# ---- uart_rx_ext ----
**uart_rx_ext: placed standard cells**

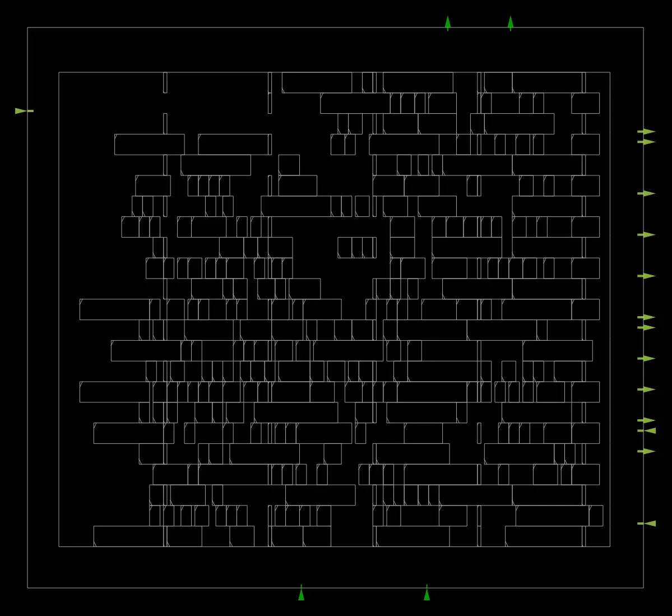

**config.mk**
```make
export PLATFORM = sky130hd
export DESIGN_NAME = uart_rx_ext
export DESIGN_NICKNAME = d
export VERILOG_FILES = /design/src/rtl/uart_rx_ext_pkg.sv /design/src/rtl/uart_bit_sampler.sv /design/src/rtl/uart_rx_ext.sv
export SDC_FILE = /design/constraint.sdc
export NUM_CORES = 1
export LEC_CHECK = 0
export ABC_AREA = 1
export CAP_MARGIN = 10
export CORE_ASPECT_RATIO = 0.9
export CORE_MARGIN = 4
export CORE_UTILIZATION = 45
export DETAILED_ROUTE_END_ITERATION = 16
export GPL_TIMING_DRIVEN = 0
export PLACE_DENSITY_LB_ADDON = 0.2
export SLEW_MARGIN = 20
export SYNTH_ARGS = -nofsm -noshare
export SYNTH_HDL_FRONTEND = slang
export SYNTH_SLANG_ARGS = --single-unit
```
**constraint.sdc**
```tcl
create_clock -name clk -period 4.1 [get_ports clk]
set_input_delay 0.615 -clock clk [delete_from_list [all_inputs] [get_ports clk]]
set_output_delay 0.615 -clock clk [all_outputs]
set_load 0.05 [all_outputs]
```
**src/rtl/uart_rx_ext_pkg.sv**
```systemverilog
// Shared definitions for the extended UART receiver: FSM states, parity modes, clog2.
`default_nettype none

package uart_rx_ext_pkg;

  typedef enum logic [2:0] {
    ST_IDLE  = 3'd0,
    ST_START = 3'd1,
    ST_DATA  = 3'd2,
    ST_PAR   = 3'd3,
    ST_STOP  = 3'd4
  } state_e;

  localparam int PAR_NONE = 0;
  localparam int PAR_EVEN = 1;
  localparam int PAR_ODD  = 2;

  function automatic int clog2(input int value);
    int r;
    r = 0;
    while ((1 << r) < value) r++;
    return r;
  endfunction

endpackage

`default_nettype wire

```
**src/rtl/uart_bit_sampler.sv**
```systemverilog
// Two-flop rx synchroniser, falling-edge strobe and 3-sample majority voter.
`default_nettype none

module uart_bit_sampler #(
  parameter int OVERSAMPLE = 16,
  parameter int SW         = 4
) (
  input  logic          clk,
  input  logic          reset,
  input  logic          rx,
  input  logic          s_tick,
  input  logic [SW-1:0] s,
  output logic          fall,
  output logic          maj
);

  localparam logic [SW-1:0] S_A = SW'(OVERSAMPLE / 2 - 1);
  localparam logic [SW-1:0] S_B = SW'(OVERSAMPLE / 2);

  logic sync1_q, sync1_d;
  logic sync2_q, sync2_d;
  logic prev_q,  prev_d;
  logic a_q,     a_d;
  logic b_q,     b_d;

  always_comb begin
    sync1_d = rx;
    sync2_d = sync1_q;
    prev_d  = sync2_q;
    a_d     = a_q;
    b_d     = b_q;
    if (s_tick && s == S_A) a_d = sync2_q;
    if (s_tick && s == S_B) b_d = sync2_q;
  end

  always_ff @(posedge clk or negedge reset) begin
    if (!reset) begin
      sync1_q <= 1'b1;
      sync2_q <= 1'b1;
      prev_q  <= 1'b1;
      a_q     <= 1'b1;
      b_q     <= 1'b1;
    end else begin
      sync1_q <= sync1_d;
      sync2_q <= sync2_d;
      prev_q  <= prev_d;
      a_q     <= a_d;
      b_q     <= b_d;
    end
  end

  // The third vote is the live synchronised value, valid on the tick at s = M+1.
  assign fall = prev_q & ~sync2_q;
  assign maj  = (a_q & b_q) | (a_q & sync2_q) | (b_q & sync2_q);

endmodule

`default_nettype wire

```
**src/rtl/uart_rx_ext.sv**
```systemverilog
// Parametrised UART receiver with majority sampling, parity/framing/break flags
// and a valid/ready output register with sticky overrun.
`default_nettype none

module uart_rx_ext
  import uart_rx_ext_pkg::*;
#(
  parameter int N_BITS     = 8,
  parameter int OVERSAMPLE = 16,
  parameter int PARITY     = 0,
  parameter int STOP_BITS  = 1
) (
  input  logic              clk,
  input  logic              reset,
  input  logic              s_tick,
  input  logic              rx,
  input  logic              rx_ready,
  output logic              rx_valid,
  output logic [N_BITS-1:0] dout,
  output logic              parity_err,
  output logic              frame_err,
  output logic              break_det,
  output logic              overrun
);

  localparam int SW = clog2(OVERSAMPLE);
  localparam int NW = clog2(N_BITS + 1);
  localparam logic [SW-1:0] S_MID     = SW'(OVERSAMPLE / 2 + 1);
  localparam logic [SW-1:0] S_LAST    = SW'(OVERSAMPLE - 1);
  localparam logic [NW-1:0] N_LAST    = NW'(N_BITS - 1);
  localparam logic [NW-1:0] STOP_LAST = NW'(STOP_BITS - 1);

  state_e            state_q, state_d;
  logic [SW-1:0]     s_q, s_d;
  logic [NW-1:0]     n_q, n_d;
  logic [N_BITS-1:0] shreg_q, shreg_d;
  logic              perr_q, perr_d;
  logic              pbit_q, pbit_d;
  logic              ferr_q, ferr_d;
  logic              done_q, done_d;

  logic              rx_valid_q, rx_valid_d;
  logic [N_BITS-1:0] dout_q, dout_d;
  logic              parity_err_q, parity_err_d;
  logic              frame_err_q, frame_err_d;
  logic              break_q, break_d;
  logic              overrun_q, overrun_d;

  logic w_fall, w_maj, w_mid, w_end, w_accept;

  uart_bit_sampler #(
    .OVERSAMPLE(OVERSAMPLE),
    .SW        (SW)
  ) u_sampler (
    .clk   (clk),
    .reset (reset),
    .rx    (rx),
    .s_tick(s_tick),
    .s     (s_q),
    .fall  (w_fall),
    .maj   (w_maj)
  );

  assign w_mid    = s_tick && (s_q == S_MID);
  assign w_end    = s_tick && (s_q == S_LAST);
  assign w_accept = rx_valid_q & rx_ready;

  always_comb begin
    state_d      = state_q;
    s_d          = s_q;
    n_d          = n_q;
    shreg_d      = shreg_q;
    perr_d       = perr_q;
    pbit_d       = pbit_q;
    ferr_d       = ferr_q;
    done_d       = 1'b0;
    rx_valid_d   = rx_valid_q;
    dout_d       = dout_q;
    parity_err_d = parity_err_q;
    frame_err_d  = frame_err_q;
    break_d      = break_q;
    overrun_d    = overrun_q;

    if (state_q != ST_IDLE && s_tick) s_d = s_q + 1'b1;

    case (state_q)
      ST_IDLE: begin
        if (w_fall) begin
          state_d = ST_START;
          s_d     = '0;
          n_d     = '0;
          perr_d  = 1'b0;
          pbit_d  = 1'b0;
          ferr_d  = 1'b0;
        end
      end
      ST_START: begin
        if (w_mid && w_maj) begin
          state_d = ST_IDLE;
          s_d     = '0;
        end else if (w_end) begin
          state_d = ST_DATA;
          s_d     = '0;
          n_d     = '0;
        end
      end
      ST_DATA: begin
        if (w_mid) shreg_d = {w_maj, shreg_q[N_BITS-1:1]};
        if (w_end) begin
          s_d = '0;
          if (n_q == N_LAST) begin
            n_d     = '0;
            state_d = (PARITY != PAR_NONE) ? ST_PAR : ST_STOP;
          end else begin
            n_d = n_q + 1'b1;
          end
        end
      end
      ST_PAR: begin
        if (w_mid) begin
          pbit_d = w_maj;
          perr_d = (^shreg_q) != ((PARITY == PAR_ODD) ? ~w_maj : w_maj);
        end
        if (w_end) begin
          state_d = ST_STOP;
          s_d     = '0;
        end
      end
      ST_STOP: begin
        if (w_mid) begin
          if (!w_maj) ferr_d = 1'b1;
          // Completion at mid-bit of the last stop bit keeps the next start edge catchable.
          if (n_q == STOP_LAST) begin
            state_d = ST_IDLE;
            s_d     = '0;
            n_d     = '0;
            done_d  = 1'b1;
          end
        end else if (w_end) begin
          s_d = '0;
          n_d = n_q + 1'b1;
        end
      end
      default: begin
        state_d = ST_IDLE;
        s_d     = '0;
        n_d     = '0;
      end
    endcase

    if (w_accept) begin
      rx_valid_d = 1'b0;
      overrun_d  = 1'b0;
    end
    if (done_q) begin
      if (!rx_valid_q || rx_ready) begin
        rx_valid_d   = 1'b1;
        dout_d       = shreg_q;
        parity_err_d = perr_q;
        frame_err_d  = ferr_q;
        break_d      = (shreg_q == '0) && !pbit_q && ferr_q;
      end else begin
        overrun_d = 1'b1;
      end
    end
  end

  always_ff @(posedge clk or negedge reset) begin
    if (!reset) begin
      state_q      <= ST_IDLE;
      s_q          <= '0;
      n_q          <= '0;
      shreg_q      <= '0;
      perr_q       <= 1'b0;
      pbit_q       <= 1'b0;
      ferr_q       <= 1'b0;
      done_q       <= 1'b0;
      rx_valid_q   <= 1'b0;
      dout_q       <= '0;
      parity_err_q <= 1'b0;
      frame_err_q  <= 1'b0;
      break_q      <= 1'b0;
      overrun_q    <= 1'b0;
    end else begin
      state_q      <= state_d;
      s_q          <= s_d;
      n_q          <= n_d;
      shreg_q      <= shreg_d;
      perr_q       <= perr_d;
      pbit_q       <= pbit_d;
      ferr_q       <= ferr_d;
      done_q       <= done_d;
      rx_valid_q   <= rx_valid_d;
      dout_q       <= dout_d;
      parity_err_q <= parity_err_d;
      frame_err_q  <= frame_err_d;
      break_q      <= break_d;
      overrun_q    <= overrun_d;
    end
  end

  assign rx_valid   = rx_valid_q;
  assign dout       = dout_q;
  assign parity_err = parity_err_q;
  assign frame_err  = frame_err_q;
  assign break_det  = break_q;
  assign overrun    = overrun_q;

endmodule

`default_nettype wire

```
# ---- regfile_arbiter ----
$ cat config.mk
export PLATFORM = sky130hd
export DESIGN_NAME = regfile_arbiter
export DESIGN_NICKNAME = d
export VERILOG_FILES = /design/src/rtl/regfile_arbiter.sv
export SDC_FILE = /design/constraint.sdc
export NUM_CORES = 1
export LEC_CHECK = 0
export CELL_PAD_IN_SITES_DETAIL_PLACEMENT = 0
export CELL_PAD_IN_SITES_GLOBAL_PLACEMENT = 1
export CORE_ASPECT_RATIO = 0.5
export CORE_MARGIN = 2
export CORE_UTILIZATION = 42
export CTS_CLUSTER_DIAMETER = 150
export DETAILED_ROUTE_END_ITERATION = 10
export DONT_BUFFER_PORTS = 1
export PLACE_DENSITY_LB_ADDON = 0.05
export REMOVE_ABC_BUFFERS = 1
export SYNTH_ARGS = -nofsm -noshare
export SYNTH_HDL_FRONTEND = slang
export SYNTH_SLANG_ARGS = --single-unit
$ cat constraint.sdc
create_clock -name Clk -period 1.5 [get_ports Clk]
set_input_delay 0.3 -clock Clk [delete_from_list [all_inputs] [get_ports Clk]]
set_output_delay 0.3 -clock Clk [all_outputs]
set_load 0.005 [all_outputs]
$ cat src/rtl/regfile_arbiter.sv
// regfile_arbiter: round-robin share of the LC-3 register file write port and read-capture port.
// Ports: Clk/Reset (async, active-high); req/we/addr/wdata per requester in;
// rf_rdata from the read-capture register; gnt/done per requester, rdata,
// SR/DR/rf_din/LD_REG/LD_RD toward the register file.
module regfile_arbiter #(
    parameter int W = 16,
    parameter int A = 3
) (
    input  logic         Clk,
    input  logic         Reset,
    input  logic         req0,
    input  logic         we0,
    input  logic [A-1:0] addr0,
    input  logic [W-1:0] wdata0,
    input  logic         req1,
    input  logic         we1,
    input  logic [A-1:0] addr1,
    input  logic [W-1:0] wdata1,
    input  logic [W-1:0] rf_rdata,
    output logic         gnt0,
    output logic         gnt1,
    output logic         done0,
    output logic         done1,
    output logic [W-1:0] rdata,
    output logic [A-1:0] SR,
    output logic [A-1:0] DR,
    output logic [W-1:0] rf_din,
    output logic         LD_REG,
    output logic         LD_RD
);
    typedef enum logic [1:0] {IDLE, WR, RD_CAP, RD_RESP} state_t;

    state_t       state_q, state_d;
    logic         prio_q, prio_d;
    logic         owner_q, owner_d;
    logic         we_q, we_d;
    logic [A-1:0] addr_q, addr_d;
    logic [W-1:0] wdata_q, wdata_d;

    always_comb begin
        state_d = state_q;
        prio_d  = prio_q;
        owner_d = owner_q;
        we_d    = we_q;
        addr_d  = addr_q;
        wdata_d = wdata_q;
        case (state_q)
            IDLE: if (req0 || req1) begin
                // on contention the prio bit picks; otherwise the lone requester wins
                owner_d = (req0 && req1) ? prio_q : req1;
                we_d    = owner_d ? we1 : we0;
                addr_d  = owner_d ? addr1 : addr0;
                wdata_d = owner_d ? wdata1 : wdata0;
                state_d = we_d ? WR : RD_CAP;
            end
            WR: begin
                prio_d  = ~owner_q;
                state_d = IDLE;
            end
            RD_CAP:  state_d = RD_RESP;
            default: begin
                prio_d  = ~owner_q;
                state_d = IDLE;
            end
        endcase
    end

    always_ff @(posedge Clk or posedge Reset) begin
        if (Reset) begin
            state_q <= IDLE;
            prio_q  <= 1'b0;
            owner_q <= 1'b0;
            we_q    <= 1'b0;
            addr_q  <= '0;
            wdata_q <= '0;
        end else begin
            state_q <= state_d;
            prio_q  <= prio_d;
            owner_q <= owner_d;
            we_q    <= we_d;
            addr_q  <= addr_d;
            wdata_q <= wdata_d;
        end
    end

    logic active, done;
    assign active = state_q != IDLE;
    assign done   = (state_q == WR) || (state_q == RD_RESP);
    assign gnt0   = active && !owner_q;
    assign gnt1   = active && owner_q;
    assign done0  = done && !owner_q;
    assign done1  = done && owner_q;
    assign LD_REG = state_q == WR;
    assign LD_RD  = state_q == RD_CAP;
    assign DR     = LD_REG ? addr_q : '0;
    assign rf_din = LD_REG ? wdata_q : '0;
    assign SR     = LD_RD ? addr_q : '0;
    assign rdata  = (state_q == RD_RESP) ? rf_rdata : '0;
endmodule

**regfile_arbiter: placed standard cells**

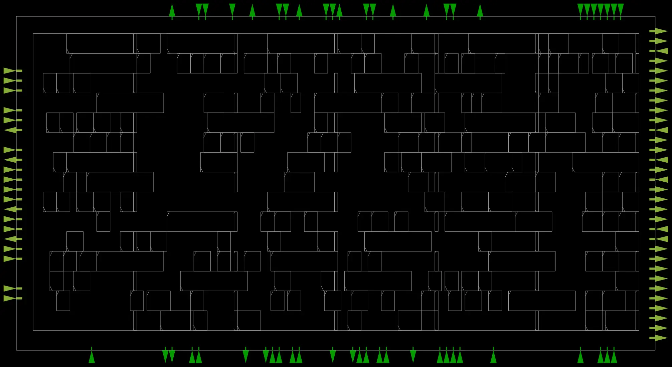
Layout Utilization: 50.3%
# rows: 15
area of the core region: 3400 µm²
fraction of area in registers: 33.8%
fillcell total: 350

**regfile_arbiter: cells colored by class**

(4 px per µm)
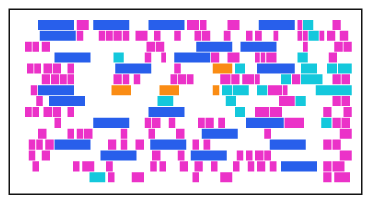
Blue stands for flops, cells 23, share of their area 35%. Magenta stands for combinational and other logic, cells 139, share of their area 50%. Orange stands for clock drivers and dummy loads, cells 4, share of their area 2.8%. Cyan stands for other buffers and delay cells, cells 20, share of their area 12%.
Post-Layout Inst Area: 1710 µm²

==> flow_results.xml, regfile_arbiter <==
<?xml version="1.0" encoding="UTF-8"?>
<metrics>
  <group name="synth">
    <metric name="top_cells_by_area" unit="">dfrtp_1, and2_1, a31oi_1</metric>
    <metric name="ys_cells" unit="">183</metric>
    <metric name="ys.flop_type" unit="">dfrtp_1</metric>
  </group>
  <group name="grt">
    <metric name="grt_antenna_before_repair" unit="">0</metric>
  </group>
  <group name="clock_network">
    <metric name="ctsHoldBuffers" unit="">1</metric>
  </group>
  <group name="power_and_ir_drop">
    <metric name="swShare" unit="%">41.0</metric>
    <metric name="p_leak" unit="nW">0.744</metric>
    <metric name="combPwrFrac" unit="%">56.3</metric>
    <metric name="power.density_cell_area" unit="nW/µm²">2060</metric>
    <metric name="p_switching" unit="mW">1.44</metric>
  </group>
  <group name="final_layout">
    <metric name="antenna-diode-count" unit="">0</metric>
  </group>
  <group name="placement">
    <metric name="placedInstanceArea" unit="µm²">1530</metric>
  </group>
  <group name="sta">
    <metric name="setup_violations" unit="">17</metric>
    <metric name="final_tns_setup" unit="ns">-0.0602</metric>
    <metric name="setup_slack" unit="ns">-0.00857</metric>
  </group>
  <group name="run_status">
    <metric name="run_status" unit="">finished with violations</metric>
    <metric name="violations" unit="">setup timing</metric>
  </group>
  <group name="flow_run">
    <metric name="cap_violations" unit="">0</metric>
  </group>
  <group name="detailed_routing">
    <metric name="postRouteAntennaNets" unit="">0</metric>
  </group>
  <group name="hold_path">
    <metric name="hold_path.startpoint" unit="">req1</metric>
  </group>
</metrics>
[regfile_arbiter: layer usage]
layer / up-vias / share of wire (%)
li1: 657 / -
met1: 659 / 44
met2: 71 / 48
met3: 0 / 7.7
met4: 0 / 0
met5: - / 0
[regfile_arbiter: area by class of cell]
| cell class | instances | area (µm²) |
|---|---|---|
| Fill cell | 350 | 1690 |
| Multi-Input combinational cell | 135 | 810 |
| Sequential cell | 23 | 578 |
| Timing Repair Buffer | 20 | 193 |
| Tap cell | 51 | 63.8 |
| Clock buffer | 3 | 41.3 |
| Inverter | 4 | 17.5 |
| Clock inverter | 1 | 5.00 |
[regfile_arbiter: stage by stage]
step | std cells | utilization, % | power [mW]
floorplan | 162 | - | 2.16
global placement | 227 | 44.9 | 2.71
detailed placement | 227 | 44.9 | 2.74
CTS | 234 | 47.8 | 3.28
global route | 237 | 50.3 | 3.81
finish | 237 | 50.3 | 3.51
[regfile_arbiter: flip-flops by register name, summed over array words and instances, names as in the netlist]
name     cells
addr_q       3
owner_q      1
prio_q       1
state_q      2
wdata_q     16
[regfile_arbiter: critical path, stage by stage, from the launching register on]
cell and delay [ns]:
dfrtp_2 0.46, nor2_4 0.17, buf_6 0.16, and2_1 0.16
**uart_rx_ext: port wiring**

(6 px per µm)
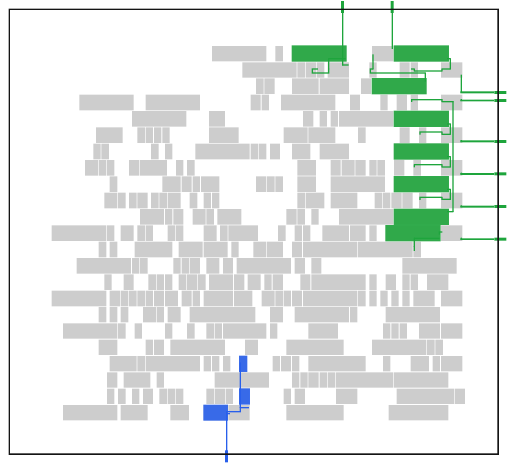
Green stands for `dout`, direction output, edge 6 right, 2 top, end cells 8, wire 143 µm. Blue stands for `s_tick`, direction input, edge bottom, end cells 3, wire 18.9 µm.
number of I/O pins: 18
Port Buffers: 17

About 'placed standard cells' of uart_rx_ext:
fraction of area in registers: 40.3%
# rows: 23
number of well-tap cells placed: 62

==> flow_results.xml, uart_rx_ext <==
<?xml version="1.0" encoding="UTF-8"?>
<metrics>
  <group name="power_and_ir_drop">
    <metric name="irDropWorstVdd" unit="V">0.000323</metric>
  </group>
  <group name="die">
    <metric name="die_width" unit="µm">81.2</metric>
  </group>
  <group name="synth">
    <metric name="synthesis.area_per_instance" unit="µm²">8.32</metric>
    <metric name="yosys_area" unit="µm²">2170</metric>
    <metric name="synth-seq-area-share" unit="%">47.5</metric>
    <metric name="netlist.top_cell.by_area" unit="">dfrtp_1</metric>
  </group>
  <group name="run_status">
    <metric name="run_status" unit="">complete, no violations</metric>
  </group>
  <group name="final_layout">
    <metric name="layout_clock_buffers" unit="">6</metric>
    <metric name="inverters" unit="">39</metric>
  </group>
  <group name="worst_setup_path">
    <metric name="cp-start-kind" unit="">register</metric>
    <metric name="path_depth" unit="">1</metric>
  </group>
  <group name="sta">
    <metric name="finalHoldViolCount" unit="">0</metric>
    <metric name="final_tns_setup" unit="ns">0</metric>
  </group>
  <group name="grt">
    <metric name="grt_antenna_before_repair" unit="">0</metric>
  </group>
  <group name="detailed_routing">
    <metric name="drt_pass1_iterations" unit="">4</metric>
  </group>
</metrics>
[uart_rx_ext: registers in the layout, indices dropped and copies added (netlist names), 3 cells and up]
register / flops
n_q: 4
s_q: 4
state_q: 3
dout: 8
shreg_q: 8
[uart_rx_ext: routing by layer]
layer / wire length, µm / track usage [%]
met3: 177 / 4.29
met5: 0 / 0
met4: 59 / 6.00
met2: 1880 / 24.5
met1: 1950 / 19.7
[uart_rx_ext: power breakdown]
| part | total, mW | switching [mW] | internal, mW |
|---|---|---|---|
| clock network | 0.337 | 0.139 | 0.198 |
| registers | 0.494 | 0.0407 | 0.453 |
| logic | 0.394 | 0.262 | 0.132 |
| total | 1.23 | 0.442 | 0.783 |
[uart_rx_ext: kinds of logic after synthesis]
kind of cell | synth area share (%)
compound gates | 8.01
xor+xnor | 2.82
fa+ha+maj | 5.18
buf+inv | 7.66
flops | 47.5
simple gates | 28.8
[uart_rx_ext: worst reg2reg max path: cells and delay by family, from the launching register on]
| family | cells | cell delay [ns] |
|---|---|---|
| AND/OR/NAND/NOR | 7 | 0.80 |
| flip-flops | 1 | 0.38 |
| adder cells (fa/ha/maj) | 1 | 0.19 |
| buffers and inverters | 1 | 0.11 |

==> notes/layouts.md <==
Pictures saved along the way, in no particular order.

Where the registers sit.
shot_01.png
(4 px per µm) Other sequential cells in the stronger gray, the rest of the logic in the fainter gray.
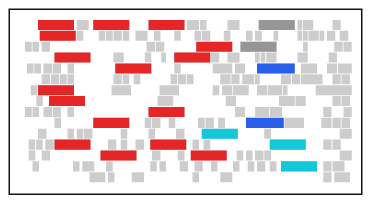
shot_02.png
(3 px per µm) Other sequential cells in the stronger gray, the rest of the logic in the fainter gray.
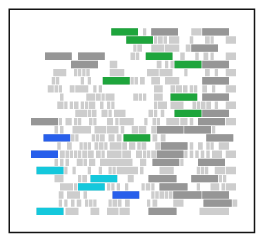
- most sequential cells: shot_02.png
- largest die: shot_02.png
shot_02.png -> uart_rx_ext
shot_01.png -> regfile_arbiter

Key to shot_02.png:
Blue stands for `state_q`, flops 3. Green stands for `shreg_q`, flops 8. Cyan stands for `s_q`, flops 4, where bottom left.
Another 26 sequential cells are not colored.


# ---- bottleneck_feed_ctrl ----
**bottleneck_feed_ctrl: port wiring**

(8 px per µm)
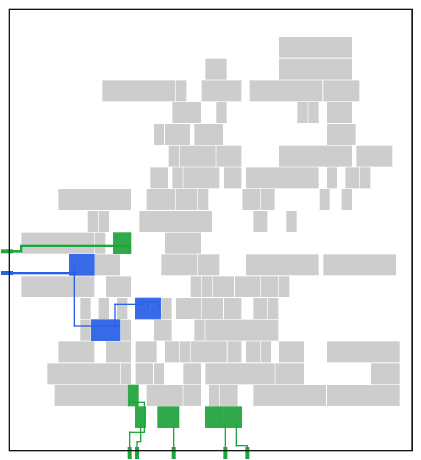

--- src/rtl/bottleneck_pkg.sv ---
// Shared Bottleneck_Layer constants, dilated-kernel geometry and feed FSM encoding.
// No logic and no latency; nothing here applies back-pressure.
package bottleneck_pkg;

  localparam int DATA_BITWIDTH  = 8;
  localparam int NUM_OF_CHANNEL = 32;
  localparam int NUM_OF_WEIGHT  = 32;

  localparam int KW       = 3;
  localparam int KH       = 3;
  localparam int DILATION = 3;

  // Inserting (DILATION-1) zeros between taps grows a K-wide kernel to this width.
  function automatic int dilated_k(input int k, input int d);
    return (k - 1) * (d - 1) + k;
  endfunction

  localparam int DKW      = dilated_k(KW, DILATION);
  localparam int DKH      = dilated_k(KH, DILATION);
  localparam int NUM_TAPS = DKW * DKH;

  typedef enum logic [1:0] {
    ST_IDLE  = 2'd0,
    ST_FEED  = 2'd1,
    ST_DRAIN = 2'd2,
    ST_DONE  = 2'd3
  } feed_state_t;

endpackage

--- src/rtl/bn_tap_counter.sv ---
// Loadable up-counter with clear (highest priority), load, enable and terminal flag.
// Count updates one cycle after en; term is combinational from the count; no back-pressure.
module bn_tap_counter #(
  parameter int W        = 4,
  parameter int TERMINAL = 1
) (
  input  logic         clk,
  input  logic         rstN,
  input  logic         clr,
  input  logic         load,
  input  logic [W-1:0] load_val,
  input  logic         en,
  output logic [W-1:0] cnt,
  output logic         term
);

  localparam logic [W-1:0] TERM_V = W'(TERMINAL);

  always_ff @(posedge clk or negedge rstN) begin
    if (!rstN) begin
      cnt <= '0;
    end else if (clr) begin
      cnt <= '0;
    end else if (load) begin
      cnt <= load_val;
    end else if (en) begin
      cnt <= cnt + W'(1);
    end
  end

  assign term = (cnt == TERM_V);

endmodule

--- src/rtl/bottleneck_feed_ctrl.sv ---
// Sequences one Bottleneck_Layer pass: buffer reads in tap order, layer strobes, drain, done.
// First beat 2 cycles after start; stalls on lyr_ready low, holding the tap and address.
module bottleneck_feed_ctrl #(
  parameter int  KW           = bottleneck_pkg::KW,
  parameter int  KH           = bottleneck_pkg::KH,
  parameter int  DILATION     = bottleneck_pkg::DILATION,
  parameter int  NUM_PIXELS   = 9,
  parameter int  DRAIN_CYCLES = 4,
  localparam int NUM_TAPS     = bottleneck_pkg::dilated_k(KW, DILATION) *
                                bottleneck_pkg::dilated_k(KH, DILATION),
  localparam int WADDR_W      = $clog2(NUM_TAPS),
  localparam int IADDR_W      = $clog2(NUM_PIXELS)
) (
  input  logic               clk,
  input  logic               rstN,
  input  logic               start,
  input  logic               abort,
  output logic               busy,
  output logic               done,
  output logic               iact_rd_en,
  output logic [IADDR_W-1:0] iact_addr,
  output logic               wght_rd_en,
  output logic [WADDR_W-1:0] wght_addr,
  input  logic               lyr_ready,
  output logic               lyr_iact_vld,
  output logic               lyr_wght_vld,
  output logic               lyr_first,
  output logic               lyr_last,
  output logic               oact_vld
);

  import bottleneck_pkg::*;

  // One extra bit so the tap count can never alias back onto a valid address.
  localparam int TCNT_W = WADDR_W + 1;
  localparam int DCNT_W = $clog2(DRAIN_CYCLES + 1);

  localparam logic [TCNT_W-1:0]  PIX_END    = TCNT_W'(NUM_PIXELS);
  localparam logic [IADDR_W-1:0] PIX_LAST   = IADDR_W'(NUM_PIXELS - 1);
  localparam logic [DCNT_W-1:0]  DRAIN_LAST = DCNT_W'(DRAIN_CYCLES - 1);

  feed_state_t       state;
  logic [TCNT_W-1:0] tap_cnt;
  logic              tap_term;
  logic              tap_clr;
  logic [DCNT_W-1:0] drain_cnt;
  logic              drain_term;
  logic              drain_clr;
  logic              drain_en;
  logic              in_feed;
  logic              issue;
  logic              pix_ok;

  assign in_feed = (state == ST_FEED);
  assign issue   = in_feed && lyr_ready;
  assign pix_ok  = (tap_cnt < PIX_END);

  // Cleared outside FEED and after the final tap so every pass starts from tap 0.
  assign tap_clr   = abort || !in_feed || (issue && tap_term);
  assign drain_clr = abort || (state != ST_DRAIN);
  assign drain_en  = (state == ST_DRAIN) && !drain_term;

  bn_tap_counter #(
    .W        (TCNT_W),
    .TERMINAL (NUM_TAPS - 1)
  ) u_tap_cnt (
    .clk      (clk),
    .rstN     (rstN),
    .clr      (tap_clr),
    .load     (1'b0),
    .load_val ('0),
    .en       (issue),
    .cnt      (tap_cnt),
    .term     (tap_term)
  );

  bn_tap_counter #(
    .W        (DCNT_W),
    .TERMINAL (DRAIN_CYCLES - 1)
  ) u_drain_cnt (
    .clk      (clk),
    .rstN     (rstN),
    .clr      (drain_clr),
    .load     (1'b0),
    .load_val ('0),
    .en       (drain_en),
    .cnt      (drain_cnt),
    .term     (drain_term)
  );

  // Buffer side: reads follow the tap counter; iact reads stop after the last pixel.
  always_comb begin
    wght_rd_en = 1'b0;
    iact_rd_en = 1'b0;
    wght_addr  = '0;
    iact_addr  = '0;
    if (in_feed) begin
      wght_rd_en = lyr_ready;
      iact_rd_en = lyr_ready && pix_ok;
      wght_addr  = tap_cnt[WADDR_W-1:0];
      iact_addr  = pix_ok ? tap_cnt[IADDR_W-1:0] : PIX_LAST;
    end
  end

  always_ff @(posedge clk or negedge rstN) begin
    if (!rstN) begin
      state        <= ST_IDLE;
      busy         <= 1'b0;
      done         <= 1'b0;
      oact_vld     <= 1'b0;
      lyr_wght_vld <= 1'b0;
      lyr_iact_vld <= 1'b0;
      lyr_first    <= 1'b0;
      lyr_last     <= 1'b0;
    end else begin
      done     <= 1'b0;
      oact_vld <= 1'b0;
      // Strobes trail the reads by one cycle to line up with buffer dout.
      lyr_wght_vld <= wght_rd_en && !abort;
      lyr_iact_vld <= iact_rd_en && !abort;
      lyr_first    <= issue && (tap_cnt == '0) && !abort;
      lyr_last     <= issue && tap_term && !abort;
      if (abort) begin
        state <= ST_IDLE;
        busy  <= 1'b0;
      end else begin
        case (state)
          ST_IDLE: begin
            if (start) begin
              state <= ST_FEED;
              busy  <= 1'b1;
            end
          end
          ST_FEED: begin
            if (issue && tap_term) begin
              state <= ST_DRAIN;
            end
          end
          ST_DRAIN: begin
            if (drain_cnt == DRAIN_LAST) begin
              state    <= ST_DONE;
              done     <= 1'b1;
              oact_vld <= 1'b1;
            end
          end
          ST_DONE: begin
            state <= ST_IDLE;
            busy  <= 1'b0;
          end
          default: begin
            state <= ST_IDLE;
            busy  <= 1'b0;
          end
        endcase
      end
    end
  end

endmodule

--- config.mk ---
export PLATFORM = sky130hd
export DESIGN_NAME = bottleneck_feed_ctrl
export DESIGN_NICKNAME = d
export VERILOG_FILES = /design/src/rtl/bottleneck_pkg.sv /design/src/rtl/bn_tap_counter.sv /design/src/rtl/bottleneck_feed_ctrl.sv
export SDC_FILE = /design/constraint.sdc
export NUM_CORES = 1
export LEC_CHECK = 0
export CAP_MARGIN = 40
export CORE_ASPECT_RATIO = 1.1
export CORE_UTILIZATION = 40
export CTS_BUF_LIST = sky130_fd_sc_hd__clkbuf_4 sky130_fd_sc_hd__clkbuf_8 sky130_fd_sc_hd__clkbuf_16
export DETAILED_ROUTE_END_ITERATION = 6
export DONT_BUFFER_PORTS = 1
export PLACE_DENSITY = 0.61
export SLEW_MARGIN = 5
export SYNTH_ARGS = -nofsm -noshare
export SYNTH_HDL_FRONTEND = slang
export SYNTH_SLANG_ARGS = --single-unit
--- constraint.sdc ---
create_clock -name clk -period 2.23 [get_ports clk]
set_input_delay 0.446 -clock clk [delete_from_list [all_inputs] [get_ports clk]]
set_output_delay 0.446 -clock clk [all_outputs]
set_load 0.02 [all_outputs]
# ---- rainbow_pattern_gen ----
## src/rtl/rainbow_pattern_gen_pkg.sv

```systemverilog
// Shared definitions for the rainbow pattern generator.
//   - hue arithmetic (11-bit hue, modulus 1536) and a wrap-safe adder
//   - colour-wheel sector encoding (hue[10:8])
//   - GRB byte offsets inside one 24-bit LED word
//   - sequencer state encoding
package rainbow_pattern_gen_pkg;

  localparam int          HUE_W   = 11;
  localparam logic [10:0] HUE_MOD = 11'd1536;

  localparam int GRB_W = 24;
  localparam int G_LSB = 16;
  localparam int R_LSB = 8;
  localparam int B_LSB = 0;

  typedef enum logic [2:0] {
    SEC_RED_TO_YEL = 3'd0,
    SEC_YEL_TO_GRN = 3'd1,
    SEC_GRN_TO_CYN = 3'd2,
    SEC_CYN_TO_BLU = 3'd3,
    SEC_BLU_TO_MAG = 3'd4,
    SEC_MAG_TO_RED = 3'd5
  } sector_e;

  typedef enum logic [1:0] {
    ST_IDLE    = 2'd0,
    ST_COMPUTE = 2'd1,
    ST_RUN     = 2'd2,
    ST_HOLD    = 2'd3
  } state_e;

  // Both operands are already reduced (< 1536), so one conditional
  // subtraction is enough to keep the result in 0..1535.
  function automatic logic [10:0] hue_add(input logic [10:0] a, input logic [10:0] b);
    logic [11:0] sum_s;
    sum_s = {1'b0, a} + {1'b0, b};
    if (sum_s >= {1'b0, HUE_MOD}) begin
      hue_add = 11'(sum_s - {1'b0, HUE_MOD});
    end else begin
      hue_add = sum_s[10:0];
    end
  endfunction

endpackage

```

## src/rtl/rainbow_pattern_gen_hue_to_grb.sv

```systemverilog
// Combinational colour wheel: 11-bit hue -> dimmed 24-bit GRB word.
// Ports:
//   hue  in  11  hue value 0..1535 (sector = hue[10:8], fraction = hue[7:0])
//   grb  out 24  {G, R, B}, each channel right-shifted by BRIGHT_SHIFT
module rainbow_pattern_gen_hue_to_grb
  import rainbow_pattern_gen_pkg::*;
#(
  parameter int BRIGHT_SHIFT = 2
) (
  input  logic [10:0] hue,
  output logic [23:0] grb
);

  logic [2:0] sector_s;
  logic [7:0] f_s;
  logic [7:0] r_s;
  logic [7:0] g_s;
  logic [7:0] b_s;

  assign sector_s = hue[10:8];
  assign f_s      = hue[7:0];

  // Full-scale channel values for the six wheel sectors.
  always_comb begin
    r_s = 8'd0;
    g_s = 8'd0;
    b_s = 8'd0;
    case (sector_s)
      SEC_RED_TO_YEL: begin r_s = 8'd255;        g_s = f_s;           b_s = 8'd0;          end
      SEC_YEL_TO_GRN: begin r_s = 8'd255 - f_s;  g_s = 8'd255;        b_s = 8'd0;          end
      SEC_GRN_TO_CYN: begin r_s = 8'd0;          g_s = 8'd255;        b_s = f_s;           end
      SEC_CYN_TO_BLU: begin r_s = 8'd0;          g_s = 8'd255 - f_s;  b_s = 8'd255;        end
      SEC_BLU_TO_MAG: begin r_s = f_s;           g_s = 8'd0;          b_s = 8'd255;        end
      SEC_MAG_TO_RED: begin r_s = 8'd255;        g_s = 8'd0;          b_s = 8'd255 - f_s;  end
      // Sectors 6/7 cannot occur for a reduced hue; emit black.
      default:        begin r_s = 8'd0;          g_s = 8'd0;          b_s = 8'd0;          end
    endcase
  end

  assign grb[G_LSB +: 8] = g_s >> BRIGHT_SHIFT;
  assign grb[R_LSB +: 8] = r_s >> BRIGHT_SHIFT;
  assign grb[B_LSB +: 8] = b_s >> BRIGHT_SHIFT;

endmodule

```

## src/rtl/rainbow_pattern_gen.sv

```systemverilog
// Rotating rainbow source for the WS2812B sender (GRBSeq/Cycle/Go interface).
// One LED word is computed per clock into a shadow register; the complete
// frame is then committed to GRBSeq in a single edge, so the sender never
// sees a partially updated frame.
// Ports:
//   clk     in   1            system clock
//   reset   in   1            asynchronous, active-high reset
//   Go      in   1            start/pause request (rising edge used)
//   Cycle   in   1            one-clock pulse per completed strip frame
//   GRBSeq  out  24*NUM_LEDS  frame; LED k at [24*(NUM_LEDS-k)-1 -: 24]
//   Busy    out  1            high while a frame is being computed
module rainbow_pattern_gen
  import rainbow_pattern_gen_pkg::*;
#(
  parameter int NUM_LEDS        = 5,
  parameter int HUE_SPACING     = 256,
  parameter int HUE_STEP        = 16,
  parameter int FRAMES_PER_STEP = 4,
  parameter int BRIGHT_SHIFT    = 2
) (
  input  logic                      clk,
  input  logic                      reset,
  input  logic                      Go,
  input  logic                      Cycle,
  output logic [24*NUM_LEDS-1:0]    GRBSeq,
  output logic                      Busy
);

  localparam int IDX_W = $clog2(NUM_LEDS + 1);
  localparam int CNT_W = (FRAMES_PER_STEP > 1) ? $clog2(FRAMES_PER_STEP) : 1;
  localparam logic [IDX_W-1:0] LAST_IDX = IDX_W'(NUM_LEDS);
  localparam logic [IDX_W-1:0] IDX_ZERO = {IDX_W{1'b0}};
  localparam logic [IDX_W-1:0] IDX_ONE  = IDX_W'(1);
  localparam logic [CNT_W-1:0] CNT_LAST = CNT_W'(FRAMES_PER_STEP - 1);
  localparam logic [CNT_W-1:0] CNT_ZERO = {CNT_W{1'b0}};
  localparam logic [CNT_W-1:0] CNT_ONE  = CNT_W'(1);
  localparam logic [10:0] SPACING_H = 11'(HUE_SPACING % 1536);
  localparam logic [10:0] STEP_H    = 11'(HUE_STEP % 1536);
  localparam int FRAME_W = GRB_W * NUM_LEDS;

  state_e               state_r;
  state_e               state_nxt_s;
  logic                 go_prev_r;
  logic                 go_edge_s;
  logic                 last_s;
  logic                 cnt_due_s;
  logic [10:0]          base_hue_r;
  logic [10:0]          base_nxt_s;
  logic [10:0]          stepped_base_s;
  logic [CNT_W-1:0]     frame_cnt_r;
  logic [CNT_W-1:0]     frame_nxt_s;
  logic                 pending_r;
  logic                 pending_nxt_s;
  logic                 go_seen_r;
  logic                 go_seen_nxt_s;
  logic [IDX_W-1:0]     idx_r;
  logic [IDX_W-1:0]     idx_nxt_s;
  logic [10:0]          cur_hue_r;
  logic [10:0]          hue_nxt_s;
  logic                 shadow_wr_s;
  logic                 commit_s;
  logic                 busy_nxt_s;
  logic [23:0]          led_grb_s;
  logic [FRAME_W-1:0]   shadow_r;
  logic [FRAME_W-1:0]   grb_r;
  logic                 busy_r;

  assign go_edge_s      = Go & ~go_prev_r;
  // idx_r counts written LEDs; reaching NUM_LEDS means the shadow is full.
  assign last_s         = (idx_r == LAST_IDX);
  assign cnt_due_s      = (frame_cnt_r == CNT_LAST);
  assign stepped_base_s = hue_add(base_hue_r, STEP_H);

  // Single colour-wheel instance shared by all LED slots.
  rainbow_pattern_gen_hue_to_grb #(
    .BRIGHT_SHIFT (BRIGHT_SHIFT)
  ) u_hue_to_grb (
    .hue (cur_hue_r),
    .grb (led_grb_s)
  );

  // State register.
  always_ff @(posedge clk or posedge reset) begin
    if (reset) begin
      state_r <= ST_IDLE;
    end else begin
      state_r <= state_nxt_s;
    end
  end

  // Next-state logic; a Go edge always beats a coincident Cycle.
  always_comb begin
    state_nxt_s = state_r;
    case (state_r)
      ST_IDLE: begin
        if (go_edge_s) state_nxt_s = ST_COMPUTE;
        else           state_nxt_s = ST_IDLE;
      end
      ST_COMPUTE: begin
        if (!last_s)                                  state_nxt_s = ST_COMPUTE;
        else if (go_seen_r || go_edge_s)              state_nxt_s = ST_HOLD;
        else if ((pending_r || Cycle) && cnt_due_s)   state_nxt_s = ST_COMPUTE;
        else                                          state_nxt_s = ST_RUN;
      end
      ST_RUN: begin
        if (go_edge_s)               state_nxt_s = ST_HOLD;
        else if (Cycle && cnt_due_s) state_nxt_s = ST_COMPUTE;
        else                         state_nxt_s = ST_RUN;
      end
      ST_HOLD: begin
        if (go_edge_s) state_nxt_s = ST_RUN;
        else           state_nxt_s = ST_HOLD;
      end
      default: state_nxt_s = ST_IDLE;
    endcase
  end

  // Datapath controls: next values of hue/counter/flag registers and strobes.
  always_comb begin
    base_nxt_s    = base_hue_r;
    frame_nxt_s   = frame_cnt_r;
    pending_nxt_s = pending_r;
    go_seen_nxt_s = go_seen_r;
    idx_nxt_s     = idx_r;
    hue_nxt_s     = cur_hue_r;
    shadow_wr_s   = 1'b0;
    commit_s      = 1'b0;
    busy_nxt_s    = (state_nxt_s == ST_COMPUTE);
    case (state_r)
      ST_IDLE: begin
        if (go_edge_s) begin
          base_nxt_s    = 11'd0;
          frame_nxt_s   = CNT_ZERO;
          pending_nxt_s = 1'b0;
          go_seen_nxt_s = 1'b0;
          idx_nxt_s     = IDX_ZERO;
          hue_nxt_s     = 11'd0;
        end else begin
          base_nxt_s = base_hue_r;
        end
      end
      ST_COMPUTE: begin
        if (last_s) begin
          commit_s      = 1'b1;
          pending_nxt_s = 1'b0;
          go_seen_nxt_s = 1'b0;
          idx_nxt_s     = IDX_ZERO;
          if (go_seen_r || go_edge_s) begin
            // Pausing takes priority; a retained Cycle is dropped.
            frame_nxt_s = frame_cnt_r;
          end else if (pending_r || Cycle) begin
            if (cnt_due_s) begin
              frame_nxt_s = CNT_ZERO;
              base_nxt_s  = stepped_base_s;
              hue_nxt_s   = stepped_base_s;
            end else begin
              frame_nxt_s = frame_cnt_r + CNT_ONE;
            end
          end else begin
            frame_nxt_s = frame_cnt_r;
          end
        end else begin
          shadow_wr_s = 1'b1;
          idx_nxt_s   = idx_r + IDX_ONE;
          hue_nxt_s   = hue_add(cur_hue_r, SPACING_H);
          if (Cycle) pending_nxt_s = 1'b1;
          else       pending_nxt_s = pending_r;
          if (go_edge_s) go_seen_nxt_s = 1'b1;
          else           go_seen_nxt_s = go_seen_r;
        end
      end
      ST_RUN: begin
        if (go_edge_s) begin
          frame_nxt_s = frame_cnt_r;
        end else if (Cycle) begin
          if (cnt_due_s) begin
            frame_nxt_s   = CNT_ZERO;
            base_nxt_s    = stepped_base_s;
            hue_nxt_s     = stepped_base_s;
            idx_nxt_s     = IDX_ZERO;
            pending_nxt_s = 1'b0;
            go_seen_nxt_s = 1'b0;
          end else begin
            frame_nxt_s = frame_cnt_r + CNT_ONE;
          end
        end else begin
          frame_nxt_s = frame_cnt_r;
        end
      end
      ST_HOLD: begin
        frame_nxt_s = frame_cnt_r;
      end
      default: begin
        busy_nxt_s = 1'b0;
      end
    endcase
  end

  // Datapath registers, shadow frame and registered outputs.
  always_ff @(posedge clk or posedge reset) begin
    if (reset) begin
      go_prev_r   <= 1'b0;
      base_hue_r  <= 11'd0;
      frame_cnt_r <= CNT_ZERO;
      pending_r   <= 1'b0;
      go_seen_r   <= 1'b0;
      idx_r       <= IDX_ZERO;
      cur_hue_r   <= 11'd0;
      shadow_r    <= {FRAME_W{1'b0}};
      grb_r       <= {FRAME_W{1'b0}};
      busy_r      <= 1'b0;
    end else begin
      go_prev_r   <= Go;
      base_hue_r  <= base_nxt_s;
      frame_cnt_r <= frame_nxt_s;
      pending_r   <= pending_nxt_s;
      go_seen_r   <= go_seen_nxt_s;
      idx_r       <= idx_nxt_s;
      cur_hue_r   <= hue_nxt_s;
      busy_r      <= busy_nxt_s;
      // LED 0 lives in the most significant word.
      for (int k = 0; k < NUM_LEDS; k++) begin
        if (shadow_wr_s && (idx_r == IDX_W'(k))) begin
          shadow_r[GRB_W*(NUM_LEDS-1-k) +: GRB_W] <= led_grb_s;
        end
      end
      if (commit_s) begin
        grb_r <= shadow_r;
      end
    end
  end

  assign GRBSeq = grb_r;
  assign Busy   = busy_r;

endmodule

```

## config.mk

```make
export PLATFORM = sky130hd
export DESIGN_NAME = rainbow_pattern_gen
export DESIGN_NICKNAME = d
export VERILOG_FILES = /design/src/rtl/rainbow_pattern_gen_pkg.sv /design/src/rtl/rainbow_pattern_gen_hue_to_grb.sv /design/src/rtl/rainbow_pattern_gen.sv
export SDC_FILE = /design/constraint.sdc
export NUM_CORES = 1
export LEC_CHECK = 0
export CAP_MARGIN = 10
export CORE_MARGIN = 10
export CORE_UTILIZATION = 40
export DETAILED_ROUTE_END_ITERATION = 10
export HOLD_SLACK_MARGIN = 0.05
export SLEW_MARGIN = 25
export SYNTH_ARGS = -nofsm -noshare
export SYNTH_HDL_FRONTEND = slang
export SYNTH_SLANG_ARGS = --single-unit
```

## constraint.sdc

```tcl
create_clock -name clk -period 14.8 [get_ports clk]
set_clock_uncertainty 0.05 [all_clocks]
set_input_delay 2.96 -clock clk [delete_from_list [all_inputs] [get_ports clk]]
set_output_delay 2.96 -clock clk [all_outputs]
set_load 0.05 [all_outputs]
```

**bottleneck_feed_ctrl: placed standard cells**

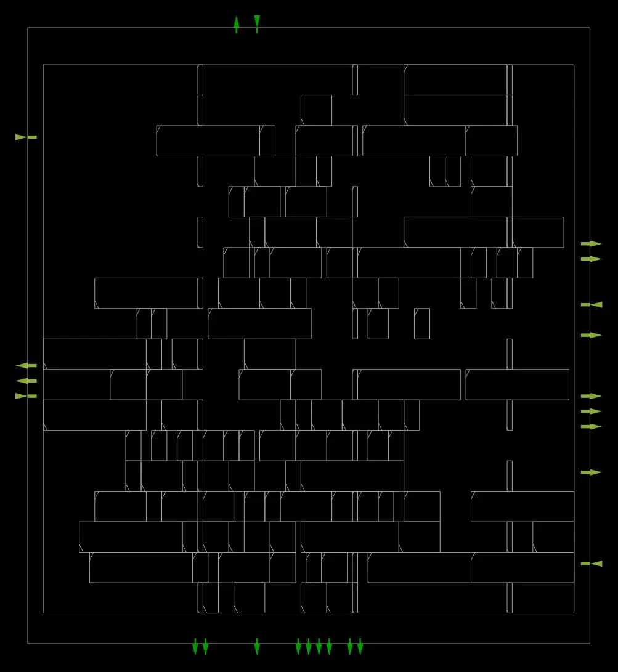
number of well-tap cells placed: 30
number of flip-flops and latches: 18
area of the core region: 2320 µm²
Layout Utilization: 47.5%

About 'port wiring' of bottleneck_feed_ctrl:
Green stands for `wght_addr`, direction output, edge 5 bottom, 1 left, end cells 6, wire 39.3 µm. Blue stands for `lyr_ready`, direction input, edge left, end cells 4, wire 30.9 µm.
Port Buffers: 0
number of I/O pins: 24

==> flow_results.xml, bottleneck_feed_ctrl <==
<?xml version="1.0" encoding="UTF-8"?>
<metrics>
  <group name="die">
    <metric name="fp-row-count" unit="">18</metric>
  </group>
  <group name="synth">
    <metric name="netlist.top_cell.by_area" unit="">dfrtp_1</metric>
    <metric name="yosys_area" unit="µm²">1020</metric>
    <metric name="ys_sh_mux" unit="%">4.90</metric>
    <metric name="ys_cells" unit="">107</metric>
    <metric name="top_cells_by_area" unit="">dfrtp_1, ha_1, nor2_1</metric>
  </group>
  <group name="final_layout">
    <metric name="design.final.nets" unit="">123</metric>
  </group>
  <group name="worst_setup_path">
    <metric name="critical_path.max_stage_delay" unit="ns">0.41</metric>
    <metric name="criticalPathCategory" unit="">reg2out</metric>
    <metric name="crit_chain" unit="">inv_1 &gt; ha_1 &gt; inv_1 &gt; nor2_1</metric>
  </group>
  <group name="detailed_routing">
    <metric name="wl" unit="µm">1980</metric>
    <metric name="m1WireLength" unit="µm">862</metric>
    <metric name="postRouteAntennaNets" unit="">0</metric>
  </group>
  <group name="sta">
    <metric name="fmax" unit="MHz">468</metric>
    <metric name="skew" unit="ns">0.00920</metric>
  </group>
  <group name="clock_network">
    <metric name="clock_latency" unit="ns">0.30</metric>
    <metric name="cts_num_sinks" unit="">18</metric>
    <metric name="clock_path_buffers" unit="">2</metric>
  </group>
  <group name="grt">
    <metric name="grt_first_pass_wirelength" unit="µm">3220</metric>
  </group>
  <group name="run_status">
    <metric name="run_status" unit="">complete, no violations</metric>
  </group>
</metrics>
-- bottleneck_feed_ctrl: layout make-up --
type,instances,area [µm²],share of cell area (%)
Clock buffer,4,36.3,3.30
Sequential cell,18,450,40.9
Timing Repair Buffer,2,17.5,1.59
Tap cell,30,37.5,3.41
Inverter,10,37.5,3.41
Multi-Input combinational cell,75,522,47.4
-- bottleneck_feed_ctrl: timing repair --
item	CTS	global route
hold buffers	1	0
gates resized	0	2
hold endpoints to repair	18	0
setup endpoints to repair	0	7
-- bottleneck_feed_ctrl: placed cells by master (no fill, tap or decap), types with 2 or more instances in the layout --
master     n
a21oi_1    2
and2_1     3
and3_1     3
clkbuf_4   3
dfrtp_1   18
ha_1       8
inv_1     10
mux2i_1    5
nand2_1    5
nand4_1    2
nor2_1    20
nor3_1     4
or3_1      2
xnor2_1    4
xor2_1     3
-- bottleneck_feed_ctrl: state kept, by name (all words and copies together) (netlist names) --
name / flops
u_tap_cnt.cnt: 7
u_drain_cnt.cnt: 3
state: 2
busy: 1
lyr_first: 1
lyr_iact_vld: 1
lyr_last: 1
lyr_wght_vld: 1
oact_vld: 1
**rainbow_pattern_gen: cells colored by class**

(1.5 px per µm)
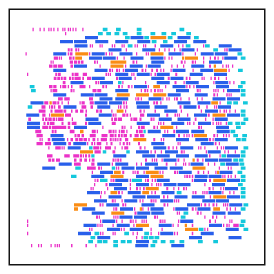
Magenta stands for combinational and other logic, cells 694, share of their area 32%. Cyan stands for other buffers and delay cells, cells 105, share of their area 10%. Orange stands for clock drivers and dummy loads, cells 44, share of their area 8.1%. Blue stands for flops, cells 209, share of their area 50%.
Layout Utilization: 49.5%
fraction of area in registers: 48.3%
Post-Layout Inst Area: 10,800 µm²
# rows: 54
area of the core region: 21,900 µm²

**rainbow_pattern_gen: port wiring**

(3 px per µm)
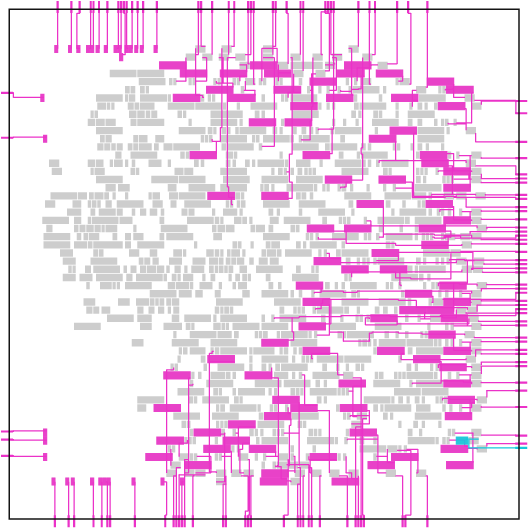
Cyan stands for `reset`, direction input, edge right, end cells 1, wire 22.9 µm. Magenta stands for `GRBSeq`, direction output, edge 42 right, 38 top, 35 bottom, 5 left, end cells 120, wire 3,940 µm.
number of I/O pins: 125
Port Buffers: 94

==> flow_results.xml, rainbow_pattern_gen <==
<?xml version="1.0" encoding="UTF-8"?>
<metrics>
  <group name="sta">
    <metric name="finalClockPeriodUsage" unit="%">33.0</metric>
    <metric name="slew_viol_final" unit="">0</metric>
    <metric name="rsz0062_at_grt" unit="">no</metric>
  </group>
  <group name="worst_setup_path">
    <metric name="worst_r2r_startpoint" unit="">cur_hue_r[10]</metric>
    <metric name="cp-endpoint" unit="">base_hue_r[8]</metric>
    <metric name="worst_r2r_path_depth" unit="">4</metric>
    <metric name="end_kind" unit="">register</metric>
    <metric name="critPathMaxFanout" unit="">11</metric>
  </group>
  <group name="detailed_routing">
    <metric name="viasPerCell" unit="">4.97</metric>
    <metric name="drt_pass1_iterations" unit="">6</metric>
    <metric name="post_drt_wl_per_cell" unit="µm">16.7</metric>
  </group>
  <group name="clock_network">
    <metric name="clock_tree.root_cell" unit="">clkbuf_16</metric>
  </group>
  <group name="placement">
    <metric name="placedInstanceArea" unit="µm²">9980</metric>
  </group>
  <group name="power_and_ir_drop">
    <metric name="intPower" unit="mW">1.48</metric>
    <metric name="power.group.top" unit="">combinational cells</metric>
  </group>
  <group name="synth">
    <metric name="synthesis.area_per_instance" unit="µm²">9.35</metric>
    <metric name="xor_xnor_area_share" unit="%">0.294</metric>
  </group>
  <group name="final_layout">
    <metric name="non_clock_buffer_count" unit="">105</metric>
    <metric name="post_route_cells_drive_above_1_share" unit="%">6.75</metric>
    <metric name="numSequentialCells" unit="">209</metric>
  </group>
  <group name="die">
    <metric name="die.size.y" unit="µm">169</metric>
  </group>
  <group name="grt">
    <metric name="grt_use_total" unit="%">15.4</metric>
  </group>
  <group name="run_status">
    <metric name="run_status" unit="">complete, no violations</metric>
  </group>
</metrics>
==> rainbow_pattern_gen: layout by cell type (no fill, tap or decap), drive strengths merged, types with 3 or more instances in the layout <==
cell           count
nand3b             3
clkbuf            35
a22o              13
o22ai              6
a21oi             24
and2               5
conb              30
buf               11
mux2i              4
o31ai              3
a31oi              6
nand2            381
nor2b              5
dfrtp            209
a221oi             6
o21ai            108
clkdlybuf4s50     94
a21o               7
nand3              9
nor2              15
inv               21
clkinv             5
nand2b             4
mux2               3
ha                14
==> rainbow_pattern_gen: registers in the layout, summed over array words and instances (netlist names) <==
signal and cells:
Busy 1, GRBSeq 90, base_hue_r 7, cur_hue_r 11, frame_cnt_r 2, go_prev_r 1, go_seen_r 1, idx_r 3
pending_r 1, shadow_r 90, state_r 2
==> rainbow_pattern_gen: per-layer routing <==
metal  global-route usage, %  vias to the layer above  wire length (µm)
met5                       0                        -                 0
met2                    25.4                      154             10700
li1                        -                     3227                 -
met1                    20.5                     3206             10100
met4                    4.13                        0               431
met3                    2.57                       37              1130
==> rainbow_pattern_gen: worst reg2reg max path: stages, from the launching register on <==
cell and delay [ns]:
dfrtp_1 0.72, inv_1 0.26, ha_1 0.42, a221oi_1 0.88, o21ai_0 0.23

# ---- pll_pfd_lock ----
--- src/rtl/pll_pfd_lock.sv ---
// Phase/frequency detector with lock detector for the PLL loop.
// Optional cycle-slip detection is enabled by defining PFD_SLIP_DET_EN.
module pll_pfd_lock #(
   parameter int CNT_W    = 4,
   parameter int LOCK_WIN = 2,
   parameter int LOCK_CNT = 8
) (
   input  logic             clk,
   input  logic             rst,
   input  logic             ref_in,
   input  logic             fb_in,
   output logic             up,
   output logic             dn,
   output logic [CNT_W-1:0] phase_err,
   output logic             err_lead,
   output logic             err_valid,
   output logic             locked
`ifdef PFD_SLIP_DET_EN
   ,
   output logic             cycle_slip
`endif
);

   typedef enum logic [1:0] {IDLE, UP, DN} state_t;

   localparam logic [CNT_W-1:0] CNT_ONE  = {{(CNT_W-1){1'b0}}, 1'b1};
   localparam logic [CNT_W-1:0] WIN      = CNT_W'(LOCK_WIN);
   localparam logic [7:0]       LOCK_TGT = 8'(LOCK_CNT);

   function automatic logic [CNT_W-1:0] sat_cnt(input logic [CNT_W-1:0] v);
      return (&v) ? v : v + CNT_ONE;
   endfunction

   function automatic logic [7:0] sat_lock(input logic [7:0] v);
      return (&v) ? v : v + 8'd1;
   endfunction

   logic ref_p0, ref_p1, ref_p2, ref_e;
   logic fb_p0, fb_p1, fb_p2, fb_e;

   state_t           state, state_nxt;
   logic [CNT_W-1:0] cnt, cnt_nxt, pe_nxt;
   logic             ev_nxt, lead_nxt;
   logic [7:0]       lock_cnt;
`ifdef PFD_SLIP_DET_EN
   logic             slip_nxt;
`endif

   // Stage p0/p1: two-flop synchronizer; p2: delay flop; edge pulse registered.
   always_ff @(posedge clk) begin
      if (rst) begin
         ref_p0 <= 1'b0;
         ref_p1 <= 1'b0;
         ref_p2 <= 1'b0;
         ref_e  <= 1'b0;
         fb_p0  <= 1'b0;
         fb_p1  <= 1'b0;
         fb_p2  <= 1'b0;
         fb_e   <= 1'b0;
      end else begin
         ref_p0 <= ref_in;
         ref_p1 <= ref_p0;
         ref_p2 <= ref_p1;
         ref_e  <= ref_p1 & ~ref_p2;
         fb_p0  <= fb_in;
         fb_p1  <= fb_p0;
         fb_p2  <= fb_p1;
         fb_e   <= fb_p1 & ~fb_p2;
      end
   end

   always_comb begin
      state_nxt = state;
      cnt_nxt   = cnt;
      ev_nxt    = 1'b0;
      pe_nxt    = phase_err;
      lead_nxt  = err_lead;
`ifdef PFD_SLIP_DET_EN
      slip_nxt  = 1'b0;
`endif
      case (state)
         IDLE: begin
            if (ref_e && fb_e) begin
               ev_nxt   = 1'b1;
               pe_nxt   = '0;
               lead_nxt = 1'b0;
            end else if (ref_e) begin
               state_nxt = UP;
               cnt_nxt   = CNT_ONE;
            end else if (fb_e) begin
               state_nxt = DN;
               cnt_nxt   = CNT_ONE;
            end
         end
         UP: begin
            if (fb_e) begin
               ev_nxt   = 1'b1;
               pe_nxt   = cnt;
               lead_nxt = 1'b1;
               // A coincident opening edge starts the next comparison at once.
               if (ref_e) cnt_nxt = CNT_ONE;
               else       state_nxt = IDLE;
            end else begin
               cnt_nxt = sat_cnt(cnt);
`ifdef PFD_SLIP_DET_EN
               slip_nxt = ref_e;
`endif
            end
         end
         DN: begin
            if (ref_e) begin
               ev_nxt   = 1'b1;
               pe_nxt   = cnt;
               lead_nxt = 1'b0;
               if (fb_e) cnt_nxt = CNT_ONE;
               else      state_nxt = IDLE;
            end else begin
               cnt_nxt = sat_cnt(cnt);
`ifdef PFD_SLIP_DET_EN
               slip_nxt = fb_e;
`endif
            end
         end
         default: state_nxt = IDLE;
      endcase
   end

   // Detector state and comparison result registers.
   always_ff @(posedge clk) begin
      if (rst) begin
         state     <= IDLE;
         cnt       <= '0;
         up        <= 1'b0;
         dn        <= 1'b0;
         err_valid <= 1'b0;
         phase_err <= '0;
         err_lead  <= 1'b0;
`ifdef PFD_SLIP_DET_EN
         cycle_slip <= 1'b0;
`endif
      end else begin
         state     <= state_nxt;
         cnt       <= cnt_nxt;
         up        <= (state_nxt == UP);
         dn        <= (state_nxt == DN);
         err_valid <= ev_nxt;
         phase_err <= pe_nxt;
         err_lead  <= lead_nxt;
`ifdef PFD_SLIP_DET_EN
         cycle_slip <= slip_nxt;
`endif
      end
   end

   // Lock detector: consumes each strobe (or slip) on the following edge.
   always_ff @(posedge clk) begin
      if (rst) begin
         lock_cnt <= 8'd0;
         locked   <= 1'b0;
`ifdef PFD_SLIP_DET_EN
      end else if (cycle_slip) begin
         lock_cnt <= 8'd0;
         locked   <= 1'b0;
`endif
      end else if (err_valid) begin
         if (phase_err <= WIN) begin
            lock_cnt <= sat_lock(lock_cnt);
            if (sat_lock(lock_cnt) >= LOCK_TGT) locked <= 1'b1;
         end else begin
            lock_cnt <= 8'd0;
            locked   <= 1'b0;
         end
      end
   end

endmodule

--- config.mk ---
export PLATFORM = sky130hd
export DESIGN_NAME = pll_pfd_lock
export DESIGN_NICKNAME = d
export VERILOG_FILES = /design/src/rtl/pll_pfd_lock.sv
export SDC_FILE = /design/constraint.sdc
export NUM_CORES = 1
export LEC_CHECK = 0
export CORE_MARGIN = 5
export CORE_UTILIZATION = 35
export DETAILED_ROUTE_END_ITERATION = 8
export HOLD_SLACK_MARGIN = 0.1
export PLACE_DENSITY = 0.5
export SLEW_MARGIN = 5
export SYNTH_ARGS = -nofsm -noshare
export SYNTH_HDL_FRONTEND = slang
export SYNTH_SLANG_ARGS = --single-unit
--- constraint.sdc ---
create_clock -name clk -period 4.5 [get_ports clk]
set_clock_uncertainty 0.15 [all_clocks]
set_input_delay 0.9 -clock clk [delete_from_list [all_inputs] [get_ports clk]]
set_output_delay 0.9 -clock clk [all_outputs]
set_load 0.005 [all_outputs]
# ---- aes_wb_frontend ----
[config.mk]
export PLATFORM = sky130hd
export DESIGN_NAME = aes_wb_frontend
export DESIGN_NICKNAME = d
export VERILOG_FILES = /design/src/rtl/aes_wb_pkg.sv /design/src/rtl/aes_wb_fifo.sv /design/src/rtl/aes_wb_frontend.sv
export SDC_FILE = /design/constraint.sdc
export NUM_CORES = 2
export LEC_CHECK = 0
export CAP_MARGIN = 5
export CORE_ASPECT_RATIO = 1.4
export CORE_MARGIN = 2
export CORE_UTILIZATION = 41
export CTS_BUF_LIST = sky130_fd_sc_hd__clkbuf_4
export DETAILED_ROUTE_END_ITERATION = 7
export SLEW_MARGIN = 20
export SYNTH_ARGS = -nofsm -noshare
export SYNTH_HDL_FRONTEND = slang
export SYNTH_SLANG_ARGS = --single-unit
[constraint.sdc]
create_clock -name clock -period 9.4 [get_ports clock]
set_input_delay 0.94 -clock clock [delete_from_list [all_inputs] [get_ports clock]]
set_output_delay 0.94 -clock clock [all_outputs]
set_load 0.02 [all_outputs]
[src/rtl/aes_wb_pkg.sv]
// Shared definitions for the AES Wishbone front end:
// register word offsets, CTRL/STATUS bit positions, FSM and mode enums.
package aes_wb_pkg;

  localparam logic [5:0] ADR_CTRL   = 6'h00;
  localparam logic [5:0] ADR_STATUS = 6'h01;
  localparam logic [5:0] ADR_DIN0   = 6'h04;
  localparam logic [5:0] ADR_KEY0   = 6'h08;
  localparam logic [5:0] ADR_DOUT0  = 6'h10;
  localparam logic [5:0] ADR_POP    = 6'h14;

  localparam int CTRL_START   = 0;
  localparam int CTRL_DECRYPT = 1;
  localparam int CTRL_MODE    = 2;
  localparam int CTRL_IRQ_EN  = 4;
  localparam int CTRL_FLUSH   = 5;

  localparam int ST_BUSY  = 0;
  localparam int ST_EMPTY = 1;
  localparam int ST_FULL  = 2;
  localparam int ST_OVF   = 3;
  localparam int ST_CNT   = 8;

  typedef enum logic [1:0] {
    S_IDLE,
    S_ISSUE,
    S_WAIT
  } state_e;

  typedef enum logic [1:0] {
    MODE_ECB,
    MODE_CBC,
    MODE_CTR,
    MODE_RSV
  } mode_e;

  function automatic logic [31:0] byte_merge(
    input logic [31:0] old,
    input logic [31:0] wd,
    input logic [3:0]  sel
  );
    logic [31:0] r;
    for (int b = 0; b < 4; b++)
      r[8*b +: 8] = sel[b] ? wd[8*b +: 8] : old[8*b +: 8];
    return r;
  endfunction

endpackage

[src/rtl/aes_wb_fifo.sv]
// Synchronous result FIFO: push/pop/flush, head, count, empty/full.
// Ports: clock, reset, push, pop, flush, din -> head, count, empty, full.
module aes_wb_fifo #(
  parameter int WIDTH = 128,
  parameter int DEPTH = 4
) (
  input  logic                     clock,
  input  logic                     reset,
  input  logic                     push,
  input  logic                     pop,
  input  logic                     flush,
  input  logic [WIDTH-1:0]         din,
  output logic [WIDTH-1:0]         head,
  output logic [$clog2(DEPTH):0]   count,
  output logic                     empty,
  output logic                     full
);

  localparam int AW = $clog2(DEPTH);

  logic [WIDTH-1:0] mem [DEPTH];
  logic [AW-1:0]    rp;
  logic [AW-1:0]    wp;
  logic [AW:0]      cnt;
  logic             do_pop;
  logic             do_push;

  assign empty   = (cnt == '0);
  assign full    = (cnt == (AW+1)'(DEPTH));
  assign do_pop  = pop & ~empty;
  // a pop in the same cycle frees the slot a full push needs
  assign do_push = push & (~full | do_pop);
  assign head    = mem[rp];
  assign count   = cnt;

  always_ff @(posedge clock or negedge reset) begin
    if (!reset) begin
      rp  <= '0;
      wp  <= '0;
      cnt <= '0;
    end else if (flush) begin
      rp  <= '0;
      wp  <= '0;
      cnt <= '0;
    end else begin
      if (do_push) wp <= wp + 1'b1;
      if (do_pop)  rp <= rp + 1'b1;
      unique case ({do_push, do_pop})
        2'b10:   cnt <= cnt + 1'b1;
        2'b01:   cnt <= cnt - 1'b1;
        default: cnt <= cnt;
      endcase
    end
  end

  always_ff @(posedge clock) begin
    if (do_push & ~flush) mem[wp] <= din;
  end

endmodule

[src/rtl/aes_wb_frontend.sv]
// Wishbone slave front end for an AES core: key/data regs, job FSM,
// result FIFO. Optional macro AES_WB_IRQ_EN enables the irq output.
module aes_wb_frontend
  import aes_wb_pkg::*;
#(
  parameter int KEY_WORDS = 8,
  parameter int OUT_DEPTH = 4
) (
  input  logic                    clock,
  input  logic                    reset,
  input  logic                    io_wbs_cyc_i,
  input  logic                    io_wbs_stb_i,
  input  logic                    io_wbs_we_i,
  input  logic [31:0]             io_wbs_adr_i,
  input  logic [31:0]             io_wbs_dat_i,
  input  logic [3:0]              io_wbs_sel_i,
  output logic [31:0]             io_wbs_dat_o,
  output logic                    io_wbs_ack_o,
  output logic                    core_start,
  output logic                    core_decrypt,
  output logic [1:0]              core_mode,
  output logic [32*KEY_WORDS-1:0] core_key,
  output logic [127:0]            core_din,
  input  logic                    core_ready,
  input  logic                    core_done,
  input  logic [127:0]            core_dout,
  output logic                    irq
);

  localparam int CW = $clog2(OUT_DEPTH) + 1;

  state_e state_q, state_d;

  logic [31:0] din_q [4];
  logic [31:0] key_q [KEY_WORDS];
  logic        decrypt_q;
  mode_e       mode_q;
  logic        irq_en_q;
  logic        ovf_q;

  logic [127:0]            din_s;
  logic [32*KEY_WORDS-1:0] key_s;
  logic                    dec_s;
  mode_e                   mode_s;
  logic [32*KEY_WORDS-1:0] key_flat;

  logic [5:0]  wa;
  logic        req, wr;
  logic        is_ctrl, is_status, is_din, is_key, is_dout, is_pop;
  logic        key_ok;
  logic [31:0] ctrl_rd, status_rd, ctrl_wd, rdata;
  logic        go, flush, pop, push, ovf_set, ovf_clr;

  logic [127:0]  head;
  logic [CW-1:0] count;
  logic          empty, full;

  assign wa  = io_wbs_adr_i[7:2];
  assign req = io_wbs_cyc_i & io_wbs_stb_i & ~io_wbs_ack_o;
  assign wr  = req & io_wbs_we_i;

  assign is_ctrl   = (wa == ADR_CTRL);
  assign is_status = (wa == ADR_STATUS);
  assign is_din    = (wa[5:2] == ADR_DIN0[5:2]);
  assign is_key    = (wa[5:3] == ADR_KEY0[5:3]);
  assign is_dout   = (wa[5:2] == ADR_DOUT0[5:2]);
  assign is_pop    = (wa == ADR_POP);
  assign key_ok    = (32'(wa[2:0]) < 32'(KEY_WORDS));

  assign ctrl_rd = {26'b0, 1'b0, irq_en_q, mode_q, decrypt_q, 1'b0};
  assign status_rd = {16'b0, 8'(count), 4'b0,
                      ovf_q, full, empty, (state_q != S_IDLE)};
  // START and DECRYPT/MODE written together: the job sees the new fields
  assign ctrl_wd = byte_merge(ctrl_rd, io_wbs_dat_i, io_wbs_sel_i);

  assign go    = wr & is_ctrl & io_wbs_sel_i[0]
               & io_wbs_dat_i[CTRL_START] & (state_q == S_IDLE);
  assign flush = wr & is_ctrl & io_wbs_sel_i[0] & io_wbs_dat_i[CTRL_FLUSH];
  assign pop   = wr & is_pop;
  assign push  = (state_q == S_WAIT) & core_done;
  assign ovf_set = push & full & ~pop & ~flush;
  assign ovf_clr = wr & is_status & io_wbs_sel_i[0] & io_wbs_dat_i[ST_OVF];

  always_comb begin
    key_flat = '0;
    for (int i = 0; i < KEY_WORDS; i++)
      key_flat[32*i +: 32] = key_q[i];
  end

  always_comb begin
    state_d    = state_q;
    core_start = 1'b0;
    unique case (state_q)
      S_IDLE:  if (go) state_d = S_ISSUE;
      S_ISSUE: if (core_ready) begin
        core_start = 1'b1;
        state_d    = S_WAIT;
      end
      S_WAIT:  if (core_done) state_d = S_IDLE;
      default: state_d = S_IDLE;
    endcase
  end

  always_ff @(posedge clock or negedge reset) begin
    if (!reset) state_q <= S_IDLE;
    else        state_q <= state_d;
  end

  always_ff @(posedge clock or negedge reset) begin
    if (!reset) begin
      for (int i = 0; i < 4; i++) din_q[i] <= '0;
      for (int i = 0; i < KEY_WORDS; i++) key_q[i] <= '0;
      decrypt_q <= 1'b0;
      mode_q    <= MODE_ECB;
      din_s     <= '0;
      key_s     <= '0;
      dec_s     <= 1'b0;
      mode_s    <= MODE_ECB;
      ovf_q     <= 1'b0;
    end else begin
      if (wr & is_ctrl) begin
        decrypt_q <= ctrl_wd[CTRL_DECRYPT];
        mode_q    <= mode_e'(ctrl_wd[CTRL_MODE +: 2]);
      end
      if (wr & is_din)
        din_q[wa[1:0]] <= byte_merge(din_q[wa[1:0]],
                                     io_wbs_dat_i, io_wbs_sel_i);
      if (wr & is_key & key_ok)
        key_q[wa[2:0]] <= byte_merge(key_q[wa[2:0]],
                                     io_wbs_dat_i, io_wbs_sel_i);
      if (go) begin
        din_s  <= {din_q[3], din_q[2], din_q[1], din_q[0]};
        key_s  <= key_flat;
        dec_s  <= ctrl_wd[CTRL_DECRYPT];
        mode_s <= mode_e'(ctrl_wd[CTRL_MODE +: 2]);
      end
      ovf_q <= ovf_set | (ovf_q & ~ovf_clr);
    end
  end

`ifdef AES_WB_IRQ_EN
  always_ff @(posedge clock or negedge reset) begin
    if (!reset) begin
      irq_en_q <= 1'b0;
      irq      <= 1'b0;
    end else begin
      if (wr & is_ctrl) irq_en_q <= ctrl_wd[CTRL_IRQ_EN];
      irq <= irq_en_q & (~empty | ovf_q);
    end
  end
`else
  assign irq_en_q = 1'b0;
  assign irq      = 1'b0;
`endif

  always_comb begin
    rdata = '0;
    unique case (1'b1)
      is_ctrl:   rdata = ctrl_rd;
      is_status: rdata = status_rd;
      is_din:    rdata = din_q[wa[1:0]];
      is_key:    rdata = key_ok ? key_q[wa[2:0]] : '0;
      is_dout:   rdata = empty ? '0 : head[32*wa[1:0] +: 32];
      default:   rdata = '0;
    endcase
  end

  always_ff @(posedge clock or negedge reset) begin
    if (!reset) begin
      io_wbs_ack_o <= 1'b0;
      io_wbs_dat_o <= '0;
    end else begin
      io_wbs_ack_o <= req;
      io_wbs_dat_o <= req ? rdata : '0;
    end
  end

  aes_wb_fifo #(
    .WIDTH (128),
    .DEPTH (OUT_DEPTH)
  ) u_fifo (
    .clock (clock),
    .reset (reset),
    .push  (push),
    .pop   (pop),
    .flush (flush),
    .din   (core_dout),
    .head  (head),
    .count (count),
    .empty (empty),
    .full  (full)
  );

  assign core_decrypt = dec_s;
  assign core_mode    = mode_s;
  assign core_key     = key_s;
  assign core_din     = din_s;

endmodule
# ---- pio_latency_probe ----
==> config.mk <==
export PLATFORM = sky130hd
export DESIGN_NAME = pio_latency_probe
export DESIGN_NICKNAME = d
export VERILOG_FILES = /design/src/rtl/pio_latency_probe.sv
export SDC_FILE = /design/constraint.sdc
export NUM_CORES = 1
export LEC_CHECK = 0
export CORE_MARGIN = 3
export CORE_UTILIZATION = 39
export DETAILED_ROUTE_END_ITERATION = 12
export DONT_BUFFER_PORTS = 1
export PLACE_DENSITY = 0.51
export SKIP_LAST_GASP = 1
export SLEW_MARGIN = 0
export SYNTH_ARGS = -nofsm -noshare
export SYNTH_HDL_FRONTEND = slang
export SYNTH_SLANG_ARGS = --single-unit
export TNS_END_PERCENT = 50
==> constraint.sdc <==
create_clock -name clk -period 3.6 [get_ports clk]
set_clock_uncertainty 0.05 [all_clocks]
set_input_delay 1.08 -clock clk [delete_from_list [all_inputs] [get_ports clk]]
set_output_delay 1.08 -clock clk [all_outputs]
set_load 0.03 [all_outputs]
==> src/rtl/pio_latency_probe.sv <==
// pio_latency_probe: HPS <-> fabric round-trip latency engine.
// An HPS start toggle makes the block flip ping_tgl and count fabric cycles
// until the HPS flips its echo toggle; the count is then recorded as the last
// latency together with running min/max/sample-count statistics.
//
// Ports:
//   clk, reset_n      fabric clock, asynchronous active-low reset
//   cmd_word          [31] start_tgl, [30] echo_tgl, [29] clear (level),
//                     [28:24] ignored, [23:0] timeout in cycles (0 = none)
//   status_word       [31] ping_tgl, [30] busy, [29] done, [28] timeout_flag,
//                     [27:16] sample_count[11:0], [15:0] zero
//   result_word       last captured latency
//   min_word/max_word minimum / maximum captured latency
//   sample_count      number of successful captures (saturating)
//   done_pulse        one-cycle strobe on each capture
//   sum_lo/sum_hi     48-bit saturating latency accumulator, present only
//                     when PIO_LAT_SUM_EN is defined
module pio_latency_probe #(
  parameter int unsigned CNT_W  = 32,
  parameter int unsigned TMO_W  = 24,
  parameter int unsigned SCNT_W = 16
) (
  input  logic              clk,
  input  logic              reset_n,
  input  logic [31:0]       cmd_word,
  output logic [31:0]       status_word,
  output logic [CNT_W-1:0]  result_word,
  output logic [CNT_W-1:0]  min_word,
  output logic [CNT_W-1:0]  max_word,
  output logic [SCNT_W-1:0] sample_count,
  output logic              done_pulse
`ifdef PIO_LAT_SUM_EN
  ,
  output logic [31:0]       sum_lo,
  output logic [15:0]       sum_hi
`endif
);

  typedef enum logic [1:0] {
    ST_IDLE    = 2'd0,
    ST_WAIT    = 2'd1,
    ST_CAPTURE = 2'd2,
    ST_TMO     = 2'd3
  } state_t;

  state_t           state_q, state_d;
  logic             start_prev_q, echo_prev_q;
  logic             ping_q, busy_q, done_q, tflag_q;
  logic [CNT_W-1:0] cnt_q;

  logic             start_edge_c, echo_edge_c, clear_c, tmo_hit_c;
  logic             start_go_c, cap_go_c, tmo_go_c, cnt_inc_c;
  logic [TMO_W-1:0] tmo_c;
  logic             unused_cmd_c;

  // Command decode; toggles are compared against last cycle's copy.
  assign start_edge_c = cmd_word[31] ^ start_prev_q;
  assign echo_edge_c  = cmd_word[30] ^ echo_prev_q;
  assign clear_c      = cmd_word[29];
  assign tmo_c        = cmd_word[TMO_W-1:0];
  assign tmo_hit_c    = (tmo_c != '0) && (cnt_q == CNT_W'(tmo_c));
  assign unused_cmd_c = ^cmd_word[28:24];

  assign status_word = {ping_q, busy_q, done_q, tflag_q, 12'(sample_count), 16'h0000};

  // State register.
  always_ff @(posedge clk or negedge reset_n) begin
    if (!reset_n) state_q <= ST_IDLE;
    else          state_q <= state_d;
  end

  // Next state and datapath strobes; clear dominates every edge.
  always_comb begin
    state_d    = state_q;
    start_go_c = 1'b0;
    cap_go_c   = 1'b0;
    tmo_go_c   = 1'b0;
    cnt_inc_c  = 1'b0;
    if (clear_c) begin
      state_d = ST_IDLE;
    end else begin
      case (state_q)
        ST_IDLE: begin
          if (start_edge_c) begin
            state_d    = ST_WAIT;
            start_go_c = 1'b1;
          end
        end
        ST_WAIT: begin
          // Echo beats a same-cycle timeout; cnt freezes on exit so CAPTURE sees the sampled value.
          if (echo_edge_c)    state_d = ST_CAPTURE;
          else if (tmo_hit_c) state_d = ST_TMO;
          else                cnt_inc_c = 1'b1;
        end
        ST_CAPTURE: begin
          state_d  = ST_IDLE;
          cap_go_c = 1'b1;
        end
        ST_TMO: begin
          state_d  = ST_IDLE;
          tmo_go_c = 1'b1;
        end
        default: state_d = ST_IDLE;
      endcase
    end
  end

  // Toggle history, counter, flags and statistics.
  always_ff @(posedge clk or negedge reset_n) begin
    if (!reset_n) begin
      start_prev_q <= 1'b0;
      echo_prev_q  <= 1'b0;
      ping_q       <= 1'b0;
      busy_q       <= 1'b0;
      done_q       <= 1'b0;
      tflag_q      <= 1'b0;
      cnt_q        <= '0;
      result_word  <= '0;
      min_word     <= '1;
      max_word     <= '0;
      sample_count <= '0;
      done_pulse   <= 1'b0;
    end else begin
      start_prev_q <= cmd_word[31];
      echo_prev_q  <= cmd_word[30];
      done_pulse   <= 1'b0;
      if (clear_c) begin
        // ping_q deliberately survives so the HPS keeps its toggle parity.
        busy_q       <= 1'b0;
        done_q       <= 1'b0;
        tflag_q      <= 1'b0;
        cnt_q        <= '0;
        result_word  <= '0;
        min_word     <= '1;
        max_word     <= '0;
        sample_count <= '0;
      end else begin
        if (start_go_c) begin
          ping_q  <= ~ping_q;
          busy_q  <= 1'b1;
          done_q  <= 1'b0;
          tflag_q <= 1'b0;
          cnt_q   <= '0;
        end
        if (cnt_inc_c && (cnt_q != '1)) cnt_q <= cnt_q + CNT_W'(1);
        if (cap_go_c) begin
          result_word <= cnt_q;
          if (cnt_q < min_word) min_word <= cnt_q;
          if (cnt_q > max_word) max_word <= cnt_q;
          if (sample_count != '1) sample_count <= sample_count + SCNT_W'(1);
          done_q     <= 1'b1;
          busy_q     <= 1'b0;
          done_pulse <= 1'b1;
        end
        if (tmo_go_c) begin
          tflag_q <= 1'b1;
          busy_q  <= 1'b0;
        end
      end
    end
  end

`ifdef PIO_LAT_SUM_EN
  logic [47:0] sum_q;
  logic [48:0] sum_next_c;

  assign sum_next_c = {1'b0, sum_q} + 49'(cnt_q);
  assign sum_lo     = sum_q[31:0];
  assign sum_hi     = sum_q[47:32];

  // Saturating accumulator of every captured latency.
  always_ff @(posedge clk or negedge reset_n) begin
    if (!reset_n)      sum_q <= '0;
    else if (clear_c)  sum_q <= '0;
    else if (cap_go_c) sum_q <= sum_next_c[48] ? '1 : sum_next_c[47:0];
  end
`else
  // Accumulator not built in this configuration.
`endif

endmodule

**pll_pfd_lock: clock wires, drivers and flops**

(4 px per µm)
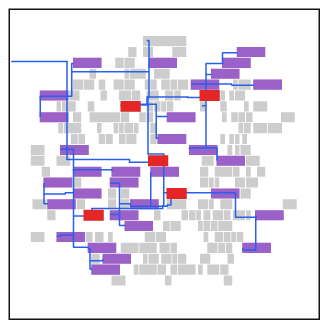
Purple stands for flip-flops, count 31. Blue stands for clock wires, length 428 µm. Red stands for clock drivers, count 5.
There are 6 routed clock nets.
share of total power in the clock network: 47.1%
insertion delay at the late pin of the worst-skew pair: 0.28 ns
clock-net power: 281 µW

==> flow_results.xml, pll_pfd_lock <==
<?xml version="1.0" encoding="UTF-8"?>
<metrics>
  <group name="run_status">
    <metric name="run_status" unit="">complete, no violations</metric>
  </group>
  <group name="final_layout">
    <metric name="buffer_area_share" unit="%">6.60</metric>
    <metric name="largest_register_ffs" unit="">8</metric>
    <metric name="numSequentialCells" unit="">31</metric>
    <metric name="clk_share" unit="%">6.46</metric>
    <metric name="antenna-diode-count" unit="">0</metric>
    <metric name="layout_top_cell_excl_fill_tap" unit="">dfxtp_1</metric>
    <metric name="comb.multi_input.count" unit="">139</metric>
    <metric name="layout_clock_buffers" unit="">6</metric>
  </group>
  <group name="synth">
    <metric name="asyncSetResetFlopFracSynth" unit="%">0</metric>
    <metric name="ys.flop_type" unit="">dfxtp_1</metric>
    <metric name="enable_flop_cells" unit="">0</metric>
    <metric name="synth-seq-area-share" unit="%">39.3</metric>
  </group>
  <group name="power_and_ir_drop">
    <metric name="sequential_fraction_of_design_power" unit="%">47.7</metric>
    <metric name="intPower" unit="µW">472</metric>
  </group>
  <group name="worst_setup_path">
    <metric name="critical_path.reg2reg.endpoint" unit="">cnt[2]</metric>
    <metric name="critical-path-top-delay-family" unit="">buffers and inverters</metric>
    <metric name="timing.critical_path.required" unit="ns">3.45</metric>
  </group>
  <group name="grt">
    <metric name="grt_pass1_vias" unit="">1297</metric>
  </group>
  <group name="clock_network">
    <metric name="cts_buffers" unit="">5</metric>
  </group>
</metrics>
pll_pfd_lock: per-stage QoR:
stage                     area, µm²  hold WS (ns)  worst slack [ns]  util, %
final                          1820         0.239              2.10     41.8
after global routing           1820         0.251              2.00     41.8
after CTS                      1820         0.242              2.08     41.8
after detailed placement       1700         0.232              1.85     39.1
after global placement         1700         0.224              1.86     39.1
after floorplan                1580         0.217              2.63        -
pll_pfd_lock: power by group through the flow:
stage	registers (mW)	clock network, mW	logic, mW
5_1_grt	0.285	0.304	0.0353
4_1_cts	0.284	0.292	0.0309
3_5_place_dp	0.290	0	0.0307
3_3_place_gp	0.290	0	0.0302
2_1_floorplan	0.288	0	0.0249
6_report	0.284	0.281	0.0308
pll_pfd_lock: cell families after synthesis:
family	after synthesis	share of synthesized area (%)
buffers and inverters	16	5.55
AND-OR/OR-AND	59	23.6
XOR/XNOR	1	0.555
flip-flops	31	39.3
AND/OR/NAND/NOR	71	24.8
multiplexers	2	1.35
adder cells (fa/ha/maj)	6	4.76
pll_pfd_lock: worst reg2reg max path: stages, from the launching register on:
cell,delay [ns]
dfxtp_1,0.35
inv_1,0.10
ha_1,0.48
o21ai_0,0.29
a211oi_1,0.43
a21oi_1,0.15
a211oi_1,0.26
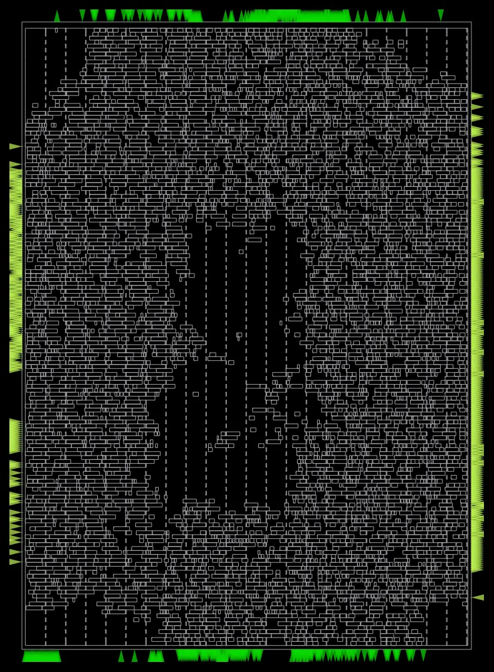
**Above:** aes_wb_frontend (placed standard cells).
area of the core region: 129,000 µm²
number of well-tap cells placed: 1,738
Non-Filler Instances: 6,283
Layout Utilization: 50.2%
# rows: 156

==> flow_results.xml, aes_wb_frontend <==
<?xml version="1.0" encoding="UTF-8"?>
<metrics>
  <group name="power_and_ir_drop">
    <metric name="irDropWorstVdd" unit="V">0.000125</metric>
    <metric name="power.clock.total" unit="mW">4.69</metric>
    <metric name="clkPwrFrac" unit="%">40.4</metric>
  </group>
  <group name="clock_network">
    <metric name="tritoncts_clock_tree" unit="">done</metric>
  </group>
  <group name="final_layout">
    <metric name="antenna-diode-count" unit="">9</metric>
    <metric name="layout_top_cell_excl_fill_tap" unit="">dfrtp_1</metric>
    <metric name="non_clock_buffer_count" unit="">647</metric>
    <metric name="clk_share" unit="%">6.13</metric>
    <metric name="syn_to_final_growth" unit="%">21.2</metric>
  </group>
  <group name="grt">
    <metric name="grt_busiest_layer" unit="">met2</metric>
    <metric name="met2_usage" unit="%">37.8</metric>
  </group>
  <group name="worst_setup_path">
    <metric name="cp-endpoint" unit="">u_fifo.mem[2][51]</metric>
    <metric name="worst_r2r_path_depth" unit="">5</metric>
    <metric name="cp-start-kind" unit="">register</metric>
    <metric name="path_depth" unit="">5</metric>
  </group>
  <group name="sta">
    <metric name="finalHoldViolCount" unit="">0</metric>
  </group>
  <group name="run_status">
    <metric name="run_status" unit="">complete, no violations</metric>
  </group>
  <group name="die">
    <metric name="die_width" unit="µm">309</metric>
    <metric name="floorplan.core_util" unit="%">41.4</metric>
  </group>
  <group name="synth">
    <metric name="xor_xnor_area_share" unit="%">0.0491</metric>
    <metric name="post_synth_num_cell_types" unit="">60</metric>
  </group>
  <group name="detailed_routing">
    <metric name="detailroute.wirelength.met2" unit="µm">75600</metric>
  </group>
</metrics>
-- aes_wb_frontend: timing repair --
action,in CTS,in global routing
endpoints found under the hold margin,90,0
resized,0,0
hold buffers,1,0
-- aes_wb_frontend: stage by stage --
stage,instance area [µm²],power [mW]
after floorplan,53500,6.66
after global placement,60800,7.01
after detailed placement,60800,7.02
after CTS,64800,11.8
after global routing,64800,12.1
final,64800,11.6
-- aes_wb_frontend: synth_stat cells, types with 3 or more instances --
library cell	number
mux2_1	383
ha_1	4
a22oi_1	3
a31oi_1	217
nor4_1	3
mux2_2	30
nand2b_1	17
edfxtp_1	512
a211oi_1	20
a221o_1	8
clkbuf_1	99
buf_4	14
o22ai_1	23
a2bb2oi_1	42
nand3_1	5
or2_2	19
mux4_2	160
o221ai_1	42
nor3_1	10
nand2_1	325
o21ai_0	136
inv_1	8
a21oi_1	85
buf_6	39
nor2b_1	10
a21boi_0	10
a211o_1	5
buf_2	86
nor2_1	271
and3_1	18
dfrtp_1	817
nor2_4	7
a222oi_1	4
buf_1	16
a221oi_1	6
mux2i_1	106
**pio_latency_probe: placed standard cells**

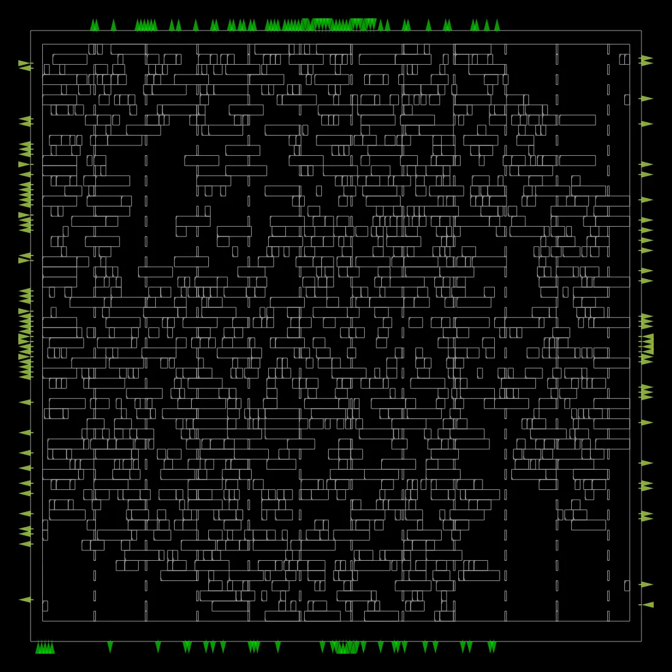
Layout Utilization: 42.4%
# rows: 57

==> flow_results.xml, pio_latency_probe <==
<?xml version="1.0" encoding="UTF-8"?>
<metrics>
  <group name="final_layout">
    <metric name="syn_to_final_growth" unit="%">6.26</metric>
    <metric name="final_cell_count_no_fill" unit="">1369</metric>
    <metric name="layout_top_cell_excl_fill_tap" unit="">dfrtp_1</metric>
  </group>
  <group name="power_and_ir_drop">
    <metric name="clkPwrFrac" unit="%">46.2</metric>
    <metric name="sequential_fraction_of_design_power" unit="%">47.9</metric>
    <metric name="combPwrFrac" unit="%">5.9</metric>
  </group>
  <group name="sta">
    <metric name="max_slew_margin" unit="%">39.8</metric>
    <metric name="worst_hold_slack" unit="ns">0.304</metric>
    <metric name="tightest_slew" unit="ns">0.900</metric>
  </group>
  <group name="synth">
    <metric name="synth-simple-area-share" unit="%">21.2</metric>
    <metric name="yosysMostFrequentCell" unit="">dfrtp_1</metric>
    <metric name="yosys_area" unit="µm²">9750</metric>
  </group>
  <group name="clock_network">
    <metric name="tritoncts_clock_tree" unit="">done</metric>
  </group>
  <group name="worst_setup_path">
    <metric name="timing.reg2reg.setup_slack" unit="ns">0.65</metric>
  </group>
  <group name="run_status">
    <metric name="run_status" unit="">complete, no violations</metric>
  </group>
  <group name="detailed_routing">
    <metric name="via_count" unit="">7152</metric>
  </group>
  <group name="placement">
    <metric name="dpl.cell_count" unit="">1337</metric>
  </group>
</metrics>
## pio_latency_probe: per-layer routing
layer / wire length [µm] / GRT usage, % / share of wire [%]
met3: 1780 / 5.95 / 6.8
met4: 450 / 5.07 / 1.7
met5: 0 / 0 / 0
met2: 12200 / 30.8 / 47
met1: 11800 / 26.0 / 45
## pio_latency_probe: area by class of cell
class / instances / area (µm²)
Clock inverter: 14 / 139
Fill cell: 2413 / 14100
Tap cell: 324 / 405
Clock buffer: 18 / 439
Inverter: 77 / 289
Multi-Input combinational cell: 746 / 4910
Timing Repair Buffer: 37 / 315
Sequential cell: 153 / 3870
## pio_latency_probe: registers in the layout (all words and copies together) (netlist names)
name and count:
busy_q 1, tflag_q 1, cnt_q 32, max_word 32
ping_q 1, done_q 1, result_word 32, start_prev_q 1
echo_prev_q 1, done_pulse 1, state_q 2, min_word 32
sample_count 16
## pio_latency_probe: worst max-delay path, stage by stage, from the launching register on
cell      delay [ns]
dfstp_2         0.65
inv_1           0.07
ha_1            0.31
a21oi_1         0.16
nor2_1          0.07
a211oi_1        0.19
o21ai_0         0.18
a211o_1         0.42
a31oi_4         0.24
buf_4           0.27
mux2i_1         0.25

## Gallery

Port wiring.
Plate I
(6 px per µm)
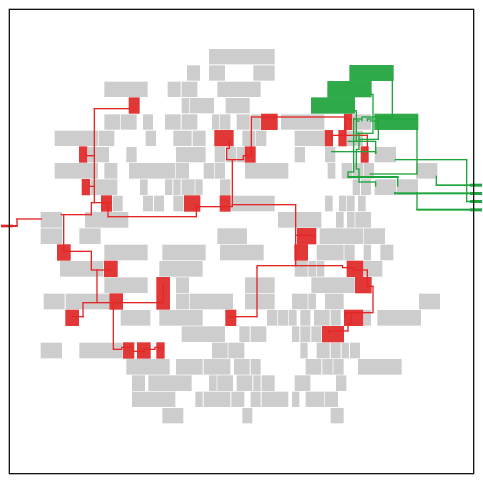
Plate II
(3 px per µm)
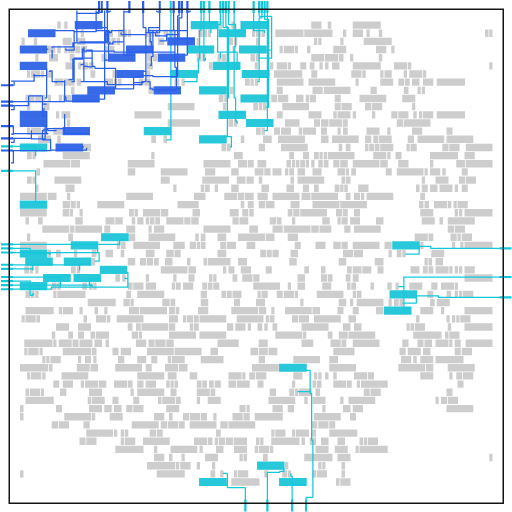
Plate III
(1 px per µm)
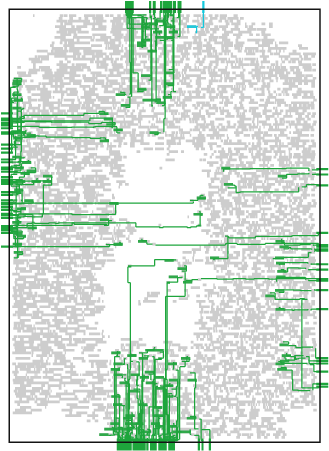
Plate II is pio_latency_probe.
Plate I is pll_pfd_lock.
Plate III is aes_wb_frontend.
The one with the smallest die is Plate I.

Key to Plate III:
Cyan stands for `core_decrypt`, direction output, edge top, end cells 1, wire 28.6 µm. Green stands for `core_din`, direction output, edge 47 bottom, 38 left, 23 top, 20 right, end cells 128, wire 8,800 µm.


# ---- sv_uart_word_packer ----
**sv_uart_word_packer: placed standard cells**

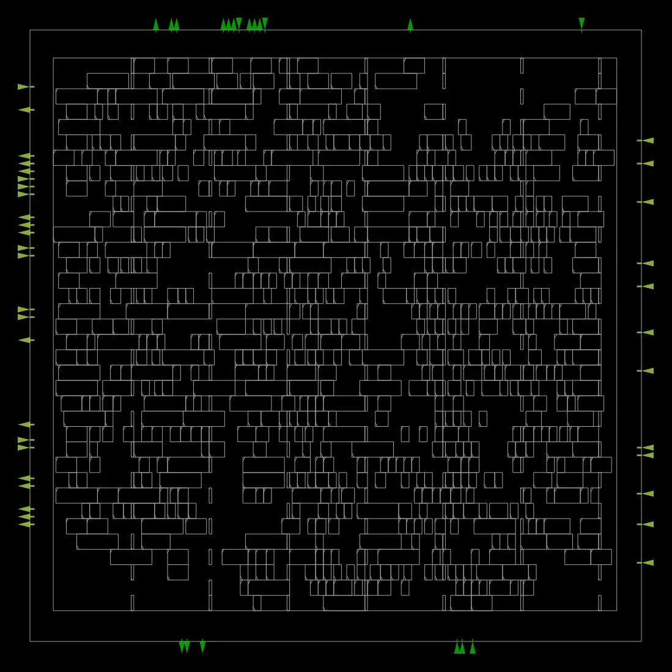

## config.mk

```make
export PLATFORM = sky130hd
export DESIGN_NAME = sv_uart_word_packer
export DESIGN_NICKNAME = d
export VERILOG_FILES = /design/src/rtl/sv_uart_word_packer.sv
export SDC_FILE = /design/constraint.sdc
export NUM_CORES = 1
export LEC_CHECK = 0
export ABC_AREA = 1
export ABC_CLOCK_PERIOD_IN_PS = 4500
export CORE_MARGIN = 4
export CORE_UTILIZATION = 44
export DETAILED_ROUTE_END_ITERATION = 12
export GPL_TIMING_DRIVEN = 1
export PLACE_DENSITY_LB_ADDON = 0.08
export SLEW_MARGIN = 0
export SYNTH_ARGS = -nofsm -noshare
export SYNTH_HDL_FRONTEND = slang
export SYNTH_SLANG_ARGS = --single-unit
```

## constraint.sdc

```tcl
create_clock -name iclk -period 4.5 [get_ports iclk]
set_input_delay 0.9 -clock iclk [delete_from_list [all_inputs] [get_ports iclk]]
set_output_delay 0.9 -clock iclk [all_outputs]
set_load 0.05 [all_outputs]
```

## src/rtl/sv_uart_word_packer.sv

```systemverilog
// ============================================================================
// Module   : sv_uart_word_packer
// Packs consecutive UART receive bytes (first byte in MSBs) into one
// DATA_WIDTH word; a partial word is dropped after an inter-byte timeout.
// Revision : 1.0
// ============================================================================
`default_nettype none

module sv_uart_word_packer #(
  parameter int DATA_WIDTH    = 24,
  parameter int TIMEOUT_BYTES = 2
) (
  input  logic                  iclk,
  input  logic                  irst,
  input  logic [7:0]            s_axis_tdata,
  input  logic                  s_axis_tvalid,
  output logic                  s_axis_tready,
  output logic [DATA_WIDTH-1:0] m_axis_tdata,
  output logic                  m_axis_tvalid,
  input  logic                  m_axis_tready,
  input  logic [15:0]           idivider,
  output logic                  odrop
);

  localparam int C_WORDS_NUM = DATA_WIDTH / 8;
  localparam int C_CNT_W     = $clog2(C_WORDS_NUM);
  localparam int C_MULT      = TIMEOUT_BYTES * 10;
  localparam int C_MULT_W    = (C_MULT > 1) ? $clog2(C_MULT + 1) : 1;
  localparam int C_TMR_W     = (16 + C_MULT_W > 24) ? (16 + C_MULT_W) : 24;
  localparam logic [C_CNT_W-1:0] C_LAST_CNT = C_CNT_W'(C_WORDS_NUM - 1);

  typedef enum logic [0:0] {
    ST_IDLE    = 1'b0,
    ST_COLLECT = 1'b1
  } state_t;

  state_t                r_state;
  state_t                w_state_nxt;
  logic [C_CNT_W-1:0]    r_byte_cnt;
  logic [C_CNT_W-1:0]    w_byte_cnt_nxt;
  logic [C_TMR_W-1:0]    r_timer;
  logic [C_TMR_W-1:0]    w_timer_nxt;
  logic [C_TMR_W-1:0]    w_thresh;
  logic [DATA_WIDTH-1:0] r_shift;
  logic [DATA_WIDTH-1:0] r_m_data;
  logic [DATA_WIDTH-1:0] w_word;
  logic                  r_m_valid;
  logic                  r_drop;
  logic                  w_drop_nxt;
  logic                  w_to_en;
  logic                  w_accept;
  logic                  w_last;

  // Backpressure only when the final byte would need a busy output register.
  assign s_axis_tready = ~(r_m_valid && (r_byte_cnt == C_LAST_CNT));
  assign w_accept      = s_axis_tvalid && s_axis_tready;
  assign w_last        = w_accept && (r_byte_cnt == C_LAST_CNT);
  assign w_word        = {r_shift[DATA_WIDTH-9:0], s_axis_tdata};
  assign w_thresh      = C_TMR_W'(idivider) * C_TMR_W'(C_MULT);
  assign w_to_en       = (TIMEOUT_BYTES != 0) && (idivider != 16'd0);

  assign m_axis_tdata  = r_m_data;
  assign m_axis_tvalid = r_m_valid;
  assign odrop         = r_drop;

  always_ff @(posedge iclk) begin
    if (irst) begin
      r_state    <= ST_IDLE;
      r_byte_cnt <= '0;
      r_timer    <= '0;
      r_drop     <= 1'b0;
    end else begin
      r_state    <= w_state_nxt;
      r_byte_cnt <= w_byte_cnt_nxt;
      r_timer    <= w_timer_nxt;
      r_drop     <= w_drop_nxt;
    end
  end

  always_comb begin
    w_state_nxt    = r_state;
    w_byte_cnt_nxt = r_byte_cnt;
    w_timer_nxt    = r_timer;
    w_drop_nxt     = 1'b0;
    case (r_state)
      ST_IDLE: begin
        w_timer_nxt = '0;
        if (w_accept) begin
          w_byte_cnt_nxt = C_CNT_W'(1);
          w_state_nxt    = ST_COLLECT;
        end
      end
      ST_COLLECT: begin
        if (w_accept) begin
          w_timer_nxt = '0;
          if (r_byte_cnt == C_LAST_CNT) begin
            w_byte_cnt_nxt = '0;
            w_state_nxt    = ST_IDLE;
          end else begin
            w_byte_cnt_nxt = r_byte_cnt + C_CNT_W'(1);
          end
        end else if (w_to_en && (r_timer == w_thresh)) begin
          w_byte_cnt_nxt = '0;
          w_timer_nxt    = '0;
          w_state_nxt    = ST_IDLE;
          w_drop_nxt     = 1'b1;
        end else if (s_axis_tready && (r_timer != '1)) begin
          // A stall is backpressure, not a line gap, so the timer freezes.
          w_timer_nxt = r_timer + C_TMR_W'(1);
        end
      end
      default: begin
        w_byte_cnt_nxt = '0;
        w_timer_nxt    = '0;
        w_state_nxt    = ST_IDLE;
      end
    endcase
  end

  // A dropped partial word is not cleared here; the next full word overwrites it.
  always_ff @(posedge iclk) begin
    if (irst) begin
      r_shift   <= '0;
      r_m_data  <= '0;
      r_m_valid <= 1'b0;
    end else begin
      if (w_accept) begin
        r_shift <= w_word;
      end
      if (w_last) begin
        r_m_data  <= w_word;
        r_m_valid <= 1'b1;
      end else if (r_m_valid && m_axis_tready) begin
        r_m_valid <= 1'b0;
      end
    end
  end

endmodule

`default_nettype wire

```

# ---- instr_decode_alu ----
<file path="config.mk">
export PLATFORM = sky130hd
export DESIGN_NAME = instr_decode_alu
export DESIGN_NICKNAME = d
export VERILOG_FILES = /design/src/rtl/instr_decode_alu.sv
export SDC_FILE = /design/constraint.sdc
export NUM_CORES = 1
export LEC_CHECK = 0
export ABC_AREA = 1
export CAP_MARGIN = 25
export CORE_ASPECT_RATIO = 0.7
export CORE_MARGIN = 3
export CORE_UTILIZATION = 45
export CTS_BUF_LIST = sky130_fd_sc_hd__clkbuf_16
export DETAILED_ROUTE_END_ITERATION = 12
export DONT_BUFFER_PORTS = 1
export SLEW_MARGIN = 20
export SYNTH_ARGS = -nofsm -noshare
export SYNTH_HDL_FRONTEND = slang
export SYNTH_SLANG_ARGS = --single-unit
export TNS_END_PERCENT = 20
</file>
<file path="constraint.sdc">
create_clock -name clk -period 4.5 [get_ports clk]
set_clock_uncertainty 0.2 [all_clocks]
set_input_delay 1.125 -clock clk [delete_from_list [all_inputs] [get_ports clk]]
set_output_delay 1.125 -clock clk [all_outputs]
set_load 0.01 [all_outputs]
</file>
<file path="src/rtl/instr_decode_alu.sv">
// ============================================================================
// instr_decode_alu
// ----------------------------------------------------------------------------
// Combined instruction decoder and ALU for the 16-bit single-cycle datapath.
// The instruction fields are decoded combinationally so the register file can
// be addressed in the same cycle. The data result (d) and the memory/jump/
// branch address (daddr) are registered on the rising edge of clk.
//
// Parameters:
//   DATA_W    operand/result width (instruction format is always 16 bits)
//
// Ports:
//   clk        in   rising-edge clock
//   reset      in   asynchronous, active-low reset
//   in_valid   in   instr/a/b/pc valid this cycle
//   instr      in   16-bit instruction word
//   a, b       in   operands from register op1 / op2
//   pc         in   4-bit current instruction index
//   opcode     out  instr[15:12]                      (combinational)
//   op1        out  instr[11:9]                       (combinational)
//   op2        out  R-type instr[8:6], otherwise 0    (combinational)
//   dest       out  R-type instr[5:3], else instr[8:6](combinational)
//   shamt      out  instr[2:0]                        (combinational)
//   imm        out  instr[5:0]                        (combinational)
//   jaddr      out  instr[8:0]                        (combinational)
//   d          out  registered ALU result
//   daddr      out  registered 16-bit address result
//   out_valid  out  registered copy of in_valid
//
// Optional build macro ALU_FLAGS_EN adds registered flags:
//   zero       out  d == 0
//   ovf        out  signed overflow for ADD/SUB/ADDI, 0 otherwise
// ============================================================================
module instr_decode_alu #(
    parameter int DATA_W = 16
) (
    input  logic              clk,
    input  logic              reset,
    input  logic              in_valid,
    input  logic [15:0]       instr,
    input  logic [DATA_W-1:0] a,
    input  logic [DATA_W-1:0] b,
    input  logic [3:0]        pc,
    output logic [3:0]        opcode,
    output logic [2:0]        op1,
    output logic [2:0]        op2,
    output logic [2:0]        dest,
    output logic [2:0]        shamt,
    output logic [5:0]        imm,
    output logic [8:0]        jaddr,
    output logic [DATA_W-1:0] d,
    output logic [15:0]       daddr,
    output logic              out_valid
`ifdef ALU_FLAGS_EN
    ,
    output logic              zero,
    output logic              ovf
`endif
);

    typedef enum logic [3:0] {
        OP_ADD  = 4'h0, OP_SUB = 4'h1, OP_AND = 4'h2, OP_OR  = 4'h3,
        OP_SLT  = 4'h4, OP_ADDI = 4'h5, OP_LI = 4'h6, OP_LW  = 4'h7,
        OP_SW   = 4'h8, OP_J   = 4'h9, OP_SLL = 4'hA, OP_SRL = 4'hB,
        OP_SRA  = 4'hC, OP_ROL = 4'hD, OP_BEQ = 4'hE, OP_BNE = 4'hF
    } opcode_e;

    localparam int MSB = DATA_W - 1;

    // ------------------------------------------------------------------
    // Field decode
    // ------------------------------------------------------------------
    logic    w_rtype;
    opcode_e w_op;

    assign opcode = instr[15:12];
    assign op1    = instr[11:9];
    assign shamt  = instr[2:0];
    assign imm    = instr[5:0];
    assign jaddr  = instr[8:0];
    assign w_op   = opcode_e'(instr[15:12]);

    // R-type occupies 0000-0100 and 1010-1101; everything else carries an
    // immediate/jump field where op2 would sit, so dest moves up to [8:6].
    assign w_rtype = (instr[15:12] <= 4'd4) ||
                     ((instr[15:12] >= 4'd10) && (instr[15:12] <= 4'd13));
    assign op2     = w_rtype ? instr[8:6] : 3'd0;
    assign dest    = w_rtype ? instr[5:3] : instr[8:6];

    // ------------------------------------------------------------------
    // Datapath
    // ------------------------------------------------------------------
    logic [DATA_W-1:0]    w_imm_sext;
    logic [DATA_W-1:0]    w_imm_zext;
    logic [DATA_W-1:0]    w_sum;
    logic [DATA_W-1:0]    w_diff;
    logic [DATA_W-1:0]    w_addi;
    logic [DATA_W+15:0]   w_addr_wide;
    logic [15:0]          w_mem_addr;
    logic [DATA_W-1:0]    w_sra;
    logic [DATA_W-1:0]    w_rol;
    logic [31:0]          w_rol_rsh;
    logic [DATA_W-1:0]    w_d;
    logic [15:0]          w_daddr;

    assign w_imm_sext = {{(DATA_W-6){imm[5]}}, imm};
    assign w_imm_zext = DATA_W'(imm);
    assign w_sum      = a + b;
    assign w_diff     = a - b;
    assign w_addi     = a + w_imm_sext;

    // Pad with zeros above the sum so the low 16 bits are a truncation when
    // DATA_W > 16 and a zero-extension when DATA_W < 16.
    assign w_addr_wide = {16'd0, w_addi};
    assign w_mem_addr  = w_addr_wide[15:0];

    assign w_sra     = $unsigned($signed(a) >>> shamt);
    // A shift by DATA_W yields 0, so shamt==0 falls out as a plain copy of a.
    assign w_rol_rsh = 32'(DATA_W) - 32'(shamt);
    assign w_rol     = (a << shamt) | (a >> w_rol_rsh);

    // NOTE: every output of a combinational block gets a default before the
    // case, so no path leaves a variable unassigned and no latch is inferred.
    always_comb begin
        w_d     = '0;
        w_daddr = '0;
        case (w_op)
            OP_ADD:  w_d = w_sum;
            OP_SUB:  w_d = w_diff;
            OP_AND:  w_d = a & b;
            OP_OR:   w_d = a | b;
            OP_SLT:  w_d = ($signed(a) < $signed(b)) ? DATA_W'(1) : '0;
            OP_ADDI: w_d = w_addi;
            OP_LI:   w_d = w_imm_zext;
            OP_LW,
            OP_SW:   w_daddr = w_mem_addr;
            OP_J:    w_daddr = 16'(pc) + 16'(jaddr);
            OP_SLL:  w_d = a << shamt;
            OP_SRL:  w_d = a >> shamt;
            OP_SRA:  w_d = w_sra;
            OP_ROL:  w_d = w_rol;
            OP_BEQ,
            OP_BNE:  w_daddr = 16'(imm);
            default: begin
                w_d     = '0;
                w_daddr = '0;
            end
        endcase
    end

`ifdef ALU_FLAGS_EN
    logic w_ovf;

    // Signed overflow: operands of the same sign (for SUB, opposite signs)
    // producing a result whose sign differs from a.
    always_comb begin
        w_ovf = 1'b0;
        case (w_op)
            OP_ADD:  w_ovf = (a[MSB] == b[MSB]) && (w_sum[MSB] != a[MSB]);
            OP_SUB:  w_ovf = (a[MSB] != b[MSB]) && (w_diff[MSB] != a[MSB]);
            OP_ADDI: w_ovf = (a[MSB] == w_imm_sext[MSB]) && (w_addi[MSB] != a[MSB]);
            default: w_ovf = 1'b0;
        endcase
    end
`endif

    // ------------------------------------------------------------------
    // Output registers: results hold when in_valid is low, out_valid drops.
    // ------------------------------------------------------------------
    logic [DATA_W-1:0] r_d;
    logic [15:0]       r_daddr;
    logic              r_out_valid;

    // NOTE: sequential state uses non-blocking assignments so every register
    // samples pre-edge values regardless of statement order.
    always_ff @(posedge clk or negedge reset) begin
        if (!reset) begin
            r_d         <= '0;
            r_daddr     <= '0;
            r_out_valid <= 1'b0;
        end else begin
            r_out_valid <= in_valid;
            if (in_valid) begin
                r_d     <= w_d;
                r_daddr <= w_daddr;
            end
        end
    end

    assign d         = r_d;
    assign daddr     = r_daddr;
    assign out_valid = r_out_valid;

`ifdef ALU_FLAGS_EN
    logic r_zero;
    logic r_ovf;

    always_ff @(posedge clk or negedge reset) begin
        if (!reset) begin
            r_zero <= 1'b0;
            r_ovf  <= 1'b0;
        end else if (in_valid) begin
            r_zero <= (w_d == '0);
            r_ovf  <= w_ovf;
        end
    end

    assign zero = r_zero;
    assign ovf  = r_ovf;
`endif

endmodule

</file>

==> notes/layouts.md <==
Pictures saved along the way, in no particular order.

Cells colored by class.
picture 1
(2 px per µm)
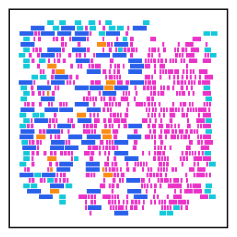
picture 2
(1.5 px per µm)
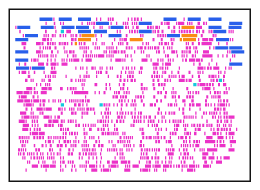
Picture 2 comes from instr_decode_alu.
Picture 1 comes from sv_uart_word_packer.
Of these, most sequential cells: picture 1
Of these, most cells: picture 2

**instr_decode_alu: met2 routing**

(3 px per µm)
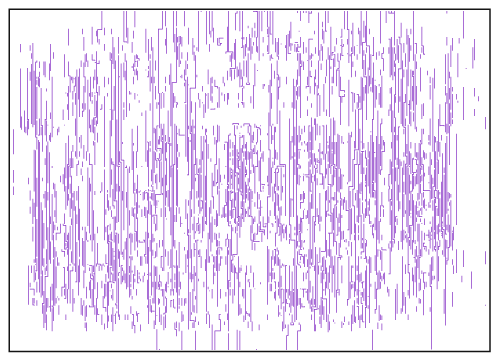
1,079 nets have wire on it. The wires run mostly vertical.
via count: 8,849
total routed wirelength: 30,300 µm
met2 layer usage reported by global route: 44.2%

**instr_decode_alu: port wiring**

(3 px per µm)
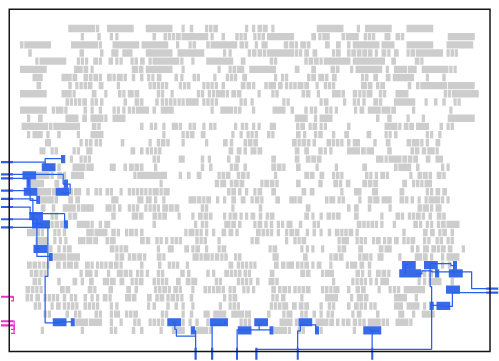
Blue stands for `b`, direction input, edge 8 left, 6 bottom, 2 right, end cells 36, wire 430 µm. Magenta stands for `op1`, direction output, edge left, end cells 0, wire 11.9 µm.
Port Buffers: 0
number of I/O pins: 119

==> flow_results.xml, instr_decode_alu <==
<?xml version="1.0" encoding="UTF-8"?>
<metrics>
  <group name="run_status">
    <metric name="run_status" unit="">complete, no violations</metric>
  </group>
  <group name="worst_setup_path">
    <metric name="criticalPathCategory" unit="">in2out</metric>
    <metric name="worstPathBufferInverterCount" unit="">2</metric>
    <metric name="crit_chain" unit="">nand2_1 &gt; inv_1 &gt; nand2_1 &gt; inv_1 &gt; a2111oi_4 &gt; nor2_1 &gt; a21oi_1</metric>
    <metric name="path_depth" unit="">7</metric>
  </group>
  <group name="final_layout">
    <metric name="final_cell_count_no_fill" unit="">1560</metric>
    <metric name="final_area" unit="µm²">7560</metric>
  </group>
  <group name="power_and_ir_drop">
    <metric name="irDropWorstVdd" unit="V">0.000214</metric>
  </group>
  <group name="synth">
    <metric name="netlist_top_cells_count" unit="">nand2_1, inv_1, nand3_1, nor2_1, ha_1</metric>
    <metric name="yosys_area" unit="µm²">7440</metric>
    <metric name="top_cells_by_area" unit="">nand2_1, nand3_1, ha_1</metric>
    <metric name="ys.flop_type" unit="">dfrtp_1</metric>
    <metric name="syn_inst" unit="">1391</metric>
  </group>
  <group name="clock_network">
    <metric name="clock_path_buffers" unit="">2</metric>
    <metric name="clock_latency" unit="ns">0.28</metric>
    <metric name="htree_levels" unit="">2</metric>
  </group>
  <group name="sta">
    <metric name="final_tns_setup" unit="ns">0</metric>
    <metric name="finalHoldViolCount" unit="">0</metric>
  </group>
  <group name="grt">
    <metric name="grt_use_total" unit="%">32.7</metric>
  </group>
  <group name="die">
    <metric name="fp-row-count" unit="">38</metric>
  </group>
</metrics>
instr_decode_alu: kinds of logic (layout without fill, tap and decap cells):
kind of cell	count (synthesis)	after routing	synth area share, %
multiplexers	1	1	0.134
AND-OR/OR-AND	145	145	11.2
buffers and inverters	259	208	14.6
XOR/XNOR	7	7	0.824
AND/OR/NAND/NOR	870	870	49.0
adder cells (fa/ha/maj)	76	76	13.2
flip-flops	33	33	11.1
instr_decode_alu: power by group:
group / switching (mW) / internal, mW / total, mW
clock: 0.130 / 0.257 / 0.387
sequential: 0.0399 / 0.330 / 0.370
combinational: 0.518 / 0.229 / 0.747
total: 0.687 / 0.816 / 1.50
instr_decode_alu: state kept, by name, summed over array words and instances, names as in the netlist:
register,flops
out_valid,1
d,16
daddr,16
instr_decode_alu: area by class of cell:
type                       count  area, µm²
fill                        1783       8270
multi-input combinational   1099       5530
sequential                    33        826
inverter                     195        732
tap                          220        275
clock buffer                   5        125
clock inverter                 3       37.5
timing repair buffer           5       37.5
instr_decode_alu: metal layers:
metal  track usage, %  up-vias
met5                0        -
li1                 -     4325
met3             8.78       37
met4             4.26        0
met1             51.9     3946
met2             44.2      541
**sv_uart_word_packer: clock wires, drivers and flops**

(2 px per µm)
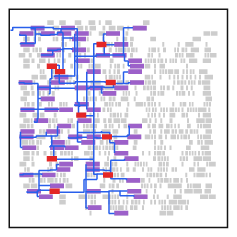
Red stands for clock drivers, count 9. Blue stands for clock wires, length 891 µm. Purple stands for flip-flops, count 69.
There are 10 routed clock nets.
maximum clock skew at final layout: 0.00797 ns
clock-net power: 458 µW
share of total power in the clock network: 33.1%
insertion delay at the late pin of the worst-skew pair: 0.34 ns

About 'placed standard cells' of sv_uart_word_packer:
fraction of area in registers: 26.4%
fillcell total: 1,017

==> flow_results.xml, sv_uart_word_packer <==
<?xml version="1.0" encoding="UTF-8"?>
<metrics>
  <group name="run_status">
    <metric name="run_status" unit="">complete, no violations</metric>
  </group>
  <group name="worst_setup_path">
    <metric name="timing.critical_path.required" unit="ns">4.72</metric>
    <metric name="critPathMaxFanout" unit="">6</metric>
  </group>
  <group name="synth">
    <metric name="post-synth-top-area-fraction" unit="%">31.2</metric>
    <metric name="yosysMostFrequentCell" unit="">nand2_1</metric>
    <metric name="ys_sh_mux" unit="%">0</metric>
    <metric name="ys_cells" unit="">679</metric>
    <metric name="netlist_top_cells_count" unit="">nand2_1, nor2_1, inv_1, dfxtp_1, nand3_1</metric>
    <metric name="yosys_warnings" unit="">0</metric>
    <metric name="synth-seq-area-share" unit="%">31.2</metric>
  </group>
  <group name="final_layout">
    <metric name="clk_share" unit="%">3.39</metric>
    <metric name="comb.multi_input.count" unit="">514</metric>
    <metric name="buffer_area_share" unit="%">10.9</metric>
  </group>
  <group name="grt">
    <metric name="grt_use_total" unit="%">19.5</metric>
    <metric name="grt_pass1_vias" unit="">4170</metric>
    <metric name="grt.overflow.total" unit="">0</metric>
  </group>
  <group name="die">
    <metric name="floorplan.core_util" unit="%">45.3</metric>
  </group>
  <group name="sta">
    <metric name="finalHoldViolCount" unit="">0</metric>
    <metric name="layout_min_cycle_time" unit="ns">3.43</metric>
    <metric name="setup_slack" unit="ns">1.07</metric>
    <metric name="fmax" unit="MHz">292</metric>
  </group>
  <group name="detailed_routing">
    <metric name="wl" unit="µm">11000</metric>
    <metric name="postRouteAntennaNets" unit="">0</metric>
    <metric name="viasPerCell" unit="">5.02</metric>
  </group>
  <group name="flow_run">
    <metric name="warning_count" unit="">27</metric>
  </group>
</metrics>
## sv_uart_word_packer: placed cells by master (no fill, tap or decap)
cell type,synthesis,layout
a21oi_1,38,38
a31o_2,1,1
and2_1,1,1
buf_4,1,4
clkbuf_1,11,2
clkbuf_8,0,12
clkdlybuf4s50_1,0,54
clkinv_2,0,1
dfxtp_1,69,69
fa_1,1,1
ha_1,30,30
inv_1,74,74
inv_2,3,3
nand2_1,187,187
nand2_2,5,5
nand2_4,1,1
nand3_1,64,64
nand3b_1,6,6
nand4_1,15,15
nor2_1,84,84
nor2_2,13,13
nor2_4,2,2
nor3_1,9,9
nor3_2,1,1
nor3b_1,1,1
nor4_1,4,4
o21ai_0,25,25
o21bai_1,2,2
o22ai_1,2,2
or2_2,1,1
or2_4,1,1
xnor2_1,5,5
xor2_1,15,15
## sv_uart_word_packer: registers in the layout, summed over array words and instances (netlist names)
register and flops:
r_byte_cnt 2, r_timer 24, m_axis_tdata 24, odrop 1
r_shift 16, r_state 1, m_axis_tvalid 1

# ---- if_stage ----
[config.mk]
export PLATFORM = sky130hd
export DESIGN_NAME = if_stage
export DESIGN_NICKNAME = d
export VERILOG_FILES = /design/src/rtl/if_stage_pkg.sv /design/src/rtl/if_stage_inst_buffer.sv /design/src/rtl/if_stage.sv
export SDC_FILE = /design/constraint.sdc
export NUM_CORES = 1
export LEC_CHECK = 0
export CORE_MARGIN = 5
export CORE_UTILIZATION = 59
export DETAILED_ROUTE_END_ITERATION = 8
export PLACE_DENSITY = 0.78
export SETUP_SLACK_MARGIN = 0.15
export SLEW_MARGIN = 5
export SYNTH_ARGS = -nofsm -noshare
export SYNTH_HDL_FRONTEND = slang
export SYNTH_SLANG_ARGS = --single-unit
[constraint.sdc]
create_clock -name clock -period 16.34 [get_ports clock]
set_clock_uncertainty 0.05 [all_clocks]
set_input_delay 3.268 -clock clock [delete_from_list [all_inputs] [get_ports clock]]
set_output_delay 3.268 -clock clock [all_outputs]
set_load 0.03 [all_outputs]
[src/rtl/if_stage_pkg.sv]
// Shared types and helpers for the instruction-fetch stage and its instruction buffer.
package if_stage_pkg;

   localparam int XLEN = 32;

   localparam logic [XLEN-1:0] PC_STEP = 32'd4;

   typedef struct packed {
      logic [XLEN-1:0] inst;
      logic [XLEN-1:0] pc;
      logic [XLEN-1:0] npc;
   } IF_PACKET;

   // Redirect targets are word-aligned by dropping the two low bits.
   function automatic logic [XLEN-1:0] align_pc(input logic [XLEN-1:0] pc);
      return {pc[XLEN-1:2], 2'b00};
   endfunction

   function automatic IF_PACKET make_packet(input logic [XLEN-1:0] inst,
                                            input logic [XLEN-1:0] pc);
      IF_PACKET p;
      p.inst = inst;
      p.pc   = pc;
      p.npc  = pc + PC_STEP;
      return p;
   endfunction

endpackage

[src/rtl/if_stage_inst_buffer.sv]
// Circular FIFO of IF_PACKET entries with push, pop, flush, full/empty and occupancy count.
module inst_buffer
   import if_stage_pkg::*;
#(
   parameter int unsigned DEPTH = 8
) (
   input  logic                       clock,
   input  logic                       reset,
   input  logic                       i_push,
   input  logic                       i_pop,
   input  logic                       i_flush,
   input  IF_PACKET                   i_data,
   output IF_PACKET                   o_head,
   output logic                       o_full,
   output logic                       o_empty,
   output logic [$clog2(DEPTH):0]     o_count
);

   localparam int unsigned PW = $clog2(DEPTH);
   localparam int unsigned CW = PW + 1;

   localparam logic [PW-1:0] PTR_ONE = PW'(1);
   localparam logic [CW-1:0] CNT_ONE = CW'(1);
   localparam logic [CW-1:0] CNT_MAX = CW'(DEPTH);

   IF_PACKET        r_mem [DEPTH];
   logic [PW-1:0]   r_wr_ptr;
   logic [PW-1:0]   r_rd_ptr;
   logic [CW-1:0]   r_count;

   logic            w_push_ok;
   logic            w_pop_ok;

   assign o_full    = (r_count == CNT_MAX);
   assign o_empty   = (r_count == '0);
   assign o_count   = r_count;
   assign o_head    = r_mem[r_rd_ptr];

   // A full buffer refuses pushes even when a pop happens in the same cycle.
   assign w_push_ok = i_push && !o_full  && !i_flush;
   assign w_pop_ok  = i_pop  && !o_empty && !i_flush;

   // NOTE: sequential state uses non-blocking assignments so every flop samples pre-edge values.
   always_ff @(posedge clock or posedge reset) begin
      if (reset) begin
         r_wr_ptr <= '0;
         r_rd_ptr <= '0;
         r_count  <= '0;
      end else if (i_flush) begin
         r_wr_ptr <= '0;
         r_rd_ptr <= '0;
         r_count  <= '0;
      end else begin
         if (w_push_ok) r_wr_ptr <= r_wr_ptr + PTR_ONE;
         if (w_pop_ok)  r_rd_ptr <= r_rd_ptr + PTR_ONE;
         unique case ({w_push_ok, w_pop_ok})
            2'b10:   r_count <= r_count + CNT_ONE;
            2'b01:   r_count <= r_count - CNT_ONE;
            default: r_count <= r_count;
         endcase
      end
   end

   // NOTE: storage has no reset; an entry is only read after a push has written it.
   always_ff @(posedge clock) begin
      if (w_push_ok) r_mem[r_wr_ptr] <= i_data;
   end

endmodule

[src/rtl/if_stage.sv]
// Fetch stage: owns the fetch PC, buffers icache hits and hands in-order packets to decode.
// Optional same-cycle bypass of an empty buffer is enabled by defining IF_BYPASS_EN.
module if_stage
   import if_stage_pkg::*;
#(
   parameter int unsigned     IBUF_DEPTH = 8,
   parameter logic [XLEN-1:0] RESET_PC   = 32'h0
) (
   input  logic                          clock,
   input  logic                          reset,
   input  logic [XLEN-1:0]               Icache2proc_data,
   input  logic                          Icache2proc_valid,
   input  logic                          commit_mis_pred,
   input  logic [XLEN-1:0]               commit_target_pc,
   input  logic                          id_ready,
   output logic [XLEN-1:0]               proc2Icache_addr,
   output logic                          if_valid,
   output IF_PACKET                      if_packet,
   output logic [$clog2(IBUF_DEPTH):0]   ibuf_count
);

   logic [XLEN-1:0] r_pc;

   IF_PACKET w_fetch_pkt;
   IF_PACKET w_head;
   logic     w_full;
   logic     w_empty;
   logic     w_hit_ok;
   logic     w_fetch_adv;
   logic     w_head_valid;
   logic     w_bypass;
   logic     w_push;
   logic     w_pop;

   assign proc2Icache_addr = r_pc;
   assign w_fetch_pkt      = make_packet(Icache2proc_data, r_pc);

   // A redirect discards this cycle's hit and hides the buffer head from decode.
   assign w_hit_ok     = Icache2proc_valid && !commit_mis_pred;
   assign w_fetch_adv  = w_hit_ok && !w_full;
   assign w_head_valid = !w_empty && !commit_mis_pred;
   assign w_pop        = w_head_valid && id_ready;

`ifdef IF_BYPASS_EN
   // The bypassed hit is consumed directly when decode is ready, otherwise buffered.
   assign w_bypass = w_empty && w_hit_ok && !reset;
   assign w_push   = w_fetch_adv && !(w_bypass && id_ready);
`else
   assign w_bypass = 1'b0;
   assign w_push   = w_fetch_adv;
`endif

   // NOTE: defaults first so every path assigns both outputs and no latch is inferred.
   always_comb begin
      if_valid  = 1'b0;
      if_packet = '0;
      if (w_head_valid) begin
         if_valid  = 1'b1;
         if_packet = w_head;
      end else if (w_bypass) begin
         if_valid  = 1'b1;
         if_packet = w_fetch_pkt;
      end
   end

   always_ff @(posedge clock or posedge reset) begin
      if (reset) begin
         r_pc <= RESET_PC;
      end else if (commit_mis_pred) begin
         r_pc <= align_pc(commit_target_pc);
      end else if (w_fetch_adv) begin
         r_pc <= r_pc + PC_STEP;
      end
   end

   inst_buffer #(
      .DEPTH (IBUF_DEPTH)
   ) u_inst_buffer (
      .clock   (clock),
      .reset   (reset),
      .i_push  (w_push),
      .i_pop   (w_pop),
      .i_flush (commit_mis_pred),
      .i_data  (w_fetch_pkt),
      .o_head  (w_head),
      .o_full  (w_full),
      .o_empty (w_empty),
      .o_count (ibuf_count)
   );

endmodule

**if_stage: port wiring**

(2 px per µm)
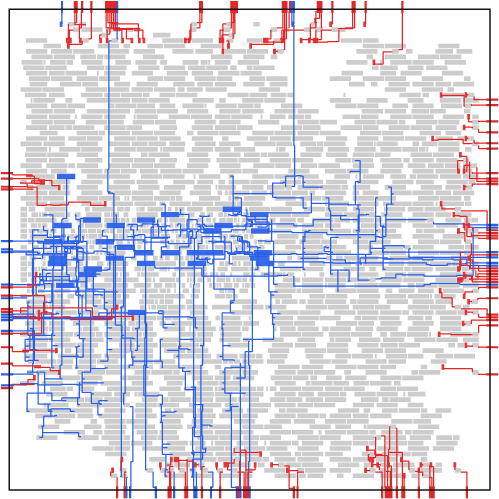
Blue stands for `proc2Icache_addr`, direction output, edge 11 left, 10 bottom, 7 right, 4 top, end cells 32, wire 5,710 µm. Red stands for `if_packet`, direction output, edge 29 right, 28 top, 27 bottom, 12 left, end cells 96, wire 2,050 µm.
number of I/O pins: 202
Port Buffers: 193

==> flow_results.xml <==
<?xml version="1.0" encoding="UTF-8"?>
<metrics>
  <group name="run_status">
    <metric name="run_status" unit="">complete, no violations</metric>
  </group>
  <group name="worst_setup_path">
    <metric name="path_depth" unit="">6</metric>
    <metric name="crit_chain" unit="">buf_2 &gt; buf_4 &gt; or2_4 &gt; buf_4 &gt; nor2_1 &gt; clkdlybuf4s50_1</metric>
    <metric name="path_common_cell" unit="">buf_4</metric>
    <metric name="cpMaxStageDelayCell" unit="">clkdlybuf4s50_1</metric>
    <metric name="critPathMaxFanout" unit="">55</metric>
    <metric name="worstSetupStartpoint" unit="">commit_mis_pred</metric>
    <metric name="cp-endpoint" unit="">if_packet[71]</metric>
    <metric name="worstPathArrival" unit="ns">5.79</metric>
  </group>
  <group name="synth">
    <metric name="synth-simple-area-share" unit="%">3.96</metric>
    <metric name="synthesis.area_per_instance" unit="µm²">19.9</metric>
    <metric name="yosys_area" unit="µm²">31100</metric>
    <metric name="yosys.area_share.aoi" unit="%">1.92</metric>
    <metric name="enable_flop_cells" unit="">736</metric>
    <metric name="topCombFamilyByArea" unit="">multiplexers</metric>
    <metric name="synth_flops" unit="">776</metric>
    <metric name="yosys_warnings" unit="">0</metric>
    <metric name="synth-seq-area-share" unit="%">74.2</metric>
    <metric name="ys_sh_mux" unit="%">16.5</metric>
  </group>
  <group name="hold_path">
    <metric name="timing.hold.worst.class" unit="">reg2reg</metric>
    <metric name="hold-path-endpoint" unit="">u_inst_buffer.o_count[2]</metric>
  </group>
  <group name="grt">
    <metric name="grt_antenna_before_repair" unit="">6</metric>
    <metric name="grt.overflow.total" unit="">0</metric>
    <metric name="grt_use_total" unit="%">24.2</metric>
  </group>
  <group name="clock_network">
    <metric name="ctsHoldBuffers" unit="">0</metric>
    <metric name="post_cts_clock_slew_at_the_launch_and_capture_registers_of_the_worst_setup_and_hold_paths" unit="ns">0.06</metric>
    <metric name="tritoncts_clock_tree" unit="">done</metric>
    <metric name="clock_path_buffers" unit="">3</metric>
    <metric name="clock_latency" unit="ns">0.60</metric>
    <metric name="cts_num_sinks" unit="">776</metric>
    <metric name="clock_tree.root_cell" unit="">clkbuf_16</metric>
    <metric name="postCtsSetupRepairBufs" unit="">0</metric>
  </group>
  <group name="flow_run">
    <metric name="cap_violations" unit="">0</metric>
  </group>
  <group name="detailed_routing">
    <metric name="wl" unit="µm">68500</metric>
    <metric name="viasPerCell" unit="">6.32</metric>
  </group>
  <group name="sta">
    <metric name="final_tns_setup" unit="ns">0</metric>
    <metric name="slew_viol_final" unit="">0</metric>
    <metric name="setup_slack" unit="ns">7.23</metric>
    <metric name="max_slew_margin" unit="%">24.8</metric>
    <metric name="fmax" unit="MHz">110</metric>
    <metric name="worst_hold_slack" unit="ns">0.595</metric>
  </group>
  <group name="power_and_ir_drop">
    <metric name="power.density_cell_area" unit="nW/µm²">132</metric>
  </group>
  <group name="placement">
    <metric name="routabilityCongestion" unit="">0.856</metric>
    <metric name="dpl.cell_count" unit="">2360</metric>
    <metric name="dp_hpwl" unit="µm">38400</metric>
  </group>
  <group name="final_layout">
    <metric name="final_area" unit="µm²">36100</metric>
    <metric name="layout_utilization" unit="%">68.8</metric>
  </group>
</metrics>
==> flip-flops by register name, indices dropped and copies added, names as in the netlist <==
name                    count
u_inst_buffer.r_rd_ptr      3
u_inst_buffer.r_mem       736
u_inst_buffer.r_wr_ptr      3
proc2Icache_addr           30
u_inst_buffer.o_count       4
==> final cells by class <==
type / count / area, µm² / share of cell area [%]
Antenna cell: 2 / 5.00 / 0.0139
Clock inverter: 33 / 327 / 0.905
Clock buffer: 102 / 2080 / 5.77
Timing Repair Buffer: 237 / 2260 / 6.25
Sequential cell: 776 / 23100 / 64.0
Inverter: 12 / 45.0 / 0.125
Multi-Input combinational cell: 647 / 7400 / 20.5
Tap cell: 688 / 861 / 2.39
==> routing by layer <==
metal	vias to the layer above	share of wire [%]	track usage [%]
met1	8262	39	33.5
met4	6	2.2	6.10
met3	114	7.9	5.64
li1	6729	-	-
met5	-	0.039	0
met2	664	51	39.9
==> power groups by stage <==
stage	logic, mW	registers, mW	clock network [mW]
6_report	0.770	2.32	1.69
5_1_grt	0.824	2.32	1.81
4_1_cts	0.784	2.32	1.72
3_5_place_dp	0.778	2.36	0
3_3_place_gp	0.764	2.35	0
2_1_floorplan	0.545	2.33	0


==> gallery <==
Clock wires, drivers and flops.
image #1
(1.5 px per µm)
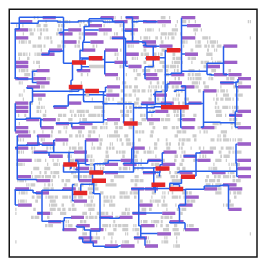
image #2
(3 px per µm)
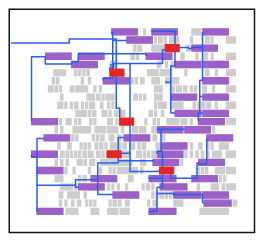
image #3
(4 px per µm)
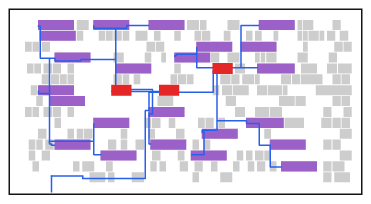
image #4
(1.5 px per µm)
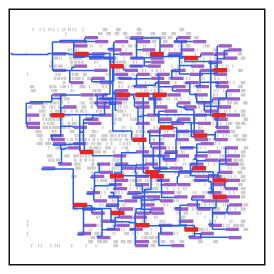
image #5
(1 px per µm)
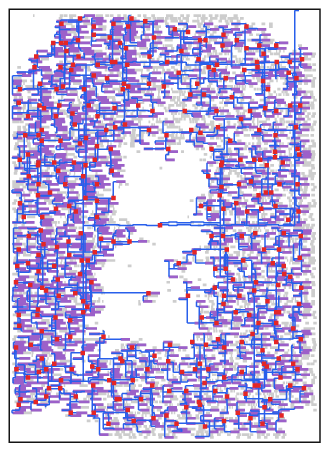
image #6
(4 px per µm)
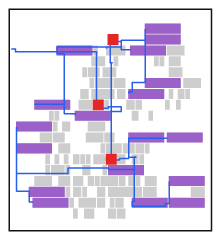
bottleneck_feed_ctrl -> image #6
pio_latency_probe -> image #1
uart_rx_ext -> image #2
aes_wb_frontend -> image #5
regfile_arbiter -> image #3
rainbow_pattern_gen -> image #4
The one with the most sequential cells is image #5.
The one with the smallest die is image #6.

Key to image #4:
Red stands for clock drivers, count 24. Blue stands for clock wires, length 2,720 µm. Purple stands for flip-flops, count 209.
There are 25 routed clock nets.


==> screenshots <==
Cells colored by class.
panel A
(4 px per µm)
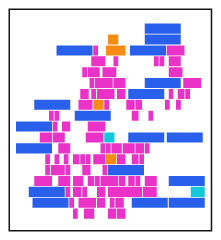
panel B
(1 px per µm)
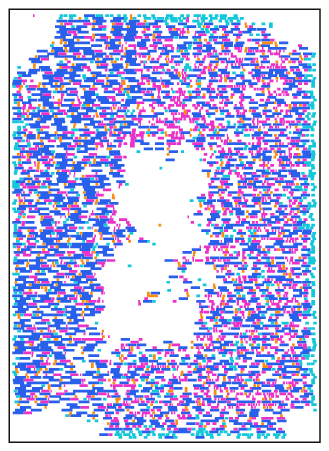
panel C
(3 px per µm)
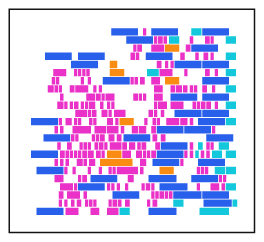
panel D
(4 px per µm)
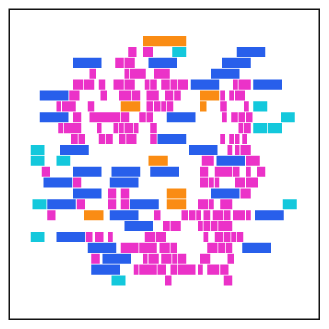
panel E
(1.5 px per µm)
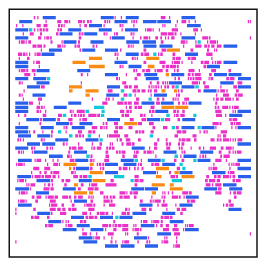
panel F
(1 px per µm)
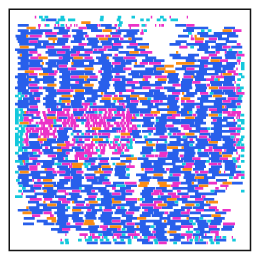
Of these, highest utilization: panel F
Of these, smallest die: panel A
| from | picture |
|---|---|
| if_stage | panel F |
| pio_latency_probe | panel E |
| aes_wb_frontend | panel B |
| pll_pfd_lock | panel D |
| uart_rx_ext | panel C |
| bottleneck_feed_ctrl | panel A |

Key to panel F:
Orange stands for clock drivers and dummy loads, cells 135, share of their area 6.8%. Blue stands for flops, cells 776, share of their area 66%. Cyan stands for other buffers and delay cells, cells 237, share of their area 6.4%. Magenta stands for combinational and other logic, cells 659, share of their area 21%.

Power is estimated from default activity; no workload was simulated.
